=== minterm_scanner ===
minterm_scanner, routing congestion:
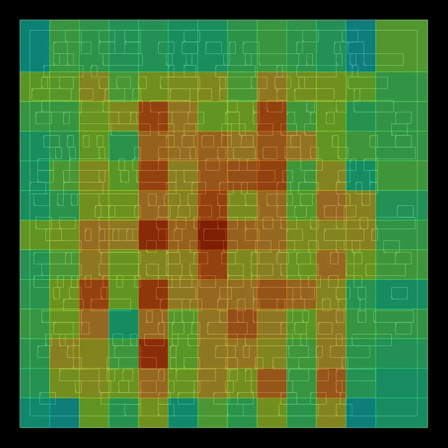

File: src/rtl/minterm_scanner.sv
// Truth-table scanner for a 4-input combinational function: steps the select
// code through 0..15, samples the function output, and reports table/popcount/match.
module minterm_scanner #(
  parameter int SETTLE = 1
) (
  input  logic        clk,
  input  logic        rst,
  input  logic        i_start,
  input  logic [15:0] i_exp,
  input  logic        i_f,
  output logic [3:0]  o_w,
  output logic        o_busy,
  output logic        o_done,
  output logic [15:0] o_table,
  output logic [4:0]  o_count,
  output logic        o_match
);

  if (SETTLE < 1 || SETTLE > 7) begin : g_bad_settle
    $error("minterm_scanner: SETTLE must be in 1..7");
  end

  localparam logic [1:0] ST_IDLE = 2'd0;
  localparam logic [1:0] ST_SCAN = 2'd1;
  localparam logic [1:0] ST_FIN  = 2'd2;

  localparam logic [2:0] SETTLE_LAST = 3'(SETTLE - 1);

  logic [1:0]  r_state;
  logic [3:0]  r_w;
  logic [2:0]  r_cnt;
  logic [15:0] r_table;
  logic [15:0] r_exp_q;
  logic [4:0]  r_count;
  logic        r_match;

  logic        w_sample;
  logic [15:0] w_table_next;

  assign w_sample = (r_cnt == SETTLE_LAST);

  // The final sample must be part of the match compare on the SCAN->FIN edge.
  always_comb begin
    // NOTE: default first so the indexed write below cannot infer a latch.
    w_table_next       = r_table;
    w_table_next[r_w]  = i_f;
  end

  // NOTE: non-blocking assignments keep every register update edge-aligned.
  always_ff @(posedge clk or posedge rst) begin
    if (rst) begin
      r_state <= ST_IDLE;
      r_w     <= 4'd0;
      r_cnt   <= 3'd0;
      r_table <= 16'h0000;
      r_exp_q <= 16'h0000;
      r_count <= 5'd0;
      r_match <= 1'b0;
    end else begin
      case (r_state)
        ST_IDLE: begin
          if (i_start) begin
            r_state <= ST_SCAN;
            r_w     <= 4'd0;
            r_cnt   <= 3'd0;
            r_table <= 16'h0000;
            r_count <= 5'd0;
            r_match <= 1'b0;
            r_exp_q <= i_exp;
          end
        end
        ST_SCAN: begin
          if (w_sample) begin
            r_table <= w_table_next;
            r_count <= r_count + {4'd0, i_f};
            r_cnt   <= 3'd0;
            if (r_w == 4'd15) begin
              r_state <= ST_FIN;
              r_w     <= 4'd0;
              r_match <= (w_table_next == r_exp_q);
            end else begin
              r_w <= r_w + 4'd1;
            end
          end else begin
            r_cnt <= r_cnt + 3'd1;
          end
        end
        ST_FIN:  r_state <= ST_IDLE;
        default: r_state <= ST_IDLE;
      endcase
    end
  end

  assign o_w     = r_w;
  assign o_busy  = (r_state == ST_SCAN);
  assign o_done  = (r_state == ST_FIN);
  assign o_table = r_table;
  assign o_count = r_count;
  assign o_match = r_match;

endmodule

File: config.mk
export PLATFORM = sky130hd
export DESIGN_NAME = minterm_scanner
export DESIGN_NICKNAME = d
export VERILOG_FILES = /design/src/rtl/minterm_scanner.sv
export SDC_FILE = /design/constraint.sdc
export NUM_CORES = 1
export LEC_CHECK = 0
export CAP_MARGIN = 0
export CELL_PAD_IN_SITES_DETAIL_PLACEMENT = 2
export CELL_PAD_IN_SITES_GLOBAL_PLACEMENT = 2
export CORE_MARGIN = 2
export CORE_UTILIZATION = 32
export DETAILED_ROUTE_END_ITERATION = 6
export MAX_ROUTING_LAYER = met4
export PLACE_DENSITY_LB_ADDON = 0.1
export SKIP_LAST_GASP = 1
export SYNTH_ARGS = -nofsm -noshare
export SYNTH_HDL_FRONTEND = slang
export SYNTH_SLANG_ARGS = --single-unit
File: constraint.sdc
create_clock -name clk -period 2.6 [get_ports clk]
set_input_delay 0.52 -clock clk [delete_from_list [all_inputs] [get_ports clk]]
set_output_delay 0.52 -clock clk [all_outputs]
set_load 0.03 [all_outputs]
=== spi_burst_ctrl_flat ===
===== config.mk =====
export PLATFORM = sky130hd
export DESIGN_NAME = spi_burst_ctrl_flat
export DESIGN_NICKNAME = d
export VERILOG_FILES = /design/src/rtl/spi_burst_ctrl_if.sv /design/src/rtl/spi_burst_ctrl.sv /design/src/flat_wrapper.sv
export SDC_FILE = /design/constraint.sdc
export NUM_CORES = 1
export LEC_CHECK = 0
export ABC_AREA = 1
export CAP_MARGIN = 20
export CORE_MARGIN = 2
export CORE_UTILIZATION = 54
export DETAILED_ROUTE_END_ITERATION = 8
export GPL_ROUTABILITY_DRIVEN = 0
export GPL_TIMING_DRIVEN = 0
export HOLD_SLACK_MARGIN = 0.12
export MAX_ROUTING_LAYER = met4
export PLACE_DENSITY = 0.85
export SLEW_MARGIN = 40
export SYNTH_ARGS = -nofsm -noshare
export SYNTH_HDL_FRONTEND = slang
export SYNTH_SLANG_ARGS = --single-unit

===== constraint.sdc =====
create_clock -name clk -period 2.66 [get_ports clk]
set_input_delay 0.665 -clock clk [delete_from_list [all_inputs] [get_ports clk]]
set_output_delay 0.665 -clock clk [all_outputs]
set_load 0.02 [all_outputs]

===== src/rtl/spi_burst_ctrl_if.sv =====
// spi_burst_ctrl_if: command, payload, read-data and transceiver FIFO signals of spi_burst_ctrl
interface spi_burst_ctrl_if #(
    parameter int LEN_W = 4
);
    logic             cmdValid;
    logic             cmdReady;
    logic             cmdRead;
    logic [6:0]       cmdAddr;
    logic [LEN_W-1:0] cmdLen;
    logic [7:0]       wrData;
    logic             wrValid;
    logic             wrReady;
    logic [7:0]       rdData;
    logic             rdValid;
    logic             rdReady;
    logic             busy;
    logic             done;
    logic [7:0]       xcvrDataIn;
    logic             xcvrWrite;
    logic             xcvrTxFull;
    logic             xcvrRead;
    logic             xcvrRxDataPresent;
    logic [7:0]       xcvrDataOut;

    modport slave (
        input  cmdValid, cmdRead, cmdAddr, cmdLen, wrData, wrValid, rdReady,
               xcvrTxFull, xcvrRxDataPresent, xcvrDataOut,
        output cmdReady, wrReady, rdData, rdValid, busy, done, xcvrDataIn, xcvrWrite, xcvrRead
    );

    modport master (
        output cmdValid, cmdRead, cmdAddr, cmdLen, wrData, wrValid, rdReady,
               xcvrTxFull, xcvrRxDataPresent, xcvrDataOut,
        input  cmdReady, wrReady, rdData, rdValid, busy, done, xcvrDataIn, xcvrWrite, xcvrRead
    );
endinterface


===== src/rtl/spi_burst_ctrl.sv =====
// spi_burst_ctrl: turns a register-burst command into header + data bytes for the SPI transceiver FIFOs and returns read bytes
module spi_burst_ctrl #(
    parameter int         LEN_W = 4,
    parameter logic [7:0] DUMMY = 8'h00
) (
    input logic             clk,
    input logic             rst,
    spi_burst_ctrl_if.slave bus
);
    typedef enum logic [2:0] {IDLE, HEADER, DATA, DRAIN, DONE} state_t;

    state_t           r_state;
    state_t           w_next;
    logic             r_read;
    logic [6:0]       r_addr;
    logic [LEN_W-1:0] r_tx_left;
    logic [LEN_W:0]   r_rx_left;
    logic [LEN_W:0]   r_rx_idx;
    logic             r_cmd_ready;
    logic             r_busy;
    logic             r_done;
    logic             r_xcvr_write;
    logic             r_xcvr_read;
    logic [7:0]       r_xcvr_data_in;
    logic             r_rd_valid;
    logic [7:0]       r_rd_data;

    logic w_accept;
    logic w_tx_ok;
    logic w_hdr_push;
    logic w_data_tx;
    logic w_wr_push;
    logic w_dummy_push;
    logic w_rx_active;
    logic w_fwd;
    logic w_pop;

    // the strobe registers double as gap flags: no new push/pop is decided while a strobe is out
    assign w_tx_ok      = !bus.xcvrTxFull && !r_xcvr_write;
    assign w_accept     = (r_state == IDLE) && r_cmd_ready && bus.cmdValid;
    assign w_hdr_push   = (r_state == HEADER) && w_tx_ok;
    assign w_data_tx    = (r_state == DATA) && (r_tx_left != '0) && w_tx_ok;
    assign w_wr_push    = w_data_tx && !r_read && bus.wrValid;
    assign w_dummy_push = w_data_tx && r_read;
    assign w_rx_active  = (r_state == HEADER) || (r_state == DATA) || (r_state == DRAIN);
    assign w_fwd        = r_read && (r_rx_idx != '0);
    assign w_pop        = w_rx_active && bus.xcvrRxDataPresent && (r_rx_left != '0) && !r_xcvr_read &&
                          (!w_fwd || !r_rd_valid || bus.rdReady);

    assign bus.wrReady    = w_data_tx && !r_read;
    assign bus.cmdReady   = r_cmd_ready;
    assign bus.busy       = r_busy;
    assign bus.done       = r_done;
    assign bus.xcvrWrite  = r_xcvr_write;
    assign bus.xcvrRead   = r_xcvr_read;
    assign bus.xcvrDataIn = r_xcvr_data_in;
    assign bus.rdValid    = r_rd_valid;
    assign bus.rdData     = r_rd_data;

    // state register
    always_ff @(posedge clk or posedge rst) begin
        if (rst) r_state <= IDLE;
        else     r_state <= w_next;
    end

    // next-state: TX side advances HEADER->DATA->DRAIN, RX side gates DRAIN->DONE
    always_comb begin
        w_next = r_state;
        unique case (r_state)
            IDLE:    w_next = w_accept ? HEADER : IDLE;
            HEADER:  w_next = w_hdr_push ? DATA : HEADER;
            DATA:    w_next = (r_tx_left == '0) ? DRAIN : DATA;
            DRAIN:   w_next = (r_rx_left == '0 && !r_rd_valid) ? DONE : DRAIN;
            DONE:    w_next = IDLE;
            default: w_next = IDLE;
        endcase
    end

    // command latch, byte counters, and registered FIFO strobes / status outputs
    always_ff @(posedge clk or posedge rst) begin
        if (rst) begin
            r_read         <= 1'b0;
            r_addr         <= '0;
            r_tx_left      <= '0;
            r_rx_left      <= '0;
            r_rx_idx       <= '0;
            r_cmd_ready    <= 1'b0;
            r_busy         <= 1'b0;
            r_done         <= 1'b0;
            r_xcvr_write   <= 1'b0;
            r_xcvr_read    <= 1'b0;
            r_xcvr_data_in <= '0;
            r_rd_valid     <= 1'b0;
            r_rd_data      <= '0;
        end else begin
            if (w_accept) begin
                r_read    <= bus.cmdRead;
                r_addr    <= bus.cmdAddr;
                r_tx_left <= bus.cmdLen;
                r_rx_left <= {1'b0, bus.cmdLen} + (LEN_W+1)'(1);
                r_rx_idx  <= '0;
            end else begin
                if (w_wr_push || w_dummy_push) r_tx_left <= r_tx_left - LEN_W'(1);
                if (w_pop) begin
                    r_rx_left <= r_rx_left - (LEN_W+1)'(1);
                    r_rx_idx  <= r_rx_idx + (LEN_W+1)'(1);
                end
            end
            r_cmd_ready    <= (w_next == IDLE);
            r_busy         <= (w_next != IDLE);
            r_done         <= (w_next == DONE);
            r_xcvr_write   <= w_hdr_push || w_wr_push || w_dummy_push;
            r_xcvr_read    <= w_pop;
            r_xcvr_data_in <= w_hdr_push ? {r_read, r_addr} : w_wr_push ? bus.wrData :
                              w_dummy_push ? DUMMY : r_xcvr_data_in;
            r_rd_valid     <= (w_pop && w_fwd) || (r_rd_valid && !bus.rdReady);
            if (w_pop && w_fwd) r_rd_data <= bus.xcvrDataOut;
        end
    end
endmodule


===== src/flat_wrapper.sv =====
// flat-port wrapper written by rule: the top's interface ports become plain ports
module spi_burst_ctrl_flat 
#(
    parameter int         LEN_W = 4,
    parameter logic [7:0] DUMMY = 8'h00
)
  (clk, rst, bus_cmdValid, bus_cmdRead, bus_cmdAddr, bus_cmdLen, bus_wrData, bus_wrValid, bus_rdReady, bus_xcvrTxFull, bus_xcvrRxDataPresent, bus_xcvrDataOut, bus_cmdReady, bus_wrReady, bus_rdData, bus_rdValid, bus_busy, bus_done, bus_xcvrDataIn, bus_xcvrWrite, bus_xcvrRead);
  spi_burst_ctrl_if #(.LEN_W(LEN_W)) bus_i ();
  input logic clk;
  input logic rst;
  input wire logic [$bits(bus_i.cmdValid)-1:0] bus_cmdValid;
  input wire logic [$bits(bus_i.cmdRead)-1:0] bus_cmdRead;
  input wire logic [$bits(bus_i.cmdAddr)-1:0] bus_cmdAddr;
  input wire logic [$bits(bus_i.cmdLen)-1:0] bus_cmdLen;
  input wire logic [$bits(bus_i.wrData)-1:0] bus_wrData;
  input wire logic [$bits(bus_i.wrValid)-1:0] bus_wrValid;
  input wire logic [$bits(bus_i.rdReady)-1:0] bus_rdReady;
  input wire logic [$bits(bus_i.xcvrTxFull)-1:0] bus_xcvrTxFull;
  input wire logic [$bits(bus_i.xcvrRxDataPresent)-1:0] bus_xcvrRxDataPresent;
  input wire logic [$bits(bus_i.xcvrDataOut)-1:0] bus_xcvrDataOut;
  output wire logic [$bits(bus_i.cmdReady)-1:0] bus_cmdReady;
  output wire logic [$bits(bus_i.wrReady)-1:0] bus_wrReady;
  output wire logic [$bits(bus_i.rdData)-1:0] bus_rdData;
  output wire logic [$bits(bus_i.rdValid)-1:0] bus_rdValid;
  output wire logic [$bits(bus_i.busy)-1:0] bus_busy;
  output wire logic [$bits(bus_i.done)-1:0] bus_done;
  output wire logic [$bits(bus_i.xcvrDataIn)-1:0] bus_xcvrDataIn;
  output wire logic [$bits(bus_i.xcvrWrite)-1:0] bus_xcvrWrite;
  output wire logic [$bits(bus_i.xcvrRead)-1:0] bus_xcvrRead;
  assign bus_i.cmdValid = bus_cmdValid;
  assign bus_i.cmdRead = bus_cmdRead;
  assign bus_i.cmdAddr = bus_cmdAddr;
  assign bus_i.cmdLen = bus_cmdLen;
  assign bus_i.wrData = bus_wrData;
  assign bus_i.wrValid = bus_wrValid;
  assign bus_i.rdReady = bus_rdReady;
  assign bus_i.xcvrTxFull = bus_xcvrTxFull;
  assign bus_i.xcvrRxDataPresent = bus_xcvrRxDataPresent;
  assign bus_i.xcvrDataOut = bus_xcvrDataOut;
  assign bus_cmdReady = bus_i.cmdReady;
  assign bus_wrReady = bus_i.wrReady;
  assign bus_rdData = bus_i.rdData;
  assign bus_rdValid = bus_i.rdValid;
  assign bus_busy = bus_i.busy;
  assign bus_done = bus_i.done;
  assign bus_xcvrDataIn = bus_i.xcvrDataIn;
  assign bus_xcvrWrite = bus_i.xcvrWrite;
  assign bus_xcvrRead = bus_i.xcvrRead;
  spi_burst_ctrl #(.LEN_W(LEN_W), .DUMMY(DUMMY)) u_core (.clk(clk), .rst(rst), .bus(bus_i));
endmodule

=== ram_arbiter_flat ===
<file path="src/rtl/ram_arbiter_pkg.sv">
// Shared types and constants for the two-port RAM arbiter.
package ram_arb_pkg;

    localparam int ADDR_W_DFLT = 5;
    localparam int DATA_W_DFLT = 8;

    typedef enum logic [1:0] {
        IDLE    = 2'd0,
        ISSUE   = 2'd1,
        CAPTURE = 2'd2
    } arb_state_e;

    localparam logic PORT_A = 1'b0;
    localparam logic PORT_B = 1'b1;

endpackage

</file>
<file path="src/rtl/ram_arbiter_if.sv">
// Requester A/B handshakes plus the RAM command bus, bundled for the arbiter.
interface ram_arbiter_if #(
    parameter int ADDR_W = ram_arb_pkg::ADDR_W_DFLT,
    parameter int DATA_W = ram_arb_pkg::DATA_W_DFLT
) ();

    logic              a_req, a_we, a_gnt, a_done;
    logic [ADDR_W-1:0] a_addr;
    logic [DATA_W-1:0] a_wdata, a_rdata;
    logic              b_req, b_we, b_gnt, b_done;
    logic [ADDR_W-1:0] b_addr;
    logic [DATA_W-1:0] b_wdata, b_rdata;
    logic              ram_we;
    logic [ADDR_W-1:0] ram_addr;
    logic [DATA_W-1:0] ram_din, ram_dout;

    // Requesters and the RAM model sit on the master side
    modport master (
        output a_req, a_we, a_addr, a_wdata,
        input  a_gnt, a_done, a_rdata,
        output b_req, b_we, b_addr, b_wdata,
        input  b_gnt, b_done, b_rdata,
        input  ram_we, ram_addr, ram_din,
        output ram_dout
    );

    modport slave (
        input  a_req, a_we, a_addr, a_wdata,
        output a_gnt, a_done, a_rdata,
        input  b_req, b_we, b_addr, b_wdata,
        output b_gnt, b_done, b_rdata,
        output ram_we, ram_addr, ram_din,
        input  ram_dout
    );

endinterface

</file>
<file path="src/rtl/ram_arbiter_rr.sv">
// Combinational two-way round-robin picker: on a tie the port not served last wins.
module ram_arb_rr (
    input  logic [1:0] req,
    input  logic       last,
    output logic       winner,
    output logic       any
);

    assign any    = |req;
    assign winner = (&req) ? ~last : req[1];

endmodule

</file>
<file path="src/rtl/ram_arbiter.sv">
// Round-robin arbiter/sequencer for a single-port RAM with registered read.
// Optional done counters per port when RAM_ARBITER_STATS_EN is defined.
module ram_arbiter
    import ram_arb_pkg::*;
#(
    parameter int ADDR_W = ADDR_W_DFLT,
    parameter int DATA_W = DATA_W_DFLT
) (
    input  logic        clock,
    input  logic        resetn,
`ifdef RAM_ARBITER_STATS_EN
    output logic [7:0]  a_count,
    output logic [7:0]  b_count,
`endif
    ram_arbiter_if.slave bus
);

    localparam logic [1:0] S_IDLE    = IDLE;
    localparam logic [1:0] S_ISSUE   = ISSUE;
    localparam logic [1:0] S_CAPTURE = CAPTURE;

    logic [1:0]              req, req_we;
    logic [1:0][ADDR_W-1:0]  req_addr;
    logic [1:0][DATA_W-1:0]  req_wdata;
    logic                    winner, any;

    logic [1:0]              state_q;
    logic                    last_q, cur_port_q, cur_we_q;
    logic                    we_q;
    logic [ADDR_W-1:0]       addr_q;
    logic [DATA_W-1:0]       din_q;
    logic [1:0]              gnt_q, done_q;
    logic [1:0][DATA_W-1:0]  rdata_q;

    assign req       = {bus.b_req, bus.a_req};
    assign req_we    = {bus.b_we, bus.a_we};
    assign req_addr  = {bus.b_addr, bus.a_addr};
    assign req_wdata = {bus.b_wdata, bus.a_wdata};

    ram_arb_rr u_rr (
        .req    (req),
        .last   (last_q),
        .winner (winner),
        .any    (any)
    );

    // gnt/done are single-cycle pulses; requests are only looked at in IDLE
    always_ff @(posedge clock or negedge resetn) begin
        if (!resetn) begin
            state_q    <= S_IDLE;
            last_q     <= PORT_B;
            cur_port_q <= PORT_A;
            cur_we_q   <= 1'b0;
            we_q       <= 1'b0;
            addr_q     <= '0;
            din_q      <= '0;
            gnt_q      <= '0;
            done_q     <= '0;
            rdata_q    <= '0;
        end else begin
            gnt_q  <= '0;
            done_q <= '0;
            case (state_q)
                S_IDLE: begin
                    we_q <= 1'b0;
                    if (any) begin
                        we_q          <= req_we[winner];
                        addr_q        <= req_addr[winner];
                        din_q         <= req_wdata[winner];
                        gnt_q[winner] <= 1'b1;
                        last_q        <= winner;
                        cur_port_q    <= winner;
                        cur_we_q      <= req_we[winner];
                        state_q       <= S_ISSUE;
                    end
                end
                S_ISSUE: begin
                    we_q <= 1'b0;
                    if (cur_we_q) begin
                        done_q[cur_port_q] <= 1'b1;
                        state_q            <= S_IDLE;
                    end else begin
                        state_q <= S_CAPTURE;
                    end
                end
                S_CAPTURE: begin
                    rdata_q[cur_port_q] <= bus.ram_dout;
                    done_q[cur_port_q]  <= 1'b1;
                    state_q             <= S_IDLE;
                end
                default: state_q <= S_IDLE;
            endcase
        end
    end

    assign bus.ram_we   = we_q;
    assign bus.ram_addr = addr_q;
    assign bus.ram_din  = din_q;
    assign bus.a_gnt    = gnt_q[PORT_A];
    assign bus.b_gnt    = gnt_q[PORT_B];
    assign bus.a_done   = done_q[PORT_A];
    assign bus.b_done   = done_q[PORT_B];
    assign bus.a_rdata  = rdata_q[PORT_A];
    assign bus.b_rdata  = rdata_q[PORT_B];

`ifdef RAM_ARBITER_STATS_EN
    logic [1:0][7:0] cnt_q;

    for (genvar p = 0; p < 2; p++) begin : g_cnt
        always_ff @(posedge clock or negedge resetn) begin
            if (!resetn)
                cnt_q[p] <= '0;
            else if (done_q[p] && cnt_q[p] != 8'hFF)
                cnt_q[p] <= cnt_q[p] + 8'd1;
        end
    end

    assign a_count = cnt_q[PORT_A];
    assign b_count = cnt_q[PORT_B];
`endif

endmodule

</file>
<file path="src/flat_wrapper.sv">
// flat-port wrapper written by rule: the top's interface ports become plain ports
module ram_arbiter_flat import ram_arb_pkg::*;
#(
    parameter int ADDR_W = ADDR_W_DFLT,
    parameter int DATA_W = DATA_W_DFLT
)
  (clock, resetn, bus_a_req, bus_a_we, bus_a_addr, bus_a_wdata, bus_a_gnt, bus_a_done, bus_a_rdata, bus_b_req, bus_b_we, bus_b_addr, bus_b_wdata, bus_b_gnt, bus_b_done, bus_b_rdata, bus_ram_we, bus_ram_addr, bus_ram_din, bus_ram_dout);
  ram_arbiter_if #(.ADDR_W(ADDR_W), .DATA_W(DATA_W)) bus_i ();
  input  logic clock;
  input  logic resetn;
  input wire logic [$bits(bus_i.a_req)-1:0] bus_a_req;
  input wire logic [$bits(bus_i.a_we)-1:0] bus_a_we;
  input wire logic [$bits(bus_i.a_addr)-1:0] bus_a_addr;
  input wire logic [$bits(bus_i.a_wdata)-1:0] bus_a_wdata;
  output wire logic [$bits(bus_i.a_gnt)-1:0] bus_a_gnt;
  output wire logic [$bits(bus_i.a_done)-1:0] bus_a_done;
  output wire logic [$bits(bus_i.a_rdata)-1:0] bus_a_rdata;
  input wire logic [$bits(bus_i.b_req)-1:0] bus_b_req;
  input wire logic [$bits(bus_i.b_we)-1:0] bus_b_we;
  input wire logic [$bits(bus_i.b_addr)-1:0] bus_b_addr;
  input wire logic [$bits(bus_i.b_wdata)-1:0] bus_b_wdata;
  output wire logic [$bits(bus_i.b_gnt)-1:0] bus_b_gnt;
  output wire logic [$bits(bus_i.b_done)-1:0] bus_b_done;
  output wire logic [$bits(bus_i.b_rdata)-1:0] bus_b_rdata;
  output wire logic [$bits(bus_i.ram_we)-1:0] bus_ram_we;
  output wire logic [$bits(bus_i.ram_addr)-1:0] bus_ram_addr;
  output wire logic [$bits(bus_i.ram_din)-1:0] bus_ram_din;
  input wire logic [$bits(bus_i.ram_dout)-1:0] bus_ram_dout;
  assign bus_i.a_req = bus_a_req;
  assign bus_i.a_we = bus_a_we;
  assign bus_i.a_addr = bus_a_addr;
  assign bus_i.a_wdata = bus_a_wdata;
  assign bus_a_gnt = bus_i.a_gnt;
  assign bus_a_done = bus_i.a_done;
  assign bus_a_rdata = bus_i.a_rdata;
  assign bus_i.b_req = bus_b_req;
  assign bus_i.b_we = bus_b_we;
  assign bus_i.b_addr = bus_b_addr;
  assign bus_i.b_wdata = bus_b_wdata;
  assign bus_b_gnt = bus_i.b_gnt;
  assign bus_b_done = bus_i.b_done;
  assign bus_b_rdata = bus_i.b_rdata;
  assign bus_ram_we = bus_i.ram_we;
  assign bus_ram_addr = bus_i.ram_addr;
  assign bus_ram_din = bus_i.ram_din;
  assign bus_i.ram_dout = bus_ram_dout;
  ram_arbiter #(.ADDR_W(ADDR_W), .DATA_W(DATA_W)) u_core (.clock(clock), .resetn(resetn), .bus(bus_i));
endmodule
</file>
<file path="config.mk">
export PLATFORM = sky130hd
export DESIGN_NAME = ram_arbiter_flat
export DESIGN_NICKNAME = d
export VERILOG_FILES = /design/src/rtl/ram_arbiter_pkg.sv /design/src/rtl/ram_arbiter_if.sv /design/src/rtl/ram_arbiter_rr.sv /design/src/rtl/ram_arbiter.sv /design/src/flat_wrapper.sv
export SDC_FILE = /design/constraint.sdc
export NUM_CORES = 1
export LEC_CHECK = 0
export CAP_MARGIN = 20
export CORE_MARGIN = 1.5
export CORE_UTILIZATION = 37
export DETAILED_ROUTE_END_ITERATION = 7
export GPL_TIMING_DRIVEN = 0
export PLACE_DENSITY_LB_ADDON = 0.2
export SYNTH_ARGS = -nofsm -noshare
export SYNTH_HDL_FRONTEND = slang
export SYNTH_SLANG_ARGS = --single-unit
</file>
<file path="constraint.sdc">
create_clock -name clock -period 1.26 [get_ports clock]
set_input_delay 0.252 -clock clock [delete_from_list [all_inputs] [get_ports clock]]
set_output_delay 0.252 -clock clock [all_outputs]
set_load 0.005 [all_outputs]
</file>
minterm_scanner, I/O pins on the die edge:
Pins as bars across the die edge, other pins in gray.
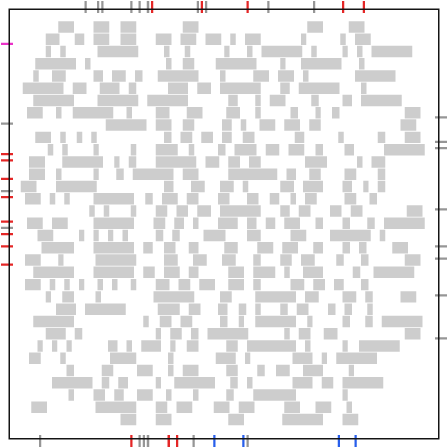
| color | port | pins | direction | edge |
|---|---|---|---|---|
| blue | `o_w` | 4 | output | bottom |
| red | `i_exp` | 16 | input | 8 left, 5 top, 3 bottom |
| magenta | `clk` | 1 | input | left |
all pins by edge: 15 top, 13 bottom, 12 left, 8 right

Notes on 'routing congestion' of minterm_scanner above:
routed length per instance: 19.58 um
Final Core Density: 43.58%
Top Usage Layer GRT: met2
Overall Global Routing Usage: 22.44%
GRT met1 Usage: 30.00%

==> notes.md, minterm_scanner <==
run results: status finished, final reports clean, WP buf/inv 2, CTS clk-pin slew, worst paths 0.10 ns, core area 8093 um^2, max incr delay on CP 0.72 ns, distinct cell type count after synthesis 40, placed cell area 3381 um^2, syn_area_per_cell 8.927 um^2, register share of total power 32.4%, Via density 5.330, Resize count post-CTS 0, vias in the first global route 2705, flop count 47, Mux area share 5.682%, Plain + repair buffers 72, Comb gates 219, Final nets 386, Final Hold Viols 0, layout cell share with drive strength beyond 1 11.42%, Relative slew margins 51.78%, Final WS setup 0.1693 ns, ys async rst share 100.0%, top cells by count, synth nand2_1, dfrtp_1, o21ai_0, Power Total 0.004177 W, clk latency late pin 0.31 ns, static leakage 1.605 nW, final worst path period need 2.431 ns, first-pass GRT wire length 14790 um, antenna-violating nets left 0, comb area leader simple AND/OR/NAND/NOR gates, hold crit path type register to register, cts hold-fix bufs 0, post-synth top area cell dfrtp_1, Slew @ Worst Pin 0.7215 ns, f_max 411.4 MHz, PortBufs 47, WS Path Type register to output port
==> minterm_scanner: layout by cell type, fill, tap and decap left out, types with 8 or more instances in the layout <==
cell             count
o21ai_0             22
clkdlybuf4s50_1     47
inv_1               12
nand2_1             63
dfrtp_1             46
nor2_1              14
ha_1                 8
mux2i_1             14
buf_4               24
nand3_1             12
a21oi_1              8
==> minterm_scanner: routing by layer <==
metal | GRT usage (%) | wire length (um)
met4 | 4.710 | 108
met3 | 2.873 | 287
met1 | 30.00 | 4213
met5 | - | 0
met2 | 36.58 | 4477
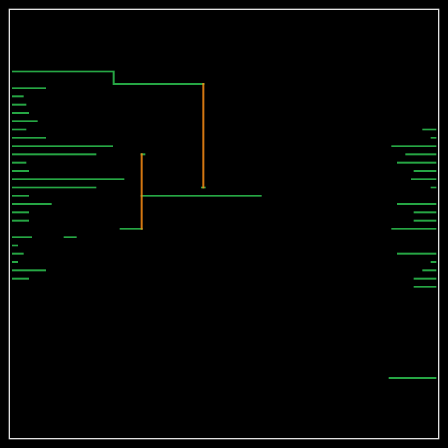
ram_arbiter_flat: signal wires by layer
Only two layers are drawn.
| color | layer | wire length |
|---|---|---|
| green | M3 | 247 um |
| orange | M4 | 29.2 um |

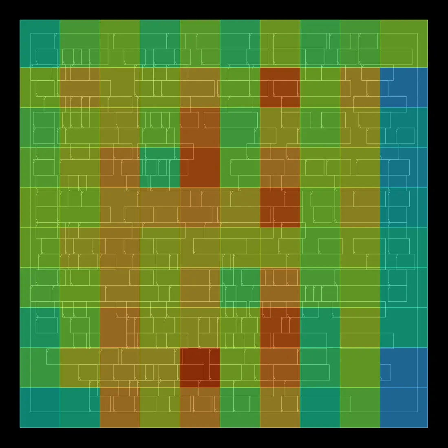
ram_arbiter_flat: routing congestion
met3 Use GR: 4.618%
Overall Global Routing Usage: 18.27%
Top Usage Layer GRT: met2
met2 Use GR: 29.56%

==> notes.md, ram_arbiter_flat <==
run results: Clock power frac 13.8%, Max-area cell share 56.76%, cts hold-fix bufs 0, f_max 742.3 MHz, 1st-iter DRT viols 79, Period Utilization, post-route 106.9%, Max Root-Sink Buffers 2, Power Total 0.006656 W, ys async rst share 100.0%, Finished Layout Cells 298, VDD IR max 1.259 mV, Synth Warn # 0, Final Instance Area 2851 um^2, first-pass GRT wire length 7148 um, routed length per instance 14.06 um, critical-path cell list inv_2 > ha_4 > nand2b_1 > buf_6 > mux2_4, Power Dens Cells 2334 nW/um^2, CP Max Fanout 8, Hold Slack 0.08208 ns, core area 4354 um^2, failing checks setup timing, setup violators final 19, initial antenna violation count 0, number of diodes 0, Comb pwr share 52.8%, Overflow after GRT 0, Crit path max-delay family flip-flops, antenna-violating nets left 0, cell count listed in synth_stat.txt 151, Most common reg cell dfrtp_1, Final nets 289, pin count of the biggest net entering global routing 40, switching power of the nets 0.002225 W, WS Path Type register to register, Worst Path Arrival 1.51 ns, multi-input logic area 824.5 um^2, Yosys reg bits 39, Slew @ Worst Pin 0.8569 ns, Final WS setup -0.08709 ns, register area 977.2 um^2, register area share after synthesis 58.33%, die width 70.29 um, CP max stage cell dfrtp_1, tool warnings 31, setup TNS -0.7686 ns, IO Pins 74, number of enable flip-flop cells 0, final setup skew 0.008092 ns, Routed WL 4191 um, register share of total power 33.5%, status finished, violations left, synthesized cell area 1675 um^2, Resize count post-CTS 73, Gate Count Post-Synth 151, Mux area share 10.75%, YS chip area 1675 um^2
==> ram_arbiter_flat: cell type report <==
class / instances / share of cell area [%]
Tap cell: 52 / 2.282
Multi-Input combinational cell: 103 / 28.92
Inverter: 3 / 0.3949
Timing Repair Buffer: 88 / 28.78
Sequential cell: 39 / 34.27
Clock buffer: 8 / 3.510
Buffer: 5 / 1.843
==> ram_arbiter_flat: routing by layer <==
layer	vias up	global-route usage, %	part of all wire, %
li1	702	-	-
met1	676	24.58	45
met2	48	29.56	49
met3	5	4.618	5.9
met4	0	4.487	0.69
met5	-	0	0
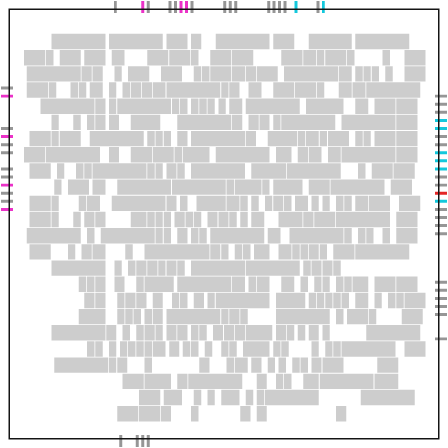
spi_burst_ctrl_flat: I/O pins on the die edge
Pins as bars across the die edge, other pins in gray.
| color | port | pins | direction | edge |
|---|---|---|---|---|
| red | `bus_xcvrTxFull` | 1 | input | right |
| cyan | `bus_xcvrDataOut` | 8 | input | 6 right, 2 top |
| magenta | `bus_cmdAddr` | 7 | input | 4 left, 3 top |
all pins by edge: 24 right, 18 top, 12 left, 4 bottom

==> notes.md, spi_burst_ctrl_flat <==
run results: clk latency late pin 0.30 ns, clock root buffer clkbuf_8, Signal buf overhead 19.93%, Clock power frac 15.3%, Min-Delay Endpoint u_core.bus.rdData[3], met2 Use GR 41.56%, Layout fillers 329, register share of total power 34.0%, Mux area share 0%, Slew @ Worst Pin 0.4562 ns, capturing point of the worst reg2reg path u_core.r_rx_left[3], clock buffers 6, die width 71.94 um, GRT met1 Usage 30.43%, required time of the critical path 2.00 ns, cts hold-fix bufs 0, CP max stage cell clkdlybuf4s50_1, flop count 47, Overflow after GRT 0, hold crit path type register to register, total CTS buffers 5, Sequential Power 0.00122 W, crit path launch type primary input, status finished, final reports clean, Final Hold Viols 0, final worst path period need 2.589 ns, CTS tree done, Final WS setup 0.07117 ns, clock network share of area 3.610%, setup bufs post-CTS 0, residual DRC count 0, CTS clk-pin slew, worst paths 0.09 ns, Max Root-Sink Buffers 2, Worst setup EP type output port, post-synth top area cell dfrtp_1, Final Core Density 73.81%, Cells after DPL 429, Synth Warn # 0, distinct cell type count after synthesis 27, routed length on met1 2538 um, power in combinational cells 0.00181 W, Period Utilization, post-route 97.32%, multi-input logic area 1105 um^2, Area growth, synth to finish 30.72%, Most common reg cell dfrtp_1, Yosys reg bits 47, max incr delay on CP 0.41 ns, Comb pwr share 50.7%, first-pass iteration count of the detailed router 4, Crit path max-delay family buffers and inverters, register area 1176 um^2, placed cell area 3141 um^2, post-DP HPWL 4213 um, setup TNS 0 ns
[spi_burst_ctrl_flat: worst max-delay path by stage]
stage	start	endpoint	cells after the start
after floorplan	bus_xcvrTxFull	bus_wrReady	3
after global placement	bus_xcvrTxFull	bus_wrReady	5
after detailed placement	bus_xcvrTxFull	bus_wrReady	5
after CTS	bus_xcvrTxFull	bus_wrReady	5
after global routing	bus_xcvrTxFull	bus_wrReady	5
final	bus_xcvrTxFull	bus_wrReady	5

=== pll_lock_seq ===
pll_lock_seq, cell classes on the final placement:
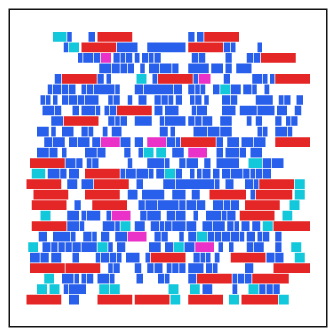

<file path="config.mk">
export PLATFORM = sky130hd
export DESIGN_NAME = pll_lock_seq
export DESIGN_NICKNAME = d
export VERILOG_FILES = /design/src/rtl/pll_lock_seq_pkg.sv /design/src/rtl/pll_lock_seq_sync.sv /design/src/rtl/pll_lock_seq.sv
export SDC_FILE = /design/constraint.sdc
export NUM_CORES = 1
export LEC_CHECK = 0
export CAP_MARGIN = 10
export CORE_MARGIN = 4
export CORE_UTILIZATION = 59
export CTS_CLUSTER_DIAMETER = 120
export CTS_CLUSTER_SIZE = 10
export DETAILED_ROUTE_END_ITERATION = 10
export PLACE_DENSITY_LB_ADDON = 0.08
export SKIP_CTS_REPAIR_TIMING = 1
export SYNTH_ARGS = -nofsm -noshare
export SYNTH_HDL_FRONTEND = slang
export SYNTH_SLANG_ARGS = --single-unit
</file>
<file path="constraint.sdc">
create_clock -name clkin1 -period 3.1 [get_ports clkin1]
set_clock_uncertainty 0.05 [all_clocks]
set_input_delay 0.62 -clock clkin1 [delete_from_list [all_inputs] [get_ports clkin1]]
set_output_delay 0.62 -clock clkin1 [all_outputs]
set_load 0.1 [all_outputs]
</file>
<file path="src/rtl/pll_lock_seq_pkg.sv">
// Shared types and helpers for the PLL lock sequencer.
package pll_lock_seq_pkg;

   // Encoding is visible on state_dbg, so the values are pinned explicitly.
   typedef enum logic [2:0] {
      RST_PLL   = 3'd0,
      WAIT_LOCK = 3'd1,
      STABLE    = 3'd2,
      GATE      = 3'd3,
      RELEASE   = 3'd4,
      RUN       = 3'd5,
      FAIL      = 3'd6
   } seq_state_e;

   // One extra bit so the largest load value itself fits (e.g. 65536 needs 17 bits).
   function automatic int ctr_width(input int rst_hold, input int stable_cyc,
                                    input int timeout_cyc, input int gate_cyc,
                                    input int stagger_cyc);
      int m;
      m = rst_hold;
      if (stable_cyc  > m) m = stable_cyc;
      if (timeout_cyc > m) m = timeout_cyc;
      if (gate_cyc    > m) m = gate_cyc;
      if (stagger_cyc > m) m = stagger_cyc;
      return $clog2(m) + 1;
   endfunction

endpackage

</file>
<file path="src/rtl/pll_lock_seq_sync.sv">
// Two-flop synchroniser bringing the raw PLL LOCK into the clkin1 domain.
module pll_lock_sync (
   input  logic clk_i,
   input  logic rst_i,
   input  logic d_i,
   output logic q_o
);
   logic meta_q;
   logic sync_q;

   // Two flops in series; the first may go metastable, the second settles it.
   always_ff @(posedge clk_i or posedge rst_i) begin
      if (rst_i) begin
         meta_q <= 1'b0;
         sync_q <= 1'b0;
      end else begin
         meta_q <= d_i;
         sync_q <= meta_q;
      end
   end

   assign q_o = sync_q;

endmodule

</file>
<file path="src/rtl/pll_lock_seq.sv">
// PLL lock sequencer: core reset pulse, lock wait/filter, clock gate enable,
// staggered channel reset release, lock-loss recovery with bounded retries.
//
//   state     | meaning
//   ----------+---------------------------------------------------------
//   RST_PLL   | PLL core reset held high; counter counts up to the hold
//   WAIT_LOCK | core reset released, waiting for lock with timeout
//   STABLE    | lock seen, must stay high for the full filter window
//   GATE      | CLKOUT0 gate enabled, waiting before first channel release
//   RELEASE   | channel resets cleared one by one, LSB first
//   RUN       | all channels running, ready high
//   FAIL      | retries exhausted; everything held in reset until restart
module pll_lock_seq
   import pll_lock_seq_pkg::*;
#(
   parameter int N_CH             = 5,
   parameter int RST_HOLD_CYC     = 16,
   parameter int LOCK_STABLE_CYC  = 1024,
   parameter int LOCK_TIMEOUT_CYC = 65536,
   parameter int GATE_DELAY_CYC   = 8,
   parameter int STAGGER_CYC      = 4,
   parameter int MAX_RETRY        = 3
) (
   input  logic            clkin1,
   input  logic            pll_rst,
   input  logic            pll_lock,
   input  logic            restart,
   output logic            pll_core_rst,
   output logic            clkout0_gate,
   output logic [N_CH-1:0] ch_rst,
   output logic            ready,
   output logic            fail,
   output logic [7:0]      retry_cnt,
   output logic [2:0]      state_dbg
);

   localparam int CW = ctr_width(RST_HOLD_CYC, LOCK_STABLE_CYC, LOCK_TIMEOUT_CYC,
                                 GATE_DELAY_CYC, STAGGER_CYC);
   localparam logic [CW-1:0]   HOLD_LAST  = CW'(RST_HOLD_CYC - 1);
   localparam logic [CW-1:0]   TIMEOUT_LD = CW'(LOCK_TIMEOUT_CYC);
   localparam logic [CW-1:0]   STABLE_LD  = CW'(LOCK_STABLE_CYC);
   localparam logic [CW-1:0]   GATE_LD    = CW'(GATE_DELAY_CYC);
   localparam logic [CW-1:0]   STAGGER_LD = CW'(STAGGER_CYC);
   localparam logic [CW-1:0]   CNT_ONE    = CW'(1);
   localparam logic [N_CH-1:0] CH_ALL     = {N_CH{1'b1}};

   seq_state_e      state_q, state_d;
   logic [CW-1:0]   cnt_q, cnt_d;
   logic            core_rst_q, core_rst_d;
   logic            gate_q, gate_d;
   logic [N_CH-1:0] ch_rst_q, ch_rst_d;
   logic            ready_q, ready_d;
   logic            fail_q, fail_d;
   logic [7:0]      retry_q, retry_d;
   logic            lock_s;
   logic            cnt_expired;
   logic            attempt_fail;

   pll_lock_sync u_sync (
      .clk_i (clkin1),
      .rst_i (pll_rst),
      .d_i   (pll_lock),
      .q_o   (lock_s)
   );

   // A phase loaded with L lasts exactly L cycles: expiry is seen on the last one.
   assign cnt_expired = (cnt_q <= CNT_ONE);

   // Next state, counter and the registered output values.
   always_comb begin
      state_d      = state_q;
      cnt_d        = cnt_q;
      ch_rst_d     = ch_rst_q;
      fail_d       = fail_q;
      retry_d      = retry_q;
      attempt_fail = 1'b0;

      unique case (state_q)
         // Counts up from 0 so the hold starts cleanly straight out of reset.
         RST_PLL: begin
            if (cnt_q == HOLD_LAST) begin
               state_d = WAIT_LOCK;
               cnt_d   = TIMEOUT_LD;
            end else begin
               cnt_d = cnt_q + CNT_ONE;
            end
         end
         WAIT_LOCK: begin
            if (lock_s) begin
               state_d = STABLE;
               cnt_d   = STABLE_LD;
            end else if (cnt_expired) begin
               attempt_fail = 1'b1;
            end else begin
               cnt_d = cnt_q - CNT_ONE;
            end
         end
         // A dropout while filtering is not a failed attempt, just a fresh wait.
         STABLE: begin
            if (!lock_s) begin
               state_d = WAIT_LOCK;
               cnt_d   = TIMEOUT_LD;
            end else if (cnt_expired) begin
               state_d = GATE;
               cnt_d   = GATE_LD;
            end else begin
               cnt_d = cnt_q - CNT_ONE;
            end
         end
         GATE: begin
            if (!lock_s) begin
               attempt_fail = 1'b1;
            end else if (cnt_expired) begin
               state_d  = RELEASE;
               cnt_d    = STAGGER_LD;
               ch_rst_d = CH_ALL << 1;
            end else begin
               cnt_d = cnt_q - CNT_ONE;
            end
         end
         // ch_rst itself tracks progress: zeros are shifted in from the LSB.
         RELEASE: begin
            if (!lock_s) begin
               attempt_fail = 1'b1;
            end else if (!ch_rst_q[N_CH-1]) begin
               state_d = RUN;
            end else if (cnt_expired) begin
               ch_rst_d = ch_rst_q << 1;
               cnt_d    = STAGGER_LD;
            end else begin
               cnt_d = cnt_q - CNT_ONE;
            end
         end
         RUN: begin
            if (!lock_s) begin
               attempt_fail = 1'b1;
            end
         end
         FAIL: begin
         end
         default: begin
            state_d = RST_PLL;
            cnt_d   = '0;
         end
      endcase

      if (attempt_fail) begin
         retry_d = (retry_q == 8'hFF) ? retry_q : retry_q + 8'd1;
         cnt_d   = '0;
         if ((MAX_RETRY != 0) && (int'(retry_q) + 1 >= MAX_RETRY)) begin
            state_d = FAIL;
            fail_d  = 1'b1;
         end else begin
            state_d = RST_PLL;
         end
      end

      if (restart) begin
         state_d = RST_PLL;
         cnt_d   = '0;
         fail_d  = 1'b0;
         retry_d = '0;
      end

      if ((state_d != RELEASE) && (state_d != RUN)) begin
         ch_rst_d = CH_ALL;
      end
      core_rst_d = (state_d == RST_PLL) || (state_d == FAIL);
      gate_d     = (state_d == GATE) || (state_d == RELEASE) || (state_d == RUN);
      ready_d    = (state_d == RUN);
   end

   // State, counter and output registers.
   always_ff @(posedge clkin1 or posedge pll_rst) begin
      if (pll_rst) begin
         state_q    <= RST_PLL;
         cnt_q      <= '0;
         core_rst_q <= 1'b1;
         gate_q     <= 1'b0;
         ch_rst_q   <= CH_ALL;
         ready_q    <= 1'b0;
         fail_q     <= 1'b0;
         retry_q    <= '0;
      end else begin
         state_q    <= state_d;
         cnt_q      <= cnt_d;
         core_rst_q <= core_rst_d;
         gate_q     <= gate_d;
         ch_rst_q   <= ch_rst_d;
         ready_q    <= ready_d;
         fail_q     <= fail_d;
         retry_q    <= retry_d;
      end
   end

   assign pll_core_rst = core_rst_q;
   assign clkout0_gate = gate_q;
   assign ch_rst       = ch_rst_q;
   assign ready        = ready_q;
   assign fail         = fail_q;
   assign retry_cnt    = retry_q;
   assign state_dbg    = state_q;

endmodule

</file>
=== mem_arbiter_flat ===
## src/rtl/mem_arbiter_if.sv

```systemverilog
// Bus bundle between the fetch/data requesters, the RAM model and mem_arbiter.
// slave is the arbiter's view; master is the requester/RAM side.
interface mem_arbiter_if #(
  parameter int ADDR_W = 32,
  parameter int DATA_W = 32
) ();
  logic              iREN;
  logic [ADDR_W-1:0] iaddr;
  logic [DATA_W-1:0] iload;
  logic              ihit;
  logic              dREN;
  logic              dWEN;
  logic [ADDR_W-1:0] daddr;
  logic [DATA_W-1:0] dstore;
  logic [DATA_W-1:0] dload;
  logic              dhit;
  logic              dstall;
  logic              ramREN;
  logic              ramWEN;
  logic [ADDR_W-1:0] ramaddr;
  logic [DATA_W-1:0] ramstore;
  logic [DATA_W-1:0] ramload;
  logic [1:0]        ramstate;
  logic              err;

  modport slave (
    input  iREN, iaddr, dREN, dWEN, daddr, dstore, ramload, ramstate,
    output iload, ihit, dload, dhit, dstall, ramREN, ramWEN, ramaddr, ramstore, err
  );

  modport master (
    output iREN, iaddr, dREN, dWEN, daddr, dstore, ramload, ramstate,
    input  iload, ihit, dload, dhit, dstall, ramREN, ramWEN, ramaddr, ramstore, err
  );
endinterface

```

## src/rtl/mem_arbiter.sv

```systemverilog
// Serialises instruction fetch and data access onto one RAM port with retry/timeout.
// Optional ARB_PERF_CNT_EN adds saturating icnt/dcnt/stallcnt counters.
module mem_arbiter #(
  parameter int ADDR_W    = 32,
  parameter int DATA_W    = 32,
  parameter int MAX_RETRY = 3,
  parameter int TIMEOUT   = 15
) (
  input  logic         CLK,
  input  logic         nRST,
  mem_arbiter_if.slave bus
`ifdef ARB_PERF_CNT_EN
  ,
  output logic [31:0]  icnt,
  output logic [31:0]  dcnt,
  output logic [31:0]  stallcnt
`endif
);

  localparam int WAIT_W  = $clog2(TIMEOUT + 1);
  localparam int RETRY_W = $clog2(MAX_RETRY + 1);

  localparam logic [1:0] RAM_ACCESS = 2'd2;
  localparam logic [1:0] RAM_ERROR  = 2'd3;

  typedef enum logic [1:0] {IDLE, DATA, INSTR} state_t;

  state_t              state_q, state_d;
  logic [ADDR_W-1:0]   addr_q, addr_d;
  logic [DATA_W-1:0]   wdata_q, wdata_d;
  logic                wr_q, wr_d;
  logic [RETRY_W-1:0]  retry_q, retry_d;
  logic [WAIT_W-1:0]   wait_q, wait_d;
  logic                drop_q, drop_d;
  logic                err_q, err_d;
  logic                starve_q, starve_d;
  logic [DATA_W-1:0]   iload_q, iload_d;
  logic [DATA_W-1:0]   dload_q, dload_d;

  logic                ihit_c, dhit_c, ren_c, wen_c, dreq_c, access_c, error_c;

  assign dreq_c   = bus.dREN | bus.dWEN;
  assign access_c = !drop_q && (bus.ramstate == RAM_ACCESS);
  assign error_c  = !drop_q && (bus.ramstate == RAM_ERROR);

  always_comb begin
    state_d  = state_q;
    addr_d   = addr_q;
    wdata_d  = wdata_q;
    wr_d     = wr_q;
    retry_d  = retry_q;
    wait_d   = wait_q;
    drop_d   = 1'b0;
    err_d    = err_q;
    starve_d = starve_q;
    iload_d  = iload_q;
    dload_d  = dload_q;
    ihit_c   = 1'b0;
    dhit_c   = 1'b0;
    ren_c    = 1'b0;
    wen_c    = 1'b0;

    case (state_q)
      IDLE: begin
        // A fetch overtakes pending data once after every data completion.
        if (bus.iREN && (starve_q || !dreq_c)) begin
          state_d  = INSTR;
          addr_d   = bus.iaddr;
          starve_d = 1'b0;
          retry_d  = '0;
          wait_d   = '0;
        end else if (dreq_c) begin
          state_d = DATA;
          addr_d  = bus.daddr;
          wdata_d = bus.dstore;
          wr_d    = bus.dWEN;
          retry_d = '0;
          wait_d  = '0;
        end
      end

      DATA, INSTR: begin
        if (!drop_q) begin
          ren_c = (state_q == INSTR) || !wr_q;
          wen_c = (state_q == DATA) && wr_q;
        end
        if (access_c) begin
          state_d = IDLE;
          if (state_q == DATA) begin
            starve_d = 1'b1;
            if (dreq_c) begin
              dhit_c = 1'b1;
              if (!wr_q) begin
                dload_d = bus.ramload;
              end
            end
          end else if (bus.iREN) begin
            ihit_c  = 1'b1;
            iload_d = bus.ramload;
          end
        end else begin
          wait_d = wait_q + WAIT_W'(1);
          if (error_c) begin
            retry_d = retry_q + RETRY_W'(1);
            drop_d  = 1'b1;
          end
          if ((wait_d == WAIT_W'(TIMEOUT)) ||
              (error_c && (retry_d == RETRY_W'(MAX_RETRY)))) begin
            err_d   = 1'b1;
            state_d = IDLE;
            drop_d  = 1'b0;
          end
        end
      end

      default: state_d = IDLE;
    endcase
  end

  always_ff @(posedge CLK or negedge nRST) begin
    if (!nRST) begin
      state_q  <= IDLE;
      addr_q   <= '0;
      wdata_q  <= '0;
      wr_q     <= 1'b0;
      retry_q  <= '0;
      wait_q   <= '0;
      drop_q   <= 1'b0;
      err_q    <= 1'b0;
      starve_q <= 1'b0;
      iload_q  <= '0;
      dload_q  <= '0;
    end else begin
      state_q  <= state_d;
      addr_q   <= addr_d;
      wdata_q  <= wdata_d;
      wr_q     <= wr_d;
      retry_q  <= retry_d;
      wait_q   <= wait_d;
      drop_q   <= drop_d;
      err_q    <= err_d;
      starve_q <= starve_d;
      iload_q  <= iload_d;
      dload_q  <= dload_d;
    end
  end

  assign bus.ramREN   = ren_c;
  assign bus.ramWEN   = wen_c;
  assign bus.ramaddr  = addr_q;
  assign bus.ramstore = wdata_q;
  assign bus.ihit     = ihit_c;
  assign bus.dhit     = dhit_c;
  assign bus.iload    = iload_d;
  assign bus.dload    = dload_d;
  assign bus.dstall   = dreq_c & ~dhit_c;
  assign bus.err      = err_q;

`ifdef ARB_PERF_CNT_EN
  function automatic logic [31:0] sat_inc(input logic [31:0] v);
    return (&v) ? v : v + 32'd1;
  endfunction

  logic [31:0] icnt_q, icnt_d, dcnt_q, dcnt_d, stallcnt_q, stallcnt_d;

  always_comb begin
    icnt_d     = ihit_c ? sat_inc(icnt_q) : icnt_q;
    dcnt_d     = dhit_c ? sat_inc(dcnt_q) : dcnt_q;
    stallcnt_d = (dreq_c & ~dhit_c) ? sat_inc(stallcnt_q) : stallcnt_q;
  end

  always_ff @(posedge CLK or negedge nRST) begin
    if (!nRST) begin
      icnt_q     <= '0;
      dcnt_q     <= '0;
      stallcnt_q <= '0;
    end else begin
      icnt_q     <= icnt_d;
      dcnt_q     <= dcnt_d;
      stallcnt_q <= stallcnt_d;
    end
  end

  assign icnt     = icnt_q;
  assign dcnt     = dcnt_q;
  assign stallcnt = stallcnt_q;
`endif

endmodule
```

## src/flat_wrapper.sv

```systemverilog
// flat-port wrapper written by rule: the top's interface ports become plain ports
module mem_arbiter_flat 
#(
  parameter int ADDR_W    = 32,
  parameter int DATA_W    = 32,
  parameter int MAX_RETRY = 3,
  parameter int TIMEOUT   = 15
)
  (CLK, nRST, bus_iREN, bus_iaddr, bus_dREN, bus_dWEN, bus_daddr, bus_dstore, bus_ramload, bus_ramstate, bus_iload, bus_ihit, bus_dload, bus_dhit, bus_dstall, bus_ramREN, bus_ramWEN, bus_ramaddr, bus_ramstore, bus_err);
  mem_arbiter_if #(.ADDR_W(ADDR_W), .DATA_W(DATA_W)) bus_i ();
  input  logic CLK;
  input  logic nRST;
  input wire logic [$bits(bus_i.iREN)-1:0] bus_iREN;
  input wire logic [$bits(bus_i.iaddr)-1:0] bus_iaddr;
  input wire logic [$bits(bus_i.dREN)-1:0] bus_dREN;
  input wire logic [$bits(bus_i.dWEN)-1:0] bus_dWEN;
  input wire logic [$bits(bus_i.daddr)-1:0] bus_daddr;
  input wire logic [$bits(bus_i.dstore)-1:0] bus_dstore;
  input wire logic [$bits(bus_i.ramload)-1:0] bus_ramload;
  input wire logic [$bits(bus_i.ramstate)-1:0] bus_ramstate;
  output wire logic [$bits(bus_i.iload)-1:0] bus_iload;
  output wire logic [$bits(bus_i.ihit)-1:0] bus_ihit;
  output wire logic [$bits(bus_i.dload)-1:0] bus_dload;
  output wire logic [$bits(bus_i.dhit)-1:0] bus_dhit;
  output wire logic [$bits(bus_i.dstall)-1:0] bus_dstall;
  output wire logic [$bits(bus_i.ramREN)-1:0] bus_ramREN;
  output wire logic [$bits(bus_i.ramWEN)-1:0] bus_ramWEN;
  output wire logic [$bits(bus_i.ramaddr)-1:0] bus_ramaddr;
  output wire logic [$bits(bus_i.ramstore)-1:0] bus_ramstore;
  output wire logic [$bits(bus_i.err)-1:0] bus_err;
  assign bus_i.iREN = bus_iREN;
  assign bus_i.iaddr = bus_iaddr;
  assign bus_i.dREN = bus_dREN;
  assign bus_i.dWEN = bus_dWEN;
  assign bus_i.daddr = bus_daddr;
  assign bus_i.dstore = bus_dstore;
  assign bus_i.ramload = bus_ramload;
  assign bus_i.ramstate = bus_ramstate;
  assign bus_iload = bus_i.iload;
  assign bus_ihit = bus_i.ihit;
  assign bus_dload = bus_i.dload;
  assign bus_dhit = bus_i.dhit;
  assign bus_dstall = bus_i.dstall;
  assign bus_ramREN = bus_i.ramREN;
  assign bus_ramWEN = bus_i.ramWEN;
  assign bus_ramaddr = bus_i.ramaddr;
  assign bus_ramstore = bus_i.ramstore;
  assign bus_err = bus_i.err;
  mem_arbiter #(.ADDR_W(ADDR_W), .DATA_W(DATA_W), .MAX_RETRY(MAX_RETRY), .TIMEOUT(TIMEOUT)) u_core (.CLK(CLK), .nRST(nRST), .bus(bus_i));
endmodule
```

## config.mk

```make
export PLATFORM = sky130hd
export DESIGN_NAME = mem_arbiter_flat
export DESIGN_NICKNAME = d
export VERILOG_FILES = /design/src/rtl/mem_arbiter_if.sv /design/src/rtl/mem_arbiter.sv /design/src/flat_wrapper.sv
export SDC_FILE = /design/constraint.sdc
export NUM_CORES = 1
export LEC_CHECK = 0
export CAP_MARGIN = 20
export CORE_ASPECT_RATIO = 1.75
export CORE_MARGIN = 2
export CORE_UTILIZATION = 38
export CTS_CLUSTER_DIAMETER = 40
export DETAILED_ROUTE_END_ITERATION = 6
export PLACE_DENSITY = 0.77
export SETUP_SLACK_MARGIN = 0.02
export SYNTH_ARGS = -nofsm -noshare
export SYNTH_HDL_FRONTEND = slang
export SYNTH_SLANG_ARGS = --single-unit
```

## constraint.sdc

```tcl
create_clock -name CLK -period 1.8 [get_ports CLK]
set_input_delay 0.18 -clock CLK [delete_from_list [all_inputs] [get_ports CLK]]
set_output_delay 0.18 -clock CLK [all_outputs]
set_load 0.05 [all_outputs]
```

=== load_store_unit ===
File: config.mk
export PLATFORM = sky130hd
export DESIGN_NAME = load_store_unit
export DESIGN_NICKNAME = d
export VERILOG_FILES = /design/src/rtl/methane_pkg.sv /design/src/rtl/load_store_unit_lane_align.sv /design/src/rtl/load_store_unit.sv
export SDC_FILE = /design/constraint.sdc
export NUM_CORES = 1
export LEC_CHECK = 0
export CAP_MARGIN = 25
export CORE_MARGIN = 5
export CORE_UTILIZATION = 39
export CTS_BUF_LIST = sky130_fd_sc_hd__clkbuf_4 sky130_fd_sc_hd__clkbuf_8
export CTS_CLUSTER_DIAMETER = 200
export DETAILED_ROUTE_END_ITERATION = 16
export PLACE_DENSITY = 0.74
export SYNTH_ARGS = -nofsm -noshare
export SYNTH_HDL_FRONTEND = slang
export SYNTH_SLANG_ARGS = --single-unit
File: constraint.sdc
create_clock -name clk -period 3.27 [get_ports clk]
set_clock_uncertainty 0.15 [all_clocks]
set_input_delay 0.654 -clock clk [delete_from_list [all_inputs] [get_ports clk]]
set_output_delay 0.654 -clock clk [all_outputs]
set_load 0.01 [all_outputs]
File: src/rtl/methane_pkg.sv
// Shared definitions for the load/store unit: memory op encodings, FSM states,
// access-size codes and byte-enable masks.
package methane_pkg;

   // {is_store, funct3} encodings of the supported memory operations
   typedef enum logic [3:0] {
      OP_LB  = 4'b0000,
      OP_LH  = 4'b0001,
      OP_LW  = 4'b0010,
      OP_LBU = 4'b0100,
      OP_LHU = 4'b0101,
      OP_SB  = 4'b1000,
      OP_SH  = 4'b1001,
      OP_SW  = 4'b1010
   } mem_op_t;

   typedef enum logic [1:0] {
      IDLE,
      ISSUE,
      WAIT,
      RESP
   } lsu_state_t;

   // Access size is funct3[1:0]
   localparam logic [1:0] SIZE_BYTE = 2'b00;
   localparam logic [1:0] SIZE_HALF = 2'b01;
   localparam logic [1:0] SIZE_WORD = 2'b10;

   // Byte-enable masks before shifting to the addressed lane
   localparam logic [3:0] BE_BYTE = 4'b0001;
   localparam logic [3:0] BE_HALF = 4'b0011;
   localparam logic [3:0] BE_WORD = 4'b1111;

   // True for the eight defined encodings, false for everything else
   function automatic logic op_legal(input logic [3:0] op);
      case (op)
         OP_LB, OP_LH, OP_LW, OP_LBU, OP_LHU,
         OP_SB, OP_SH, OP_SW: return 1'b1;
         default:             return 1'b0;
      endcase
   endfunction

endpackage

File: src/rtl/load_store_unit_lane_align.sv
// lsu_lane_align: purely combinational byte-lane steering.
// Store side: replicates store data into every lane and builds the write mask.
// Load side: shifts the addressed lane down and sign/zero extends it.
// The offset must already be naturally aligned for the access size.
module lsu_lane_align
   import methane_pkg::*;
(
   input  logic [1:0]  size,
   input  logic        is_unsigned,
   input  logic [1:0]  offset,
   input  logic [31:0] wdata,
   input  logic [31:0] rdata,
   output logic [3:0]  we_mask,
   output logic [31:0] din,
   output logic [31:0] load_data
);

   logic [31:0] shifted;

   // Lane steering for both directions, selected by access size
   always_comb begin
      // NOTE: every output gets a default first so no path can infer a latch.
      we_mask   = BE_WORD;
      din       = wdata;
      load_data = 32'd0;
      shifted   = rdata >> {offset, 3'b000};
      case (size)
         SIZE_BYTE: begin
            we_mask   = BE_BYTE << offset;
            din       = {4{wdata[7:0]}};
            load_data = is_unsigned ? {24'd0, shifted[7:0]}
                                    : {{24{shifted[7]}}, shifted[7:0]};
         end
         SIZE_HALF: begin
            we_mask   = BE_HALF << offset;
            din       = {2{wdata[15:0]}};
            load_data = is_unsigned ? {16'd0, shifted[15:0]}
                                    : {{16{shifted[15]}}, shifted[15:0]};
         end
         default: begin
            we_mask   = BE_WORD;
            din       = wdata;
            load_data = shifted;
         end
      endcase
   end

endmodule

File: src/rtl/load_store_unit.sv
// load_store_unit: single-outstanding load/store stage in front of a word-wide
// BRAM port. FSM IDLE -> ISSUE -> (WAIT) -> RESP -> IDLE, all outputs registered.
// Optional macro LSU_MISALIGN_TRAP_EN: misaligned half/word accesses skip memory
// and respond with resp_err=1. Without it, low address bits are forced to
// natural alignment and the access proceeds.
module load_store_unit
   import methane_pkg::*;
#(
   parameter int ADDR_W     = 14,
   parameter int RD_LATENCY = 1
) (
   input  logic              clk,
   input  logic              rst,
   input  logic              req_valid,
   output logic              req_ready,
   input  logic [3:0]        req_op,
   input  logic [31:0]       req_addr,
   input  logic [31:0]       req_wdata,
   output logic              resp_valid,
   output logic [31:0]       resp_data,
   output logic              resp_err,
   output logic              mem_en,
   output logic [3:0]        mem_we,
   output logic [ADDR_W-1:0] mem_addr,
   output logic [31:0]       mem_din,
   input  logic [31:0]       mem_dout
);

   localparam logic [1:0] WAIT_INIT = 2'(RD_LATENCY - 1);

   lsu_state_t  state;
   logic [3:0]  op_q;
   logic [1:0]  off_q;
   logic        err_q;
   logic [1:0]  cnt;

   logic [1:0]  req_size;
   logic [1:0]  off_aligned;
   logic        misalign;
   logic        bad_req;

   logic [1:0]  al_size;
   logic [1:0]  al_offset;
   logic [3:0]  al_we_mask;
   logic [31:0] al_din;
   logic [31:0] al_load_data;

   // Address bits above the BRAM range wrap around and are deliberately dropped
   logic unused_addr_hi;
   assign unused_addr_hi = ^req_addr[31:ADDR_W+2];

   // Classify the incoming request: aligned lane offset and error conditions
   always_comb begin
      req_size    = req_op[1:0];
      off_aligned = req_addr[1:0];
      case (req_size)
         SIZE_HALF: off_aligned = {req_addr[1], 1'b0};
         SIZE_WORD: off_aligned = 2'b00;
         default:   off_aligned = req_addr[1:0];
      endcase
`ifdef LSU_MISALIGN_TRAP_EN
      misalign = ((req_size == SIZE_HALF) && req_addr[0]) ||
                 ((req_size == SIZE_WORD) && (req_addr[1:0] != 2'b00));
`else
      misalign = 1'b0;
`endif
      bad_req = !op_legal(req_op) || misalign;
   end

   // In IDLE the aligner sees the live request (store path); later the latched one
   always_comb begin
      al_size   = (state == IDLE) ? req_size    : op_q[1:0];
      al_offset = (state == IDLE) ? off_aligned : off_q;
   end

   lsu_lane_align u_lane_align (
      .size        (al_size),
      .is_unsigned (op_q[2]),
      .offset      (al_offset),
      .wdata       (req_wdata),
      .rdata       (mem_dout),
      .we_mask     (al_we_mask),
      .din         (al_din),
      .load_data   (al_load_data)
   );

   // Access FSM with registered handshake, memory and response outputs
   always_ff @(posedge clk) begin
      if (rst) begin
         state      <= IDLE;
         req_ready  <= 1'b1;
         resp_valid <= 1'b0;
         resp_data  <= 32'd0;
         resp_err   <= 1'b0;
         mem_en     <= 1'b0;
         mem_we     <= 4'b0000;
         mem_addr   <= '0;
         mem_din    <= 32'd0;
         op_q       <= OP_LB;
         off_q      <= 2'b00;
         err_q      <= 1'b0;
         cnt        <= 2'd0;
      end else begin
         case (state)
            IDLE: begin
               if (req_valid) begin
                  op_q      <= req_op;
                  off_q     <= off_aligned;
                  err_q     <= bad_req;
                  mem_addr  <= req_addr[ADDR_W+1:2];
                  req_ready <= 1'b0;
                  state     <= ISSUE;
                  if (!bad_req) begin
                     mem_en <= 1'b1;
                     if (req_op[3]) begin
                        mem_we  <= al_we_mask;
                        mem_din <= al_din;
                     end
                  end
               end
            end
            ISSUE: begin
               mem_en <= 1'b0;
               mem_we <= 4'b0000;
               if (err_q || op_q[3]) begin
                  resp_valid <= 1'b1;
                  resp_err   <= err_q;
                  resp_data  <= 32'd0;
                  state      <= RESP;
               end else begin
                  cnt   <= WAIT_INIT;
                  state <= WAIT;
               end
            end
            WAIT: begin
               if (cnt == 2'd0) begin
                  resp_valid <= 1'b1;
                  resp_err   <= 1'b0;
                  resp_data  <= al_load_data;
                  state      <= RESP;
               end else begin
                  cnt <= cnt - 2'd1;
               end
            end
            RESP: begin
               resp_valid <= 1'b0;
               req_ready  <= 1'b1;
               state      <= IDLE;
            end
            default: begin
               state <= IDLE;
            end
         endcase
      end
   end

endmodule

=== serial_addsub ===
==> src/rtl/serial_addsub.sv <==
// Bit-serial two's-complement adder/subtractor: one full-adder slice and a carry
// flop, LSB first, behind a start/busy/done handshake.
module serial_addsub #(
  parameter int unsigned data_width = 8
) (
  input  logic                  clk,
  input  logic                  rst,
  input  logic                  start,
  input  logic                  SUB,
  input  logic [data_width-1:0] A,
  input  logic [data_width-1:0] B,
  input  logic                  CIN,
  output logic                  busy,
  output logic                  done,
  output logic [data_width-1:0] SUM,
  output logic                  COUT,
  output logic                  OVF
);

  localparam int unsigned cnt_w = $clog2(data_width);
  localparam logic [cnt_w-1:0] last_bit = cnt_w'(data_width - 1);

  typedef enum logic [1:0] {
    S_IDLE,
    S_RUN,
    S_DONE
  } state_t;

  state_t                  state;
  state_t                  state_n;
  logic                    accept_c;
  logic                    last_c;
  logic                    s_bit_c;
  logic                    c_next_c;
  logic [data_width-1:0]   a_sr;
  logic [data_width-1:0]   b_sr;
  logic [data_width-1:0]   s_sr;
  logic [cnt_w-1:0]        cnt;
  logic                    carry;

  // Single full-adder slice on the current LSBs
  assign s_bit_c  = a_sr[0] ^ b_sr[0] ^ carry;
  assign c_next_c = (a_sr[0] & b_sr[0]) | (a_sr[0] & carry) | (b_sr[0] & carry);

  // State register
  always_ff @(posedge clk) begin
    if (rst) state <= S_IDLE;
    else     state <= state_n;
  end

  // Next-state logic; start is only honoured outside RUN
  always_comb begin
    state_n  = state;
    accept_c = 1'b0;
    last_c   = (cnt == last_bit);
    case (state)
      S_IDLE: begin
        if (start) begin
          accept_c = 1'b1;
          state_n  = S_RUN;
        end
      end
      S_RUN: begin
        if (last_c) state_n = S_DONE;
      end
      S_DONE: begin
        if (start) begin
          accept_c = 1'b1;
          state_n  = S_RUN;
        end else begin
          state_n = S_IDLE;
        end
      end
      default: state_n = S_IDLE;
    endcase
  end

  // Handshake flags follow the state being entered
  always_ff @(posedge clk) begin
    if (rst) begin
      busy <= 1'b0;
      done <= 1'b0;
    end else begin
      busy <= (state_n == S_RUN);
      done <= (state_n == S_DONE);
    end
  end

  // Serial datapath; subtraction stores ~B so CIN acts as not-borrow
  always_ff @(posedge clk) begin
    if (rst) begin
      a_sr  <= '0;
      b_sr  <= '0;
      s_sr  <= '0;
      cnt   <= '0;
      carry <= 1'b0;
      SUM   <= '0;
      COUT  <= 1'b0;
      OVF   <= 1'b0;
    end else if (accept_c) begin
      a_sr  <= A;
      b_sr  <= SUB ? ~B : B;
      carry <= CIN;
      cnt   <= '0;
    end else if (state == S_RUN) begin
      a_sr  <= a_sr >> 1;
      b_sr  <= b_sr >> 1;
      s_sr  <= {s_bit_c, s_sr[data_width-1:1]};
      carry <= c_next_c;
      cnt   <= cnt + cnt_w'(1);
      if (last_c) begin
        // carry still holds the carry into the MSB here
        SUM  <= {s_bit_c, s_sr[data_width-1:1]};
        COUT <= c_next_c;
        OVF  <= carry ^ c_next_c;
      end
    end
  end

endmodule

==> config.mk <==
export PLATFORM = sky130hd
export DESIGN_NAME = serial_addsub
export DESIGN_NICKNAME = d
export VERILOG_FILES = /design/src/rtl/serial_addsub.sv
export SDC_FILE = /design/constraint.sdc
export NUM_CORES = 1
export LEC_CHECK = 0
export CAP_MARGIN = 40
export CORE_AREA = 2 2 62 64
export CTS_CLUSTER_DIAMETER = 60
export DETAILED_ROUTE_END_ITERATION = 8
export DIE_AREA = 0 0 64 66
export PLACE_DENSITY = 0.72
export SYNTH_ARGS = -nofsm -noshare
export SYNTH_HDL_FRONTEND = slang
export SYNTH_SLANG_ARGS = --single-unit
==> constraint.sdc <==
create_clock -name clk -period 1.8 [get_ports clk]
set_input_delay 0.36 -clock clk [delete_from_list [all_inputs] [get_ports clk]]
set_output_delay 0.36 -clock clk [all_outputs]
set_load 0.01 [all_outputs]
mem_arbiter_flat, routing congestion:
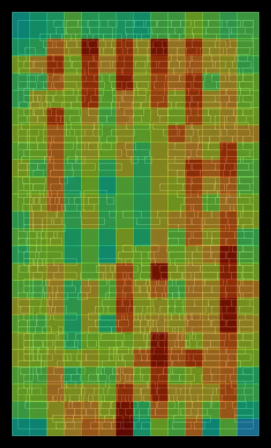
GRT met1 Usage: 24.15%
met3 Use GR: 5.848%
Top Usage Layer GRT: met2
met2 Use GR: 40.22%

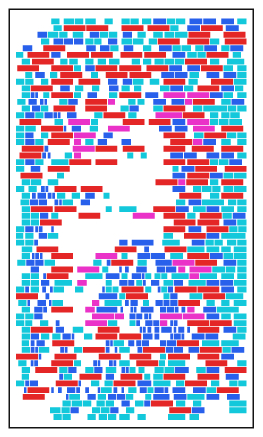
mem_arbiter_flat: cell classes on the final placement
| color | class | cells |
|---|---|---|
| red | registers | 140 |
| magenta | clock drivers and dummy loads | 32 |
| cyan | remaining buffers and delay cells | 332 |
| blue | remaining logic cells | 269 |

==> notes.md, mem_arbiter_flat <==
run results: final worst path period need 2.474 ns, setup violators final 130, worst-case reg-to-reg path depth 7, Worst setup endpoint bus_dload[12], WL met2 10770 um, cell count listed in synth_stat.txt 430, comb area leader multiplexers, most frequent cell after synthesis dfrtp_1, die width 98.39 um, number of enable flip-flop cells 0, R2R setup slack -0.23 ns, Crit path max-delay family simple AND/OR/NAND/NOR gates, Comb pwr share 61.7%, launch point of the worst path u_core.drop_q, failing checks setup timing, cts hold-fix bufs 1, layout cell share with drive strength beyond 1 37.52%, Final WS setup -0.6738 ns, Max-area cell share 59.13%, crit path launch type register, CP max stage cell dfrtp_1, Power Total 0.02333 W, placed cell area 9261 um^2, Setup WS pre-CTS -0.5514 ns, hold crit path type primary input to async pin, CTS tree done, status finished, violations left, post-synth top area cell dfrtp_1, CTS clk-pin slew, worst paths 0.07 ns, Top Layer Used met4, WS Path Type register to output port, clk latency late pin 0.41 ns, Top Layout Cells dfrtp_1, clkdlybuf4s50_1, buf_6, synthesized cell area 5924 um^2, YS chip area 5924 um^2, VDD IR max 1.052 mV, Row Count 60
mem_arbiter_flat: logic make-up after synthesis:
| family | after synthesis |
|---|---|
| AND-OR/OR-AND | 58 |
| adder cells (fa/ha/maj) | 6 |
| buffers and inverters | 25 |
| flip-flops | 140 |
| multiplexers | 130 |
| AND/OR/NAND/NOR | 71 |
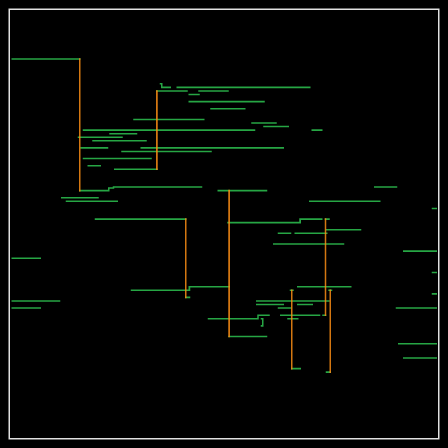
pll_lock_seq: signal wires by layer
Only two layers are drawn.
| color | layer | wire length |
|---|---|---|
| green | M3 | 495 um |
| orange | M4 | 132 um |

Notes on 'cell classes on the final placement' of pll_lock_seq above:
| color | class | cells |
|---|---|---|
| red | registers | 39 |
| cyan | remaining buffers and delay cells | 33 |
| blue | remaining logic cells | 331 |
| magenta | clock drivers and dummy loads | 8 |

==> notes.md, pll_lock_seq <==
run results: status finished, final reports clean, layout cell share with drive strength beyond 1 17.52%, clk latency late pin 0.30 ns, Hold Slack 0.3075 ns, pin count of the biggest net entering global routing 40, vias in the first global route 2809, Most common reg cell dfrtp_1, Overflow after GRT 0, number of enable flip-flop cells 0, tap cells 70, CTS tree done, GRT met1 Usage 37.56%, Num Clock Sinks 39, routed length per instance 16.79 um, setup TNS 0 ns, critical-path cell list nor4_4 > nand4b_2 > nor2_2 > nand3b_1 > nor2b_1 > o21ai_0, syn_area_per_cell 8.026 um^2, Comb area share 57.65%, Final Hold Viols 0, Logic inverters 15, distinct cell type count after synthesis 71, Top area cell types dfrtp_1, nor2_1, dfstp_2, a21oi_1, nor3_1, register share of total power 39.3%, VDD IR max 0.3014 mV, die width 81.77 um, Row Count 26, met3 Use GR 4.496%, IO Pins 24, R2R setup slack 0.54 ns, Final Core Density 67.21%, Max Root-Sink Buffers 2, Comb pwr share 36.2%, clock network share of area 2.825%, final worst path period need 2.556 ns, register area share after synthesis 30.63%
-- pll_lock_seq: kinds of logic (layout without fill, tap and decap cells) --
family                     count (synthesis)  in the layout  share of synthesized area (%)
DFF                                       39             39                          30.63
buffers and inverters                     45             56                          6.742
muxes                                      2              2                         0.6625
AOI/OAI and AO/OA                        113            113                          26.27
adders and majority gates                  5              5                          1.949
and+or+nand+nor                          181            181                          29.66
xor gates and xnor gates                  15             15                          4.092
-- pll_lock_seq: through the flow --
step	cell area (um^2)	std cells
after floorplan	3211	400
after global placement	3400	473
after detailed placement	3400	473
after CTS	3498	481
after global routing	3498	481
final	3498	481
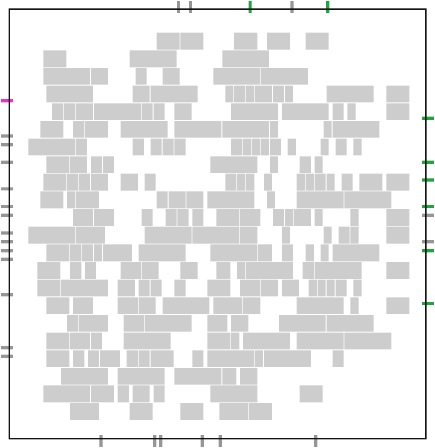
serial_addsub: I/O pins on the die edge
Pins as bars across the die edge, other pins in gray.
| color | port | pins | direction | edge |
|---|---|---|---|---|
| magenta | `clk` | 1 | input | left |
| green | `SUM` | 8 | output | 6 right, 2 top |
all pins by edge: 14 left, 8 right, 6 bottom, 5 top

==> notes.md, serial_addsub <==
run results: status finished, final reports clean, Slew @ Worst Pin 0.4281 ns, VDD IR max 0.4771 mV, core area 3551 um^2, Die H 66 um, Crit path max-delay family buffers and inverters, Most common reg cell dfxtp_1, Routed WL 3393 um, 1st-iter DRT viols 50, Post-Syn Nets 213, Biggest Area Class flip-flops and latches, critical-path cell list clkdlybuf4s50_1, PortBufs 32, tap cells 48, hold crit path type register to register, Power Total 0.001601 W, Placer Congestion 0.7587, f_max 634.5 MHz, required time of the critical path 1.44 ns, Comb gates 130, Basic Gates by Area 17.28%, Overall Global Routing Usage 18.04%, Hold Slack 0.4568 ns, Max-area cell share 48.24%
serial_addsub: tightest hold or removal path, cell delays in order, from the launching register on:
cell and delay (ns):
dfxtp_1 0.32, nand2_1 0.05, a21oi_1 0.05
serial_addsub: cells in the final DEF (no fill, tap or decap), types with 4 or more instances in the layout:
master            n
clkdlybuf4s50_1  32
nand2_1          34
clkbuf_4          5
a22oi_1          11
nand3_1          17
dfxtp_1          41
xor2_1            8
a22oi_2           4
nor2_1            5
a21oi_1          33
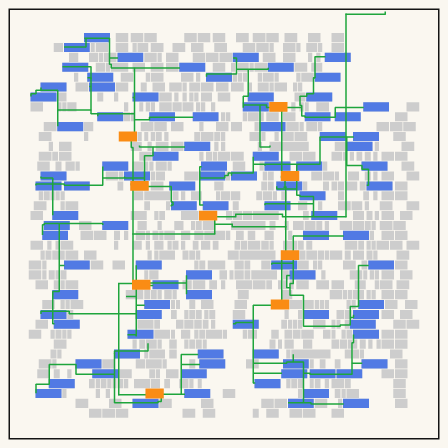
load_store_unit: clock distribution
[green] clock wires | length: 1210 um
[blue] flip-flops | count: 97
[orange] clock-net drivers | count: 9
routed clock nets: 10
flops lie: widely spread

==> notes.md, load_store_unit <==
run results: status finished, final reports clean, required time of the critical path 3.36 ns, setup bufs post-CTS 0, die width 117.8 um, Top Layout Cells clkdlybuf4s50_1, nand2_1, dfxtp_1, antenna-violating nets left 0, core area 11420 um^2, Mux area share 4.309%, Resize count post-CTS 0, Final nets 840, residual DRC count 0, met2 Use GR 35.15%, Die H 117.8 um, met3 Use GR 5.766%, YS chip area 4529 um^2, Post-Syn Nets 677, Overflow after GRT 0, internal power 0.002817 W, Top area cell types dfxtp_1, nand2_1, a21oi_1, nor2_1, a311oi_1, Gate Count Post-Synth 566, R2R setup slack 0.53 ns, Sequential Power 0.00150 W, final worst path period need 2.873 ns, worst hold stages 2, Relative slew margins 48.65%, Power Total 0.004644 W, Worst Path Arrival 2.96 ns, tap cells 143, IO Pins 189, ys async rst share 0%, register area 1942 um^2, hold path start mem_din[4], first-pass iteration count of the detailed router 5, Core Util at FP 39.67%, Hold Slack 0.3077 ns, first-pass GRT wire length 23670 um, AO/OA Area Share 24.75%, cell count listed in synth_stat.txt 566, Placer Congestion 0.9209, Final Core Density 58.20%, Setup WS pre-CTS 0.03454 ns, PortBufs 172, Cells after DPL 861, crit path launch type primary input, chip area 13870 um^2, Final WS setup 0.3967 ns, Comb area share 35.62%, WL met2 7371 um, WL met3 1118 um, number of enable flip-flop cells 0, Biggest Area Class multi-input combinational cells, Routed WL 14940 um, most frequent cell after synthesis nand2_1, Area growth, synth to finish 46.71%, hold crit path type register to register, XOR Share, Synth 0%, Final Hold Viols 0, flop count 97, VDD IR max 0.2626 mV, launch point of the worst path req_op[1], register area share after synthesis 42.87%, Max Root-Sink Buffers 2, register share of total power 32.2%, Clk. pwr 0.000911 W, synthesized cell area 4529 um^2
==> load_store_unit: critical path: stages <==
cell and delay [ns]:
clkdlybuf4s50_1 0.49, inv_1 0.07, ha_1 0.34, o211a_1 0.24, or2_1 0.25, a211oi_2 0.31, a2111oi_4 0.09, buf_4 0.18
a311oi_1 0.23, o21ai_1 0.10
==> load_store_unit: registers in the layout, summed over array words and instances, names as in the netlist, 2 cells and up <==
name,count
op_q,4
cnt,2
off_q,2
mem_addr,14
resp_data,32
state,2
mem_din,32
mem_we,4


==> notes/layouts.md <==
Pictures saved along the way, in no particular order.

I/O pins on the die edge.
Pins as bars across the die edge, other pins in gray.
Plate I
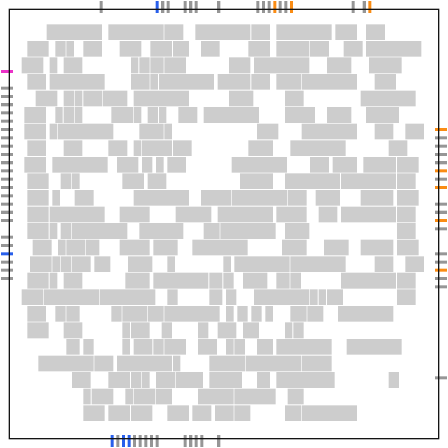
Plate II
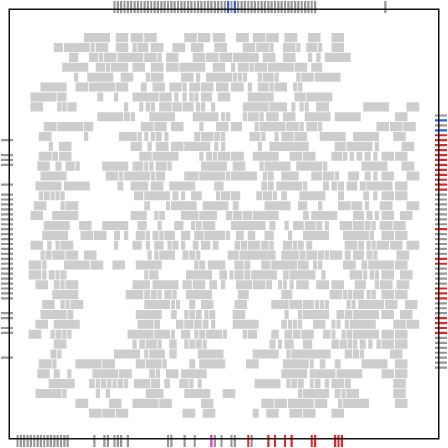
Plate III
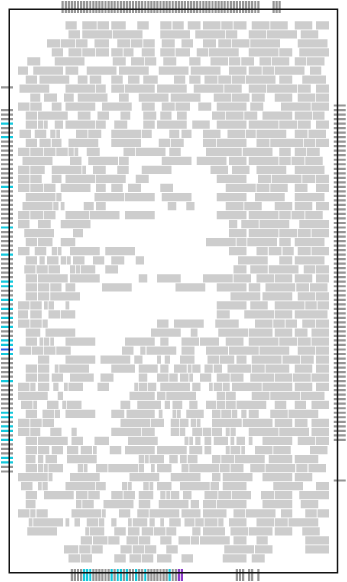
Plate IV
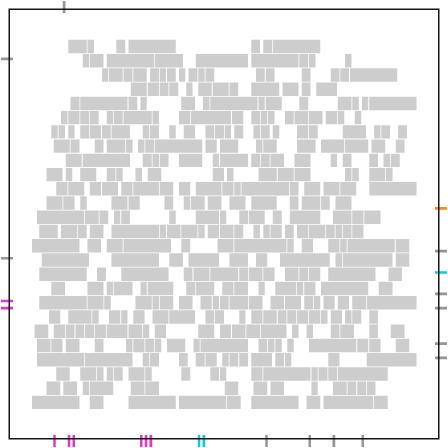
pll_lock_seq is Plate IV.
ram_arbiter_flat is Plate I.
mem_arbiter_flat is Plate III.
load_store_unit is Plate II.


## Gallery

Clock distribution.
image #1
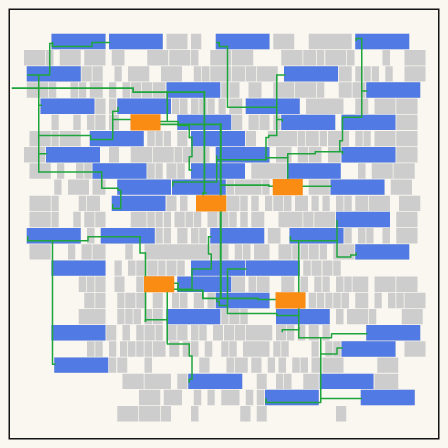
image #2
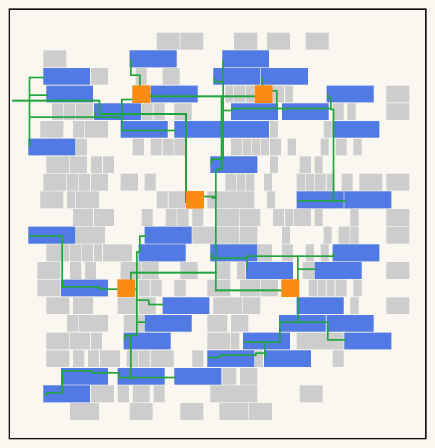
image #3
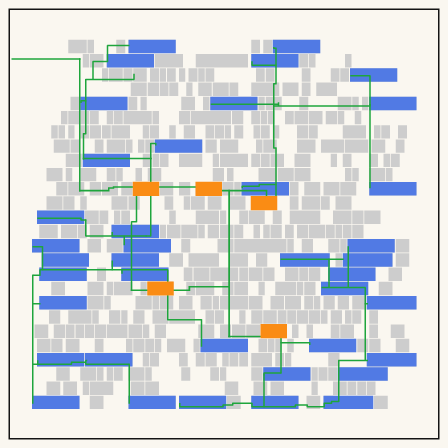
image #4
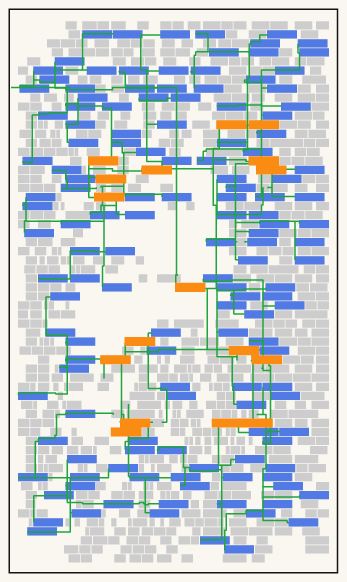
image #5
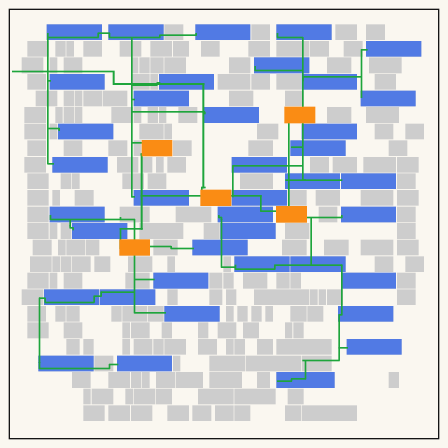
image #6
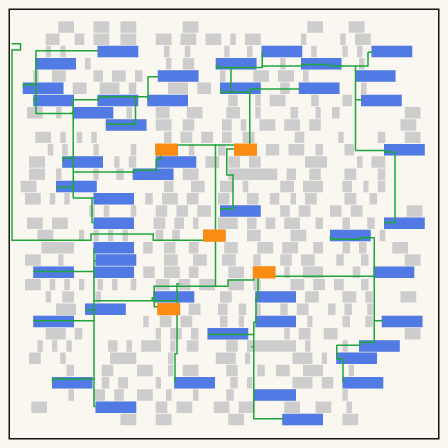
Of these, most sequential cells: image #4
| from | picture |
|---|---|
| serial_addsub | image #2 |
| pll_lock_seq | image #3 |
| ram_arbiter_flat | image #5 |
| spi_burst_ctrl_flat | image #1 |
| minterm_scanner | image #6 |
| mem_arbiter_flat | image #4 |

Power and IR drop assume default switching activity.
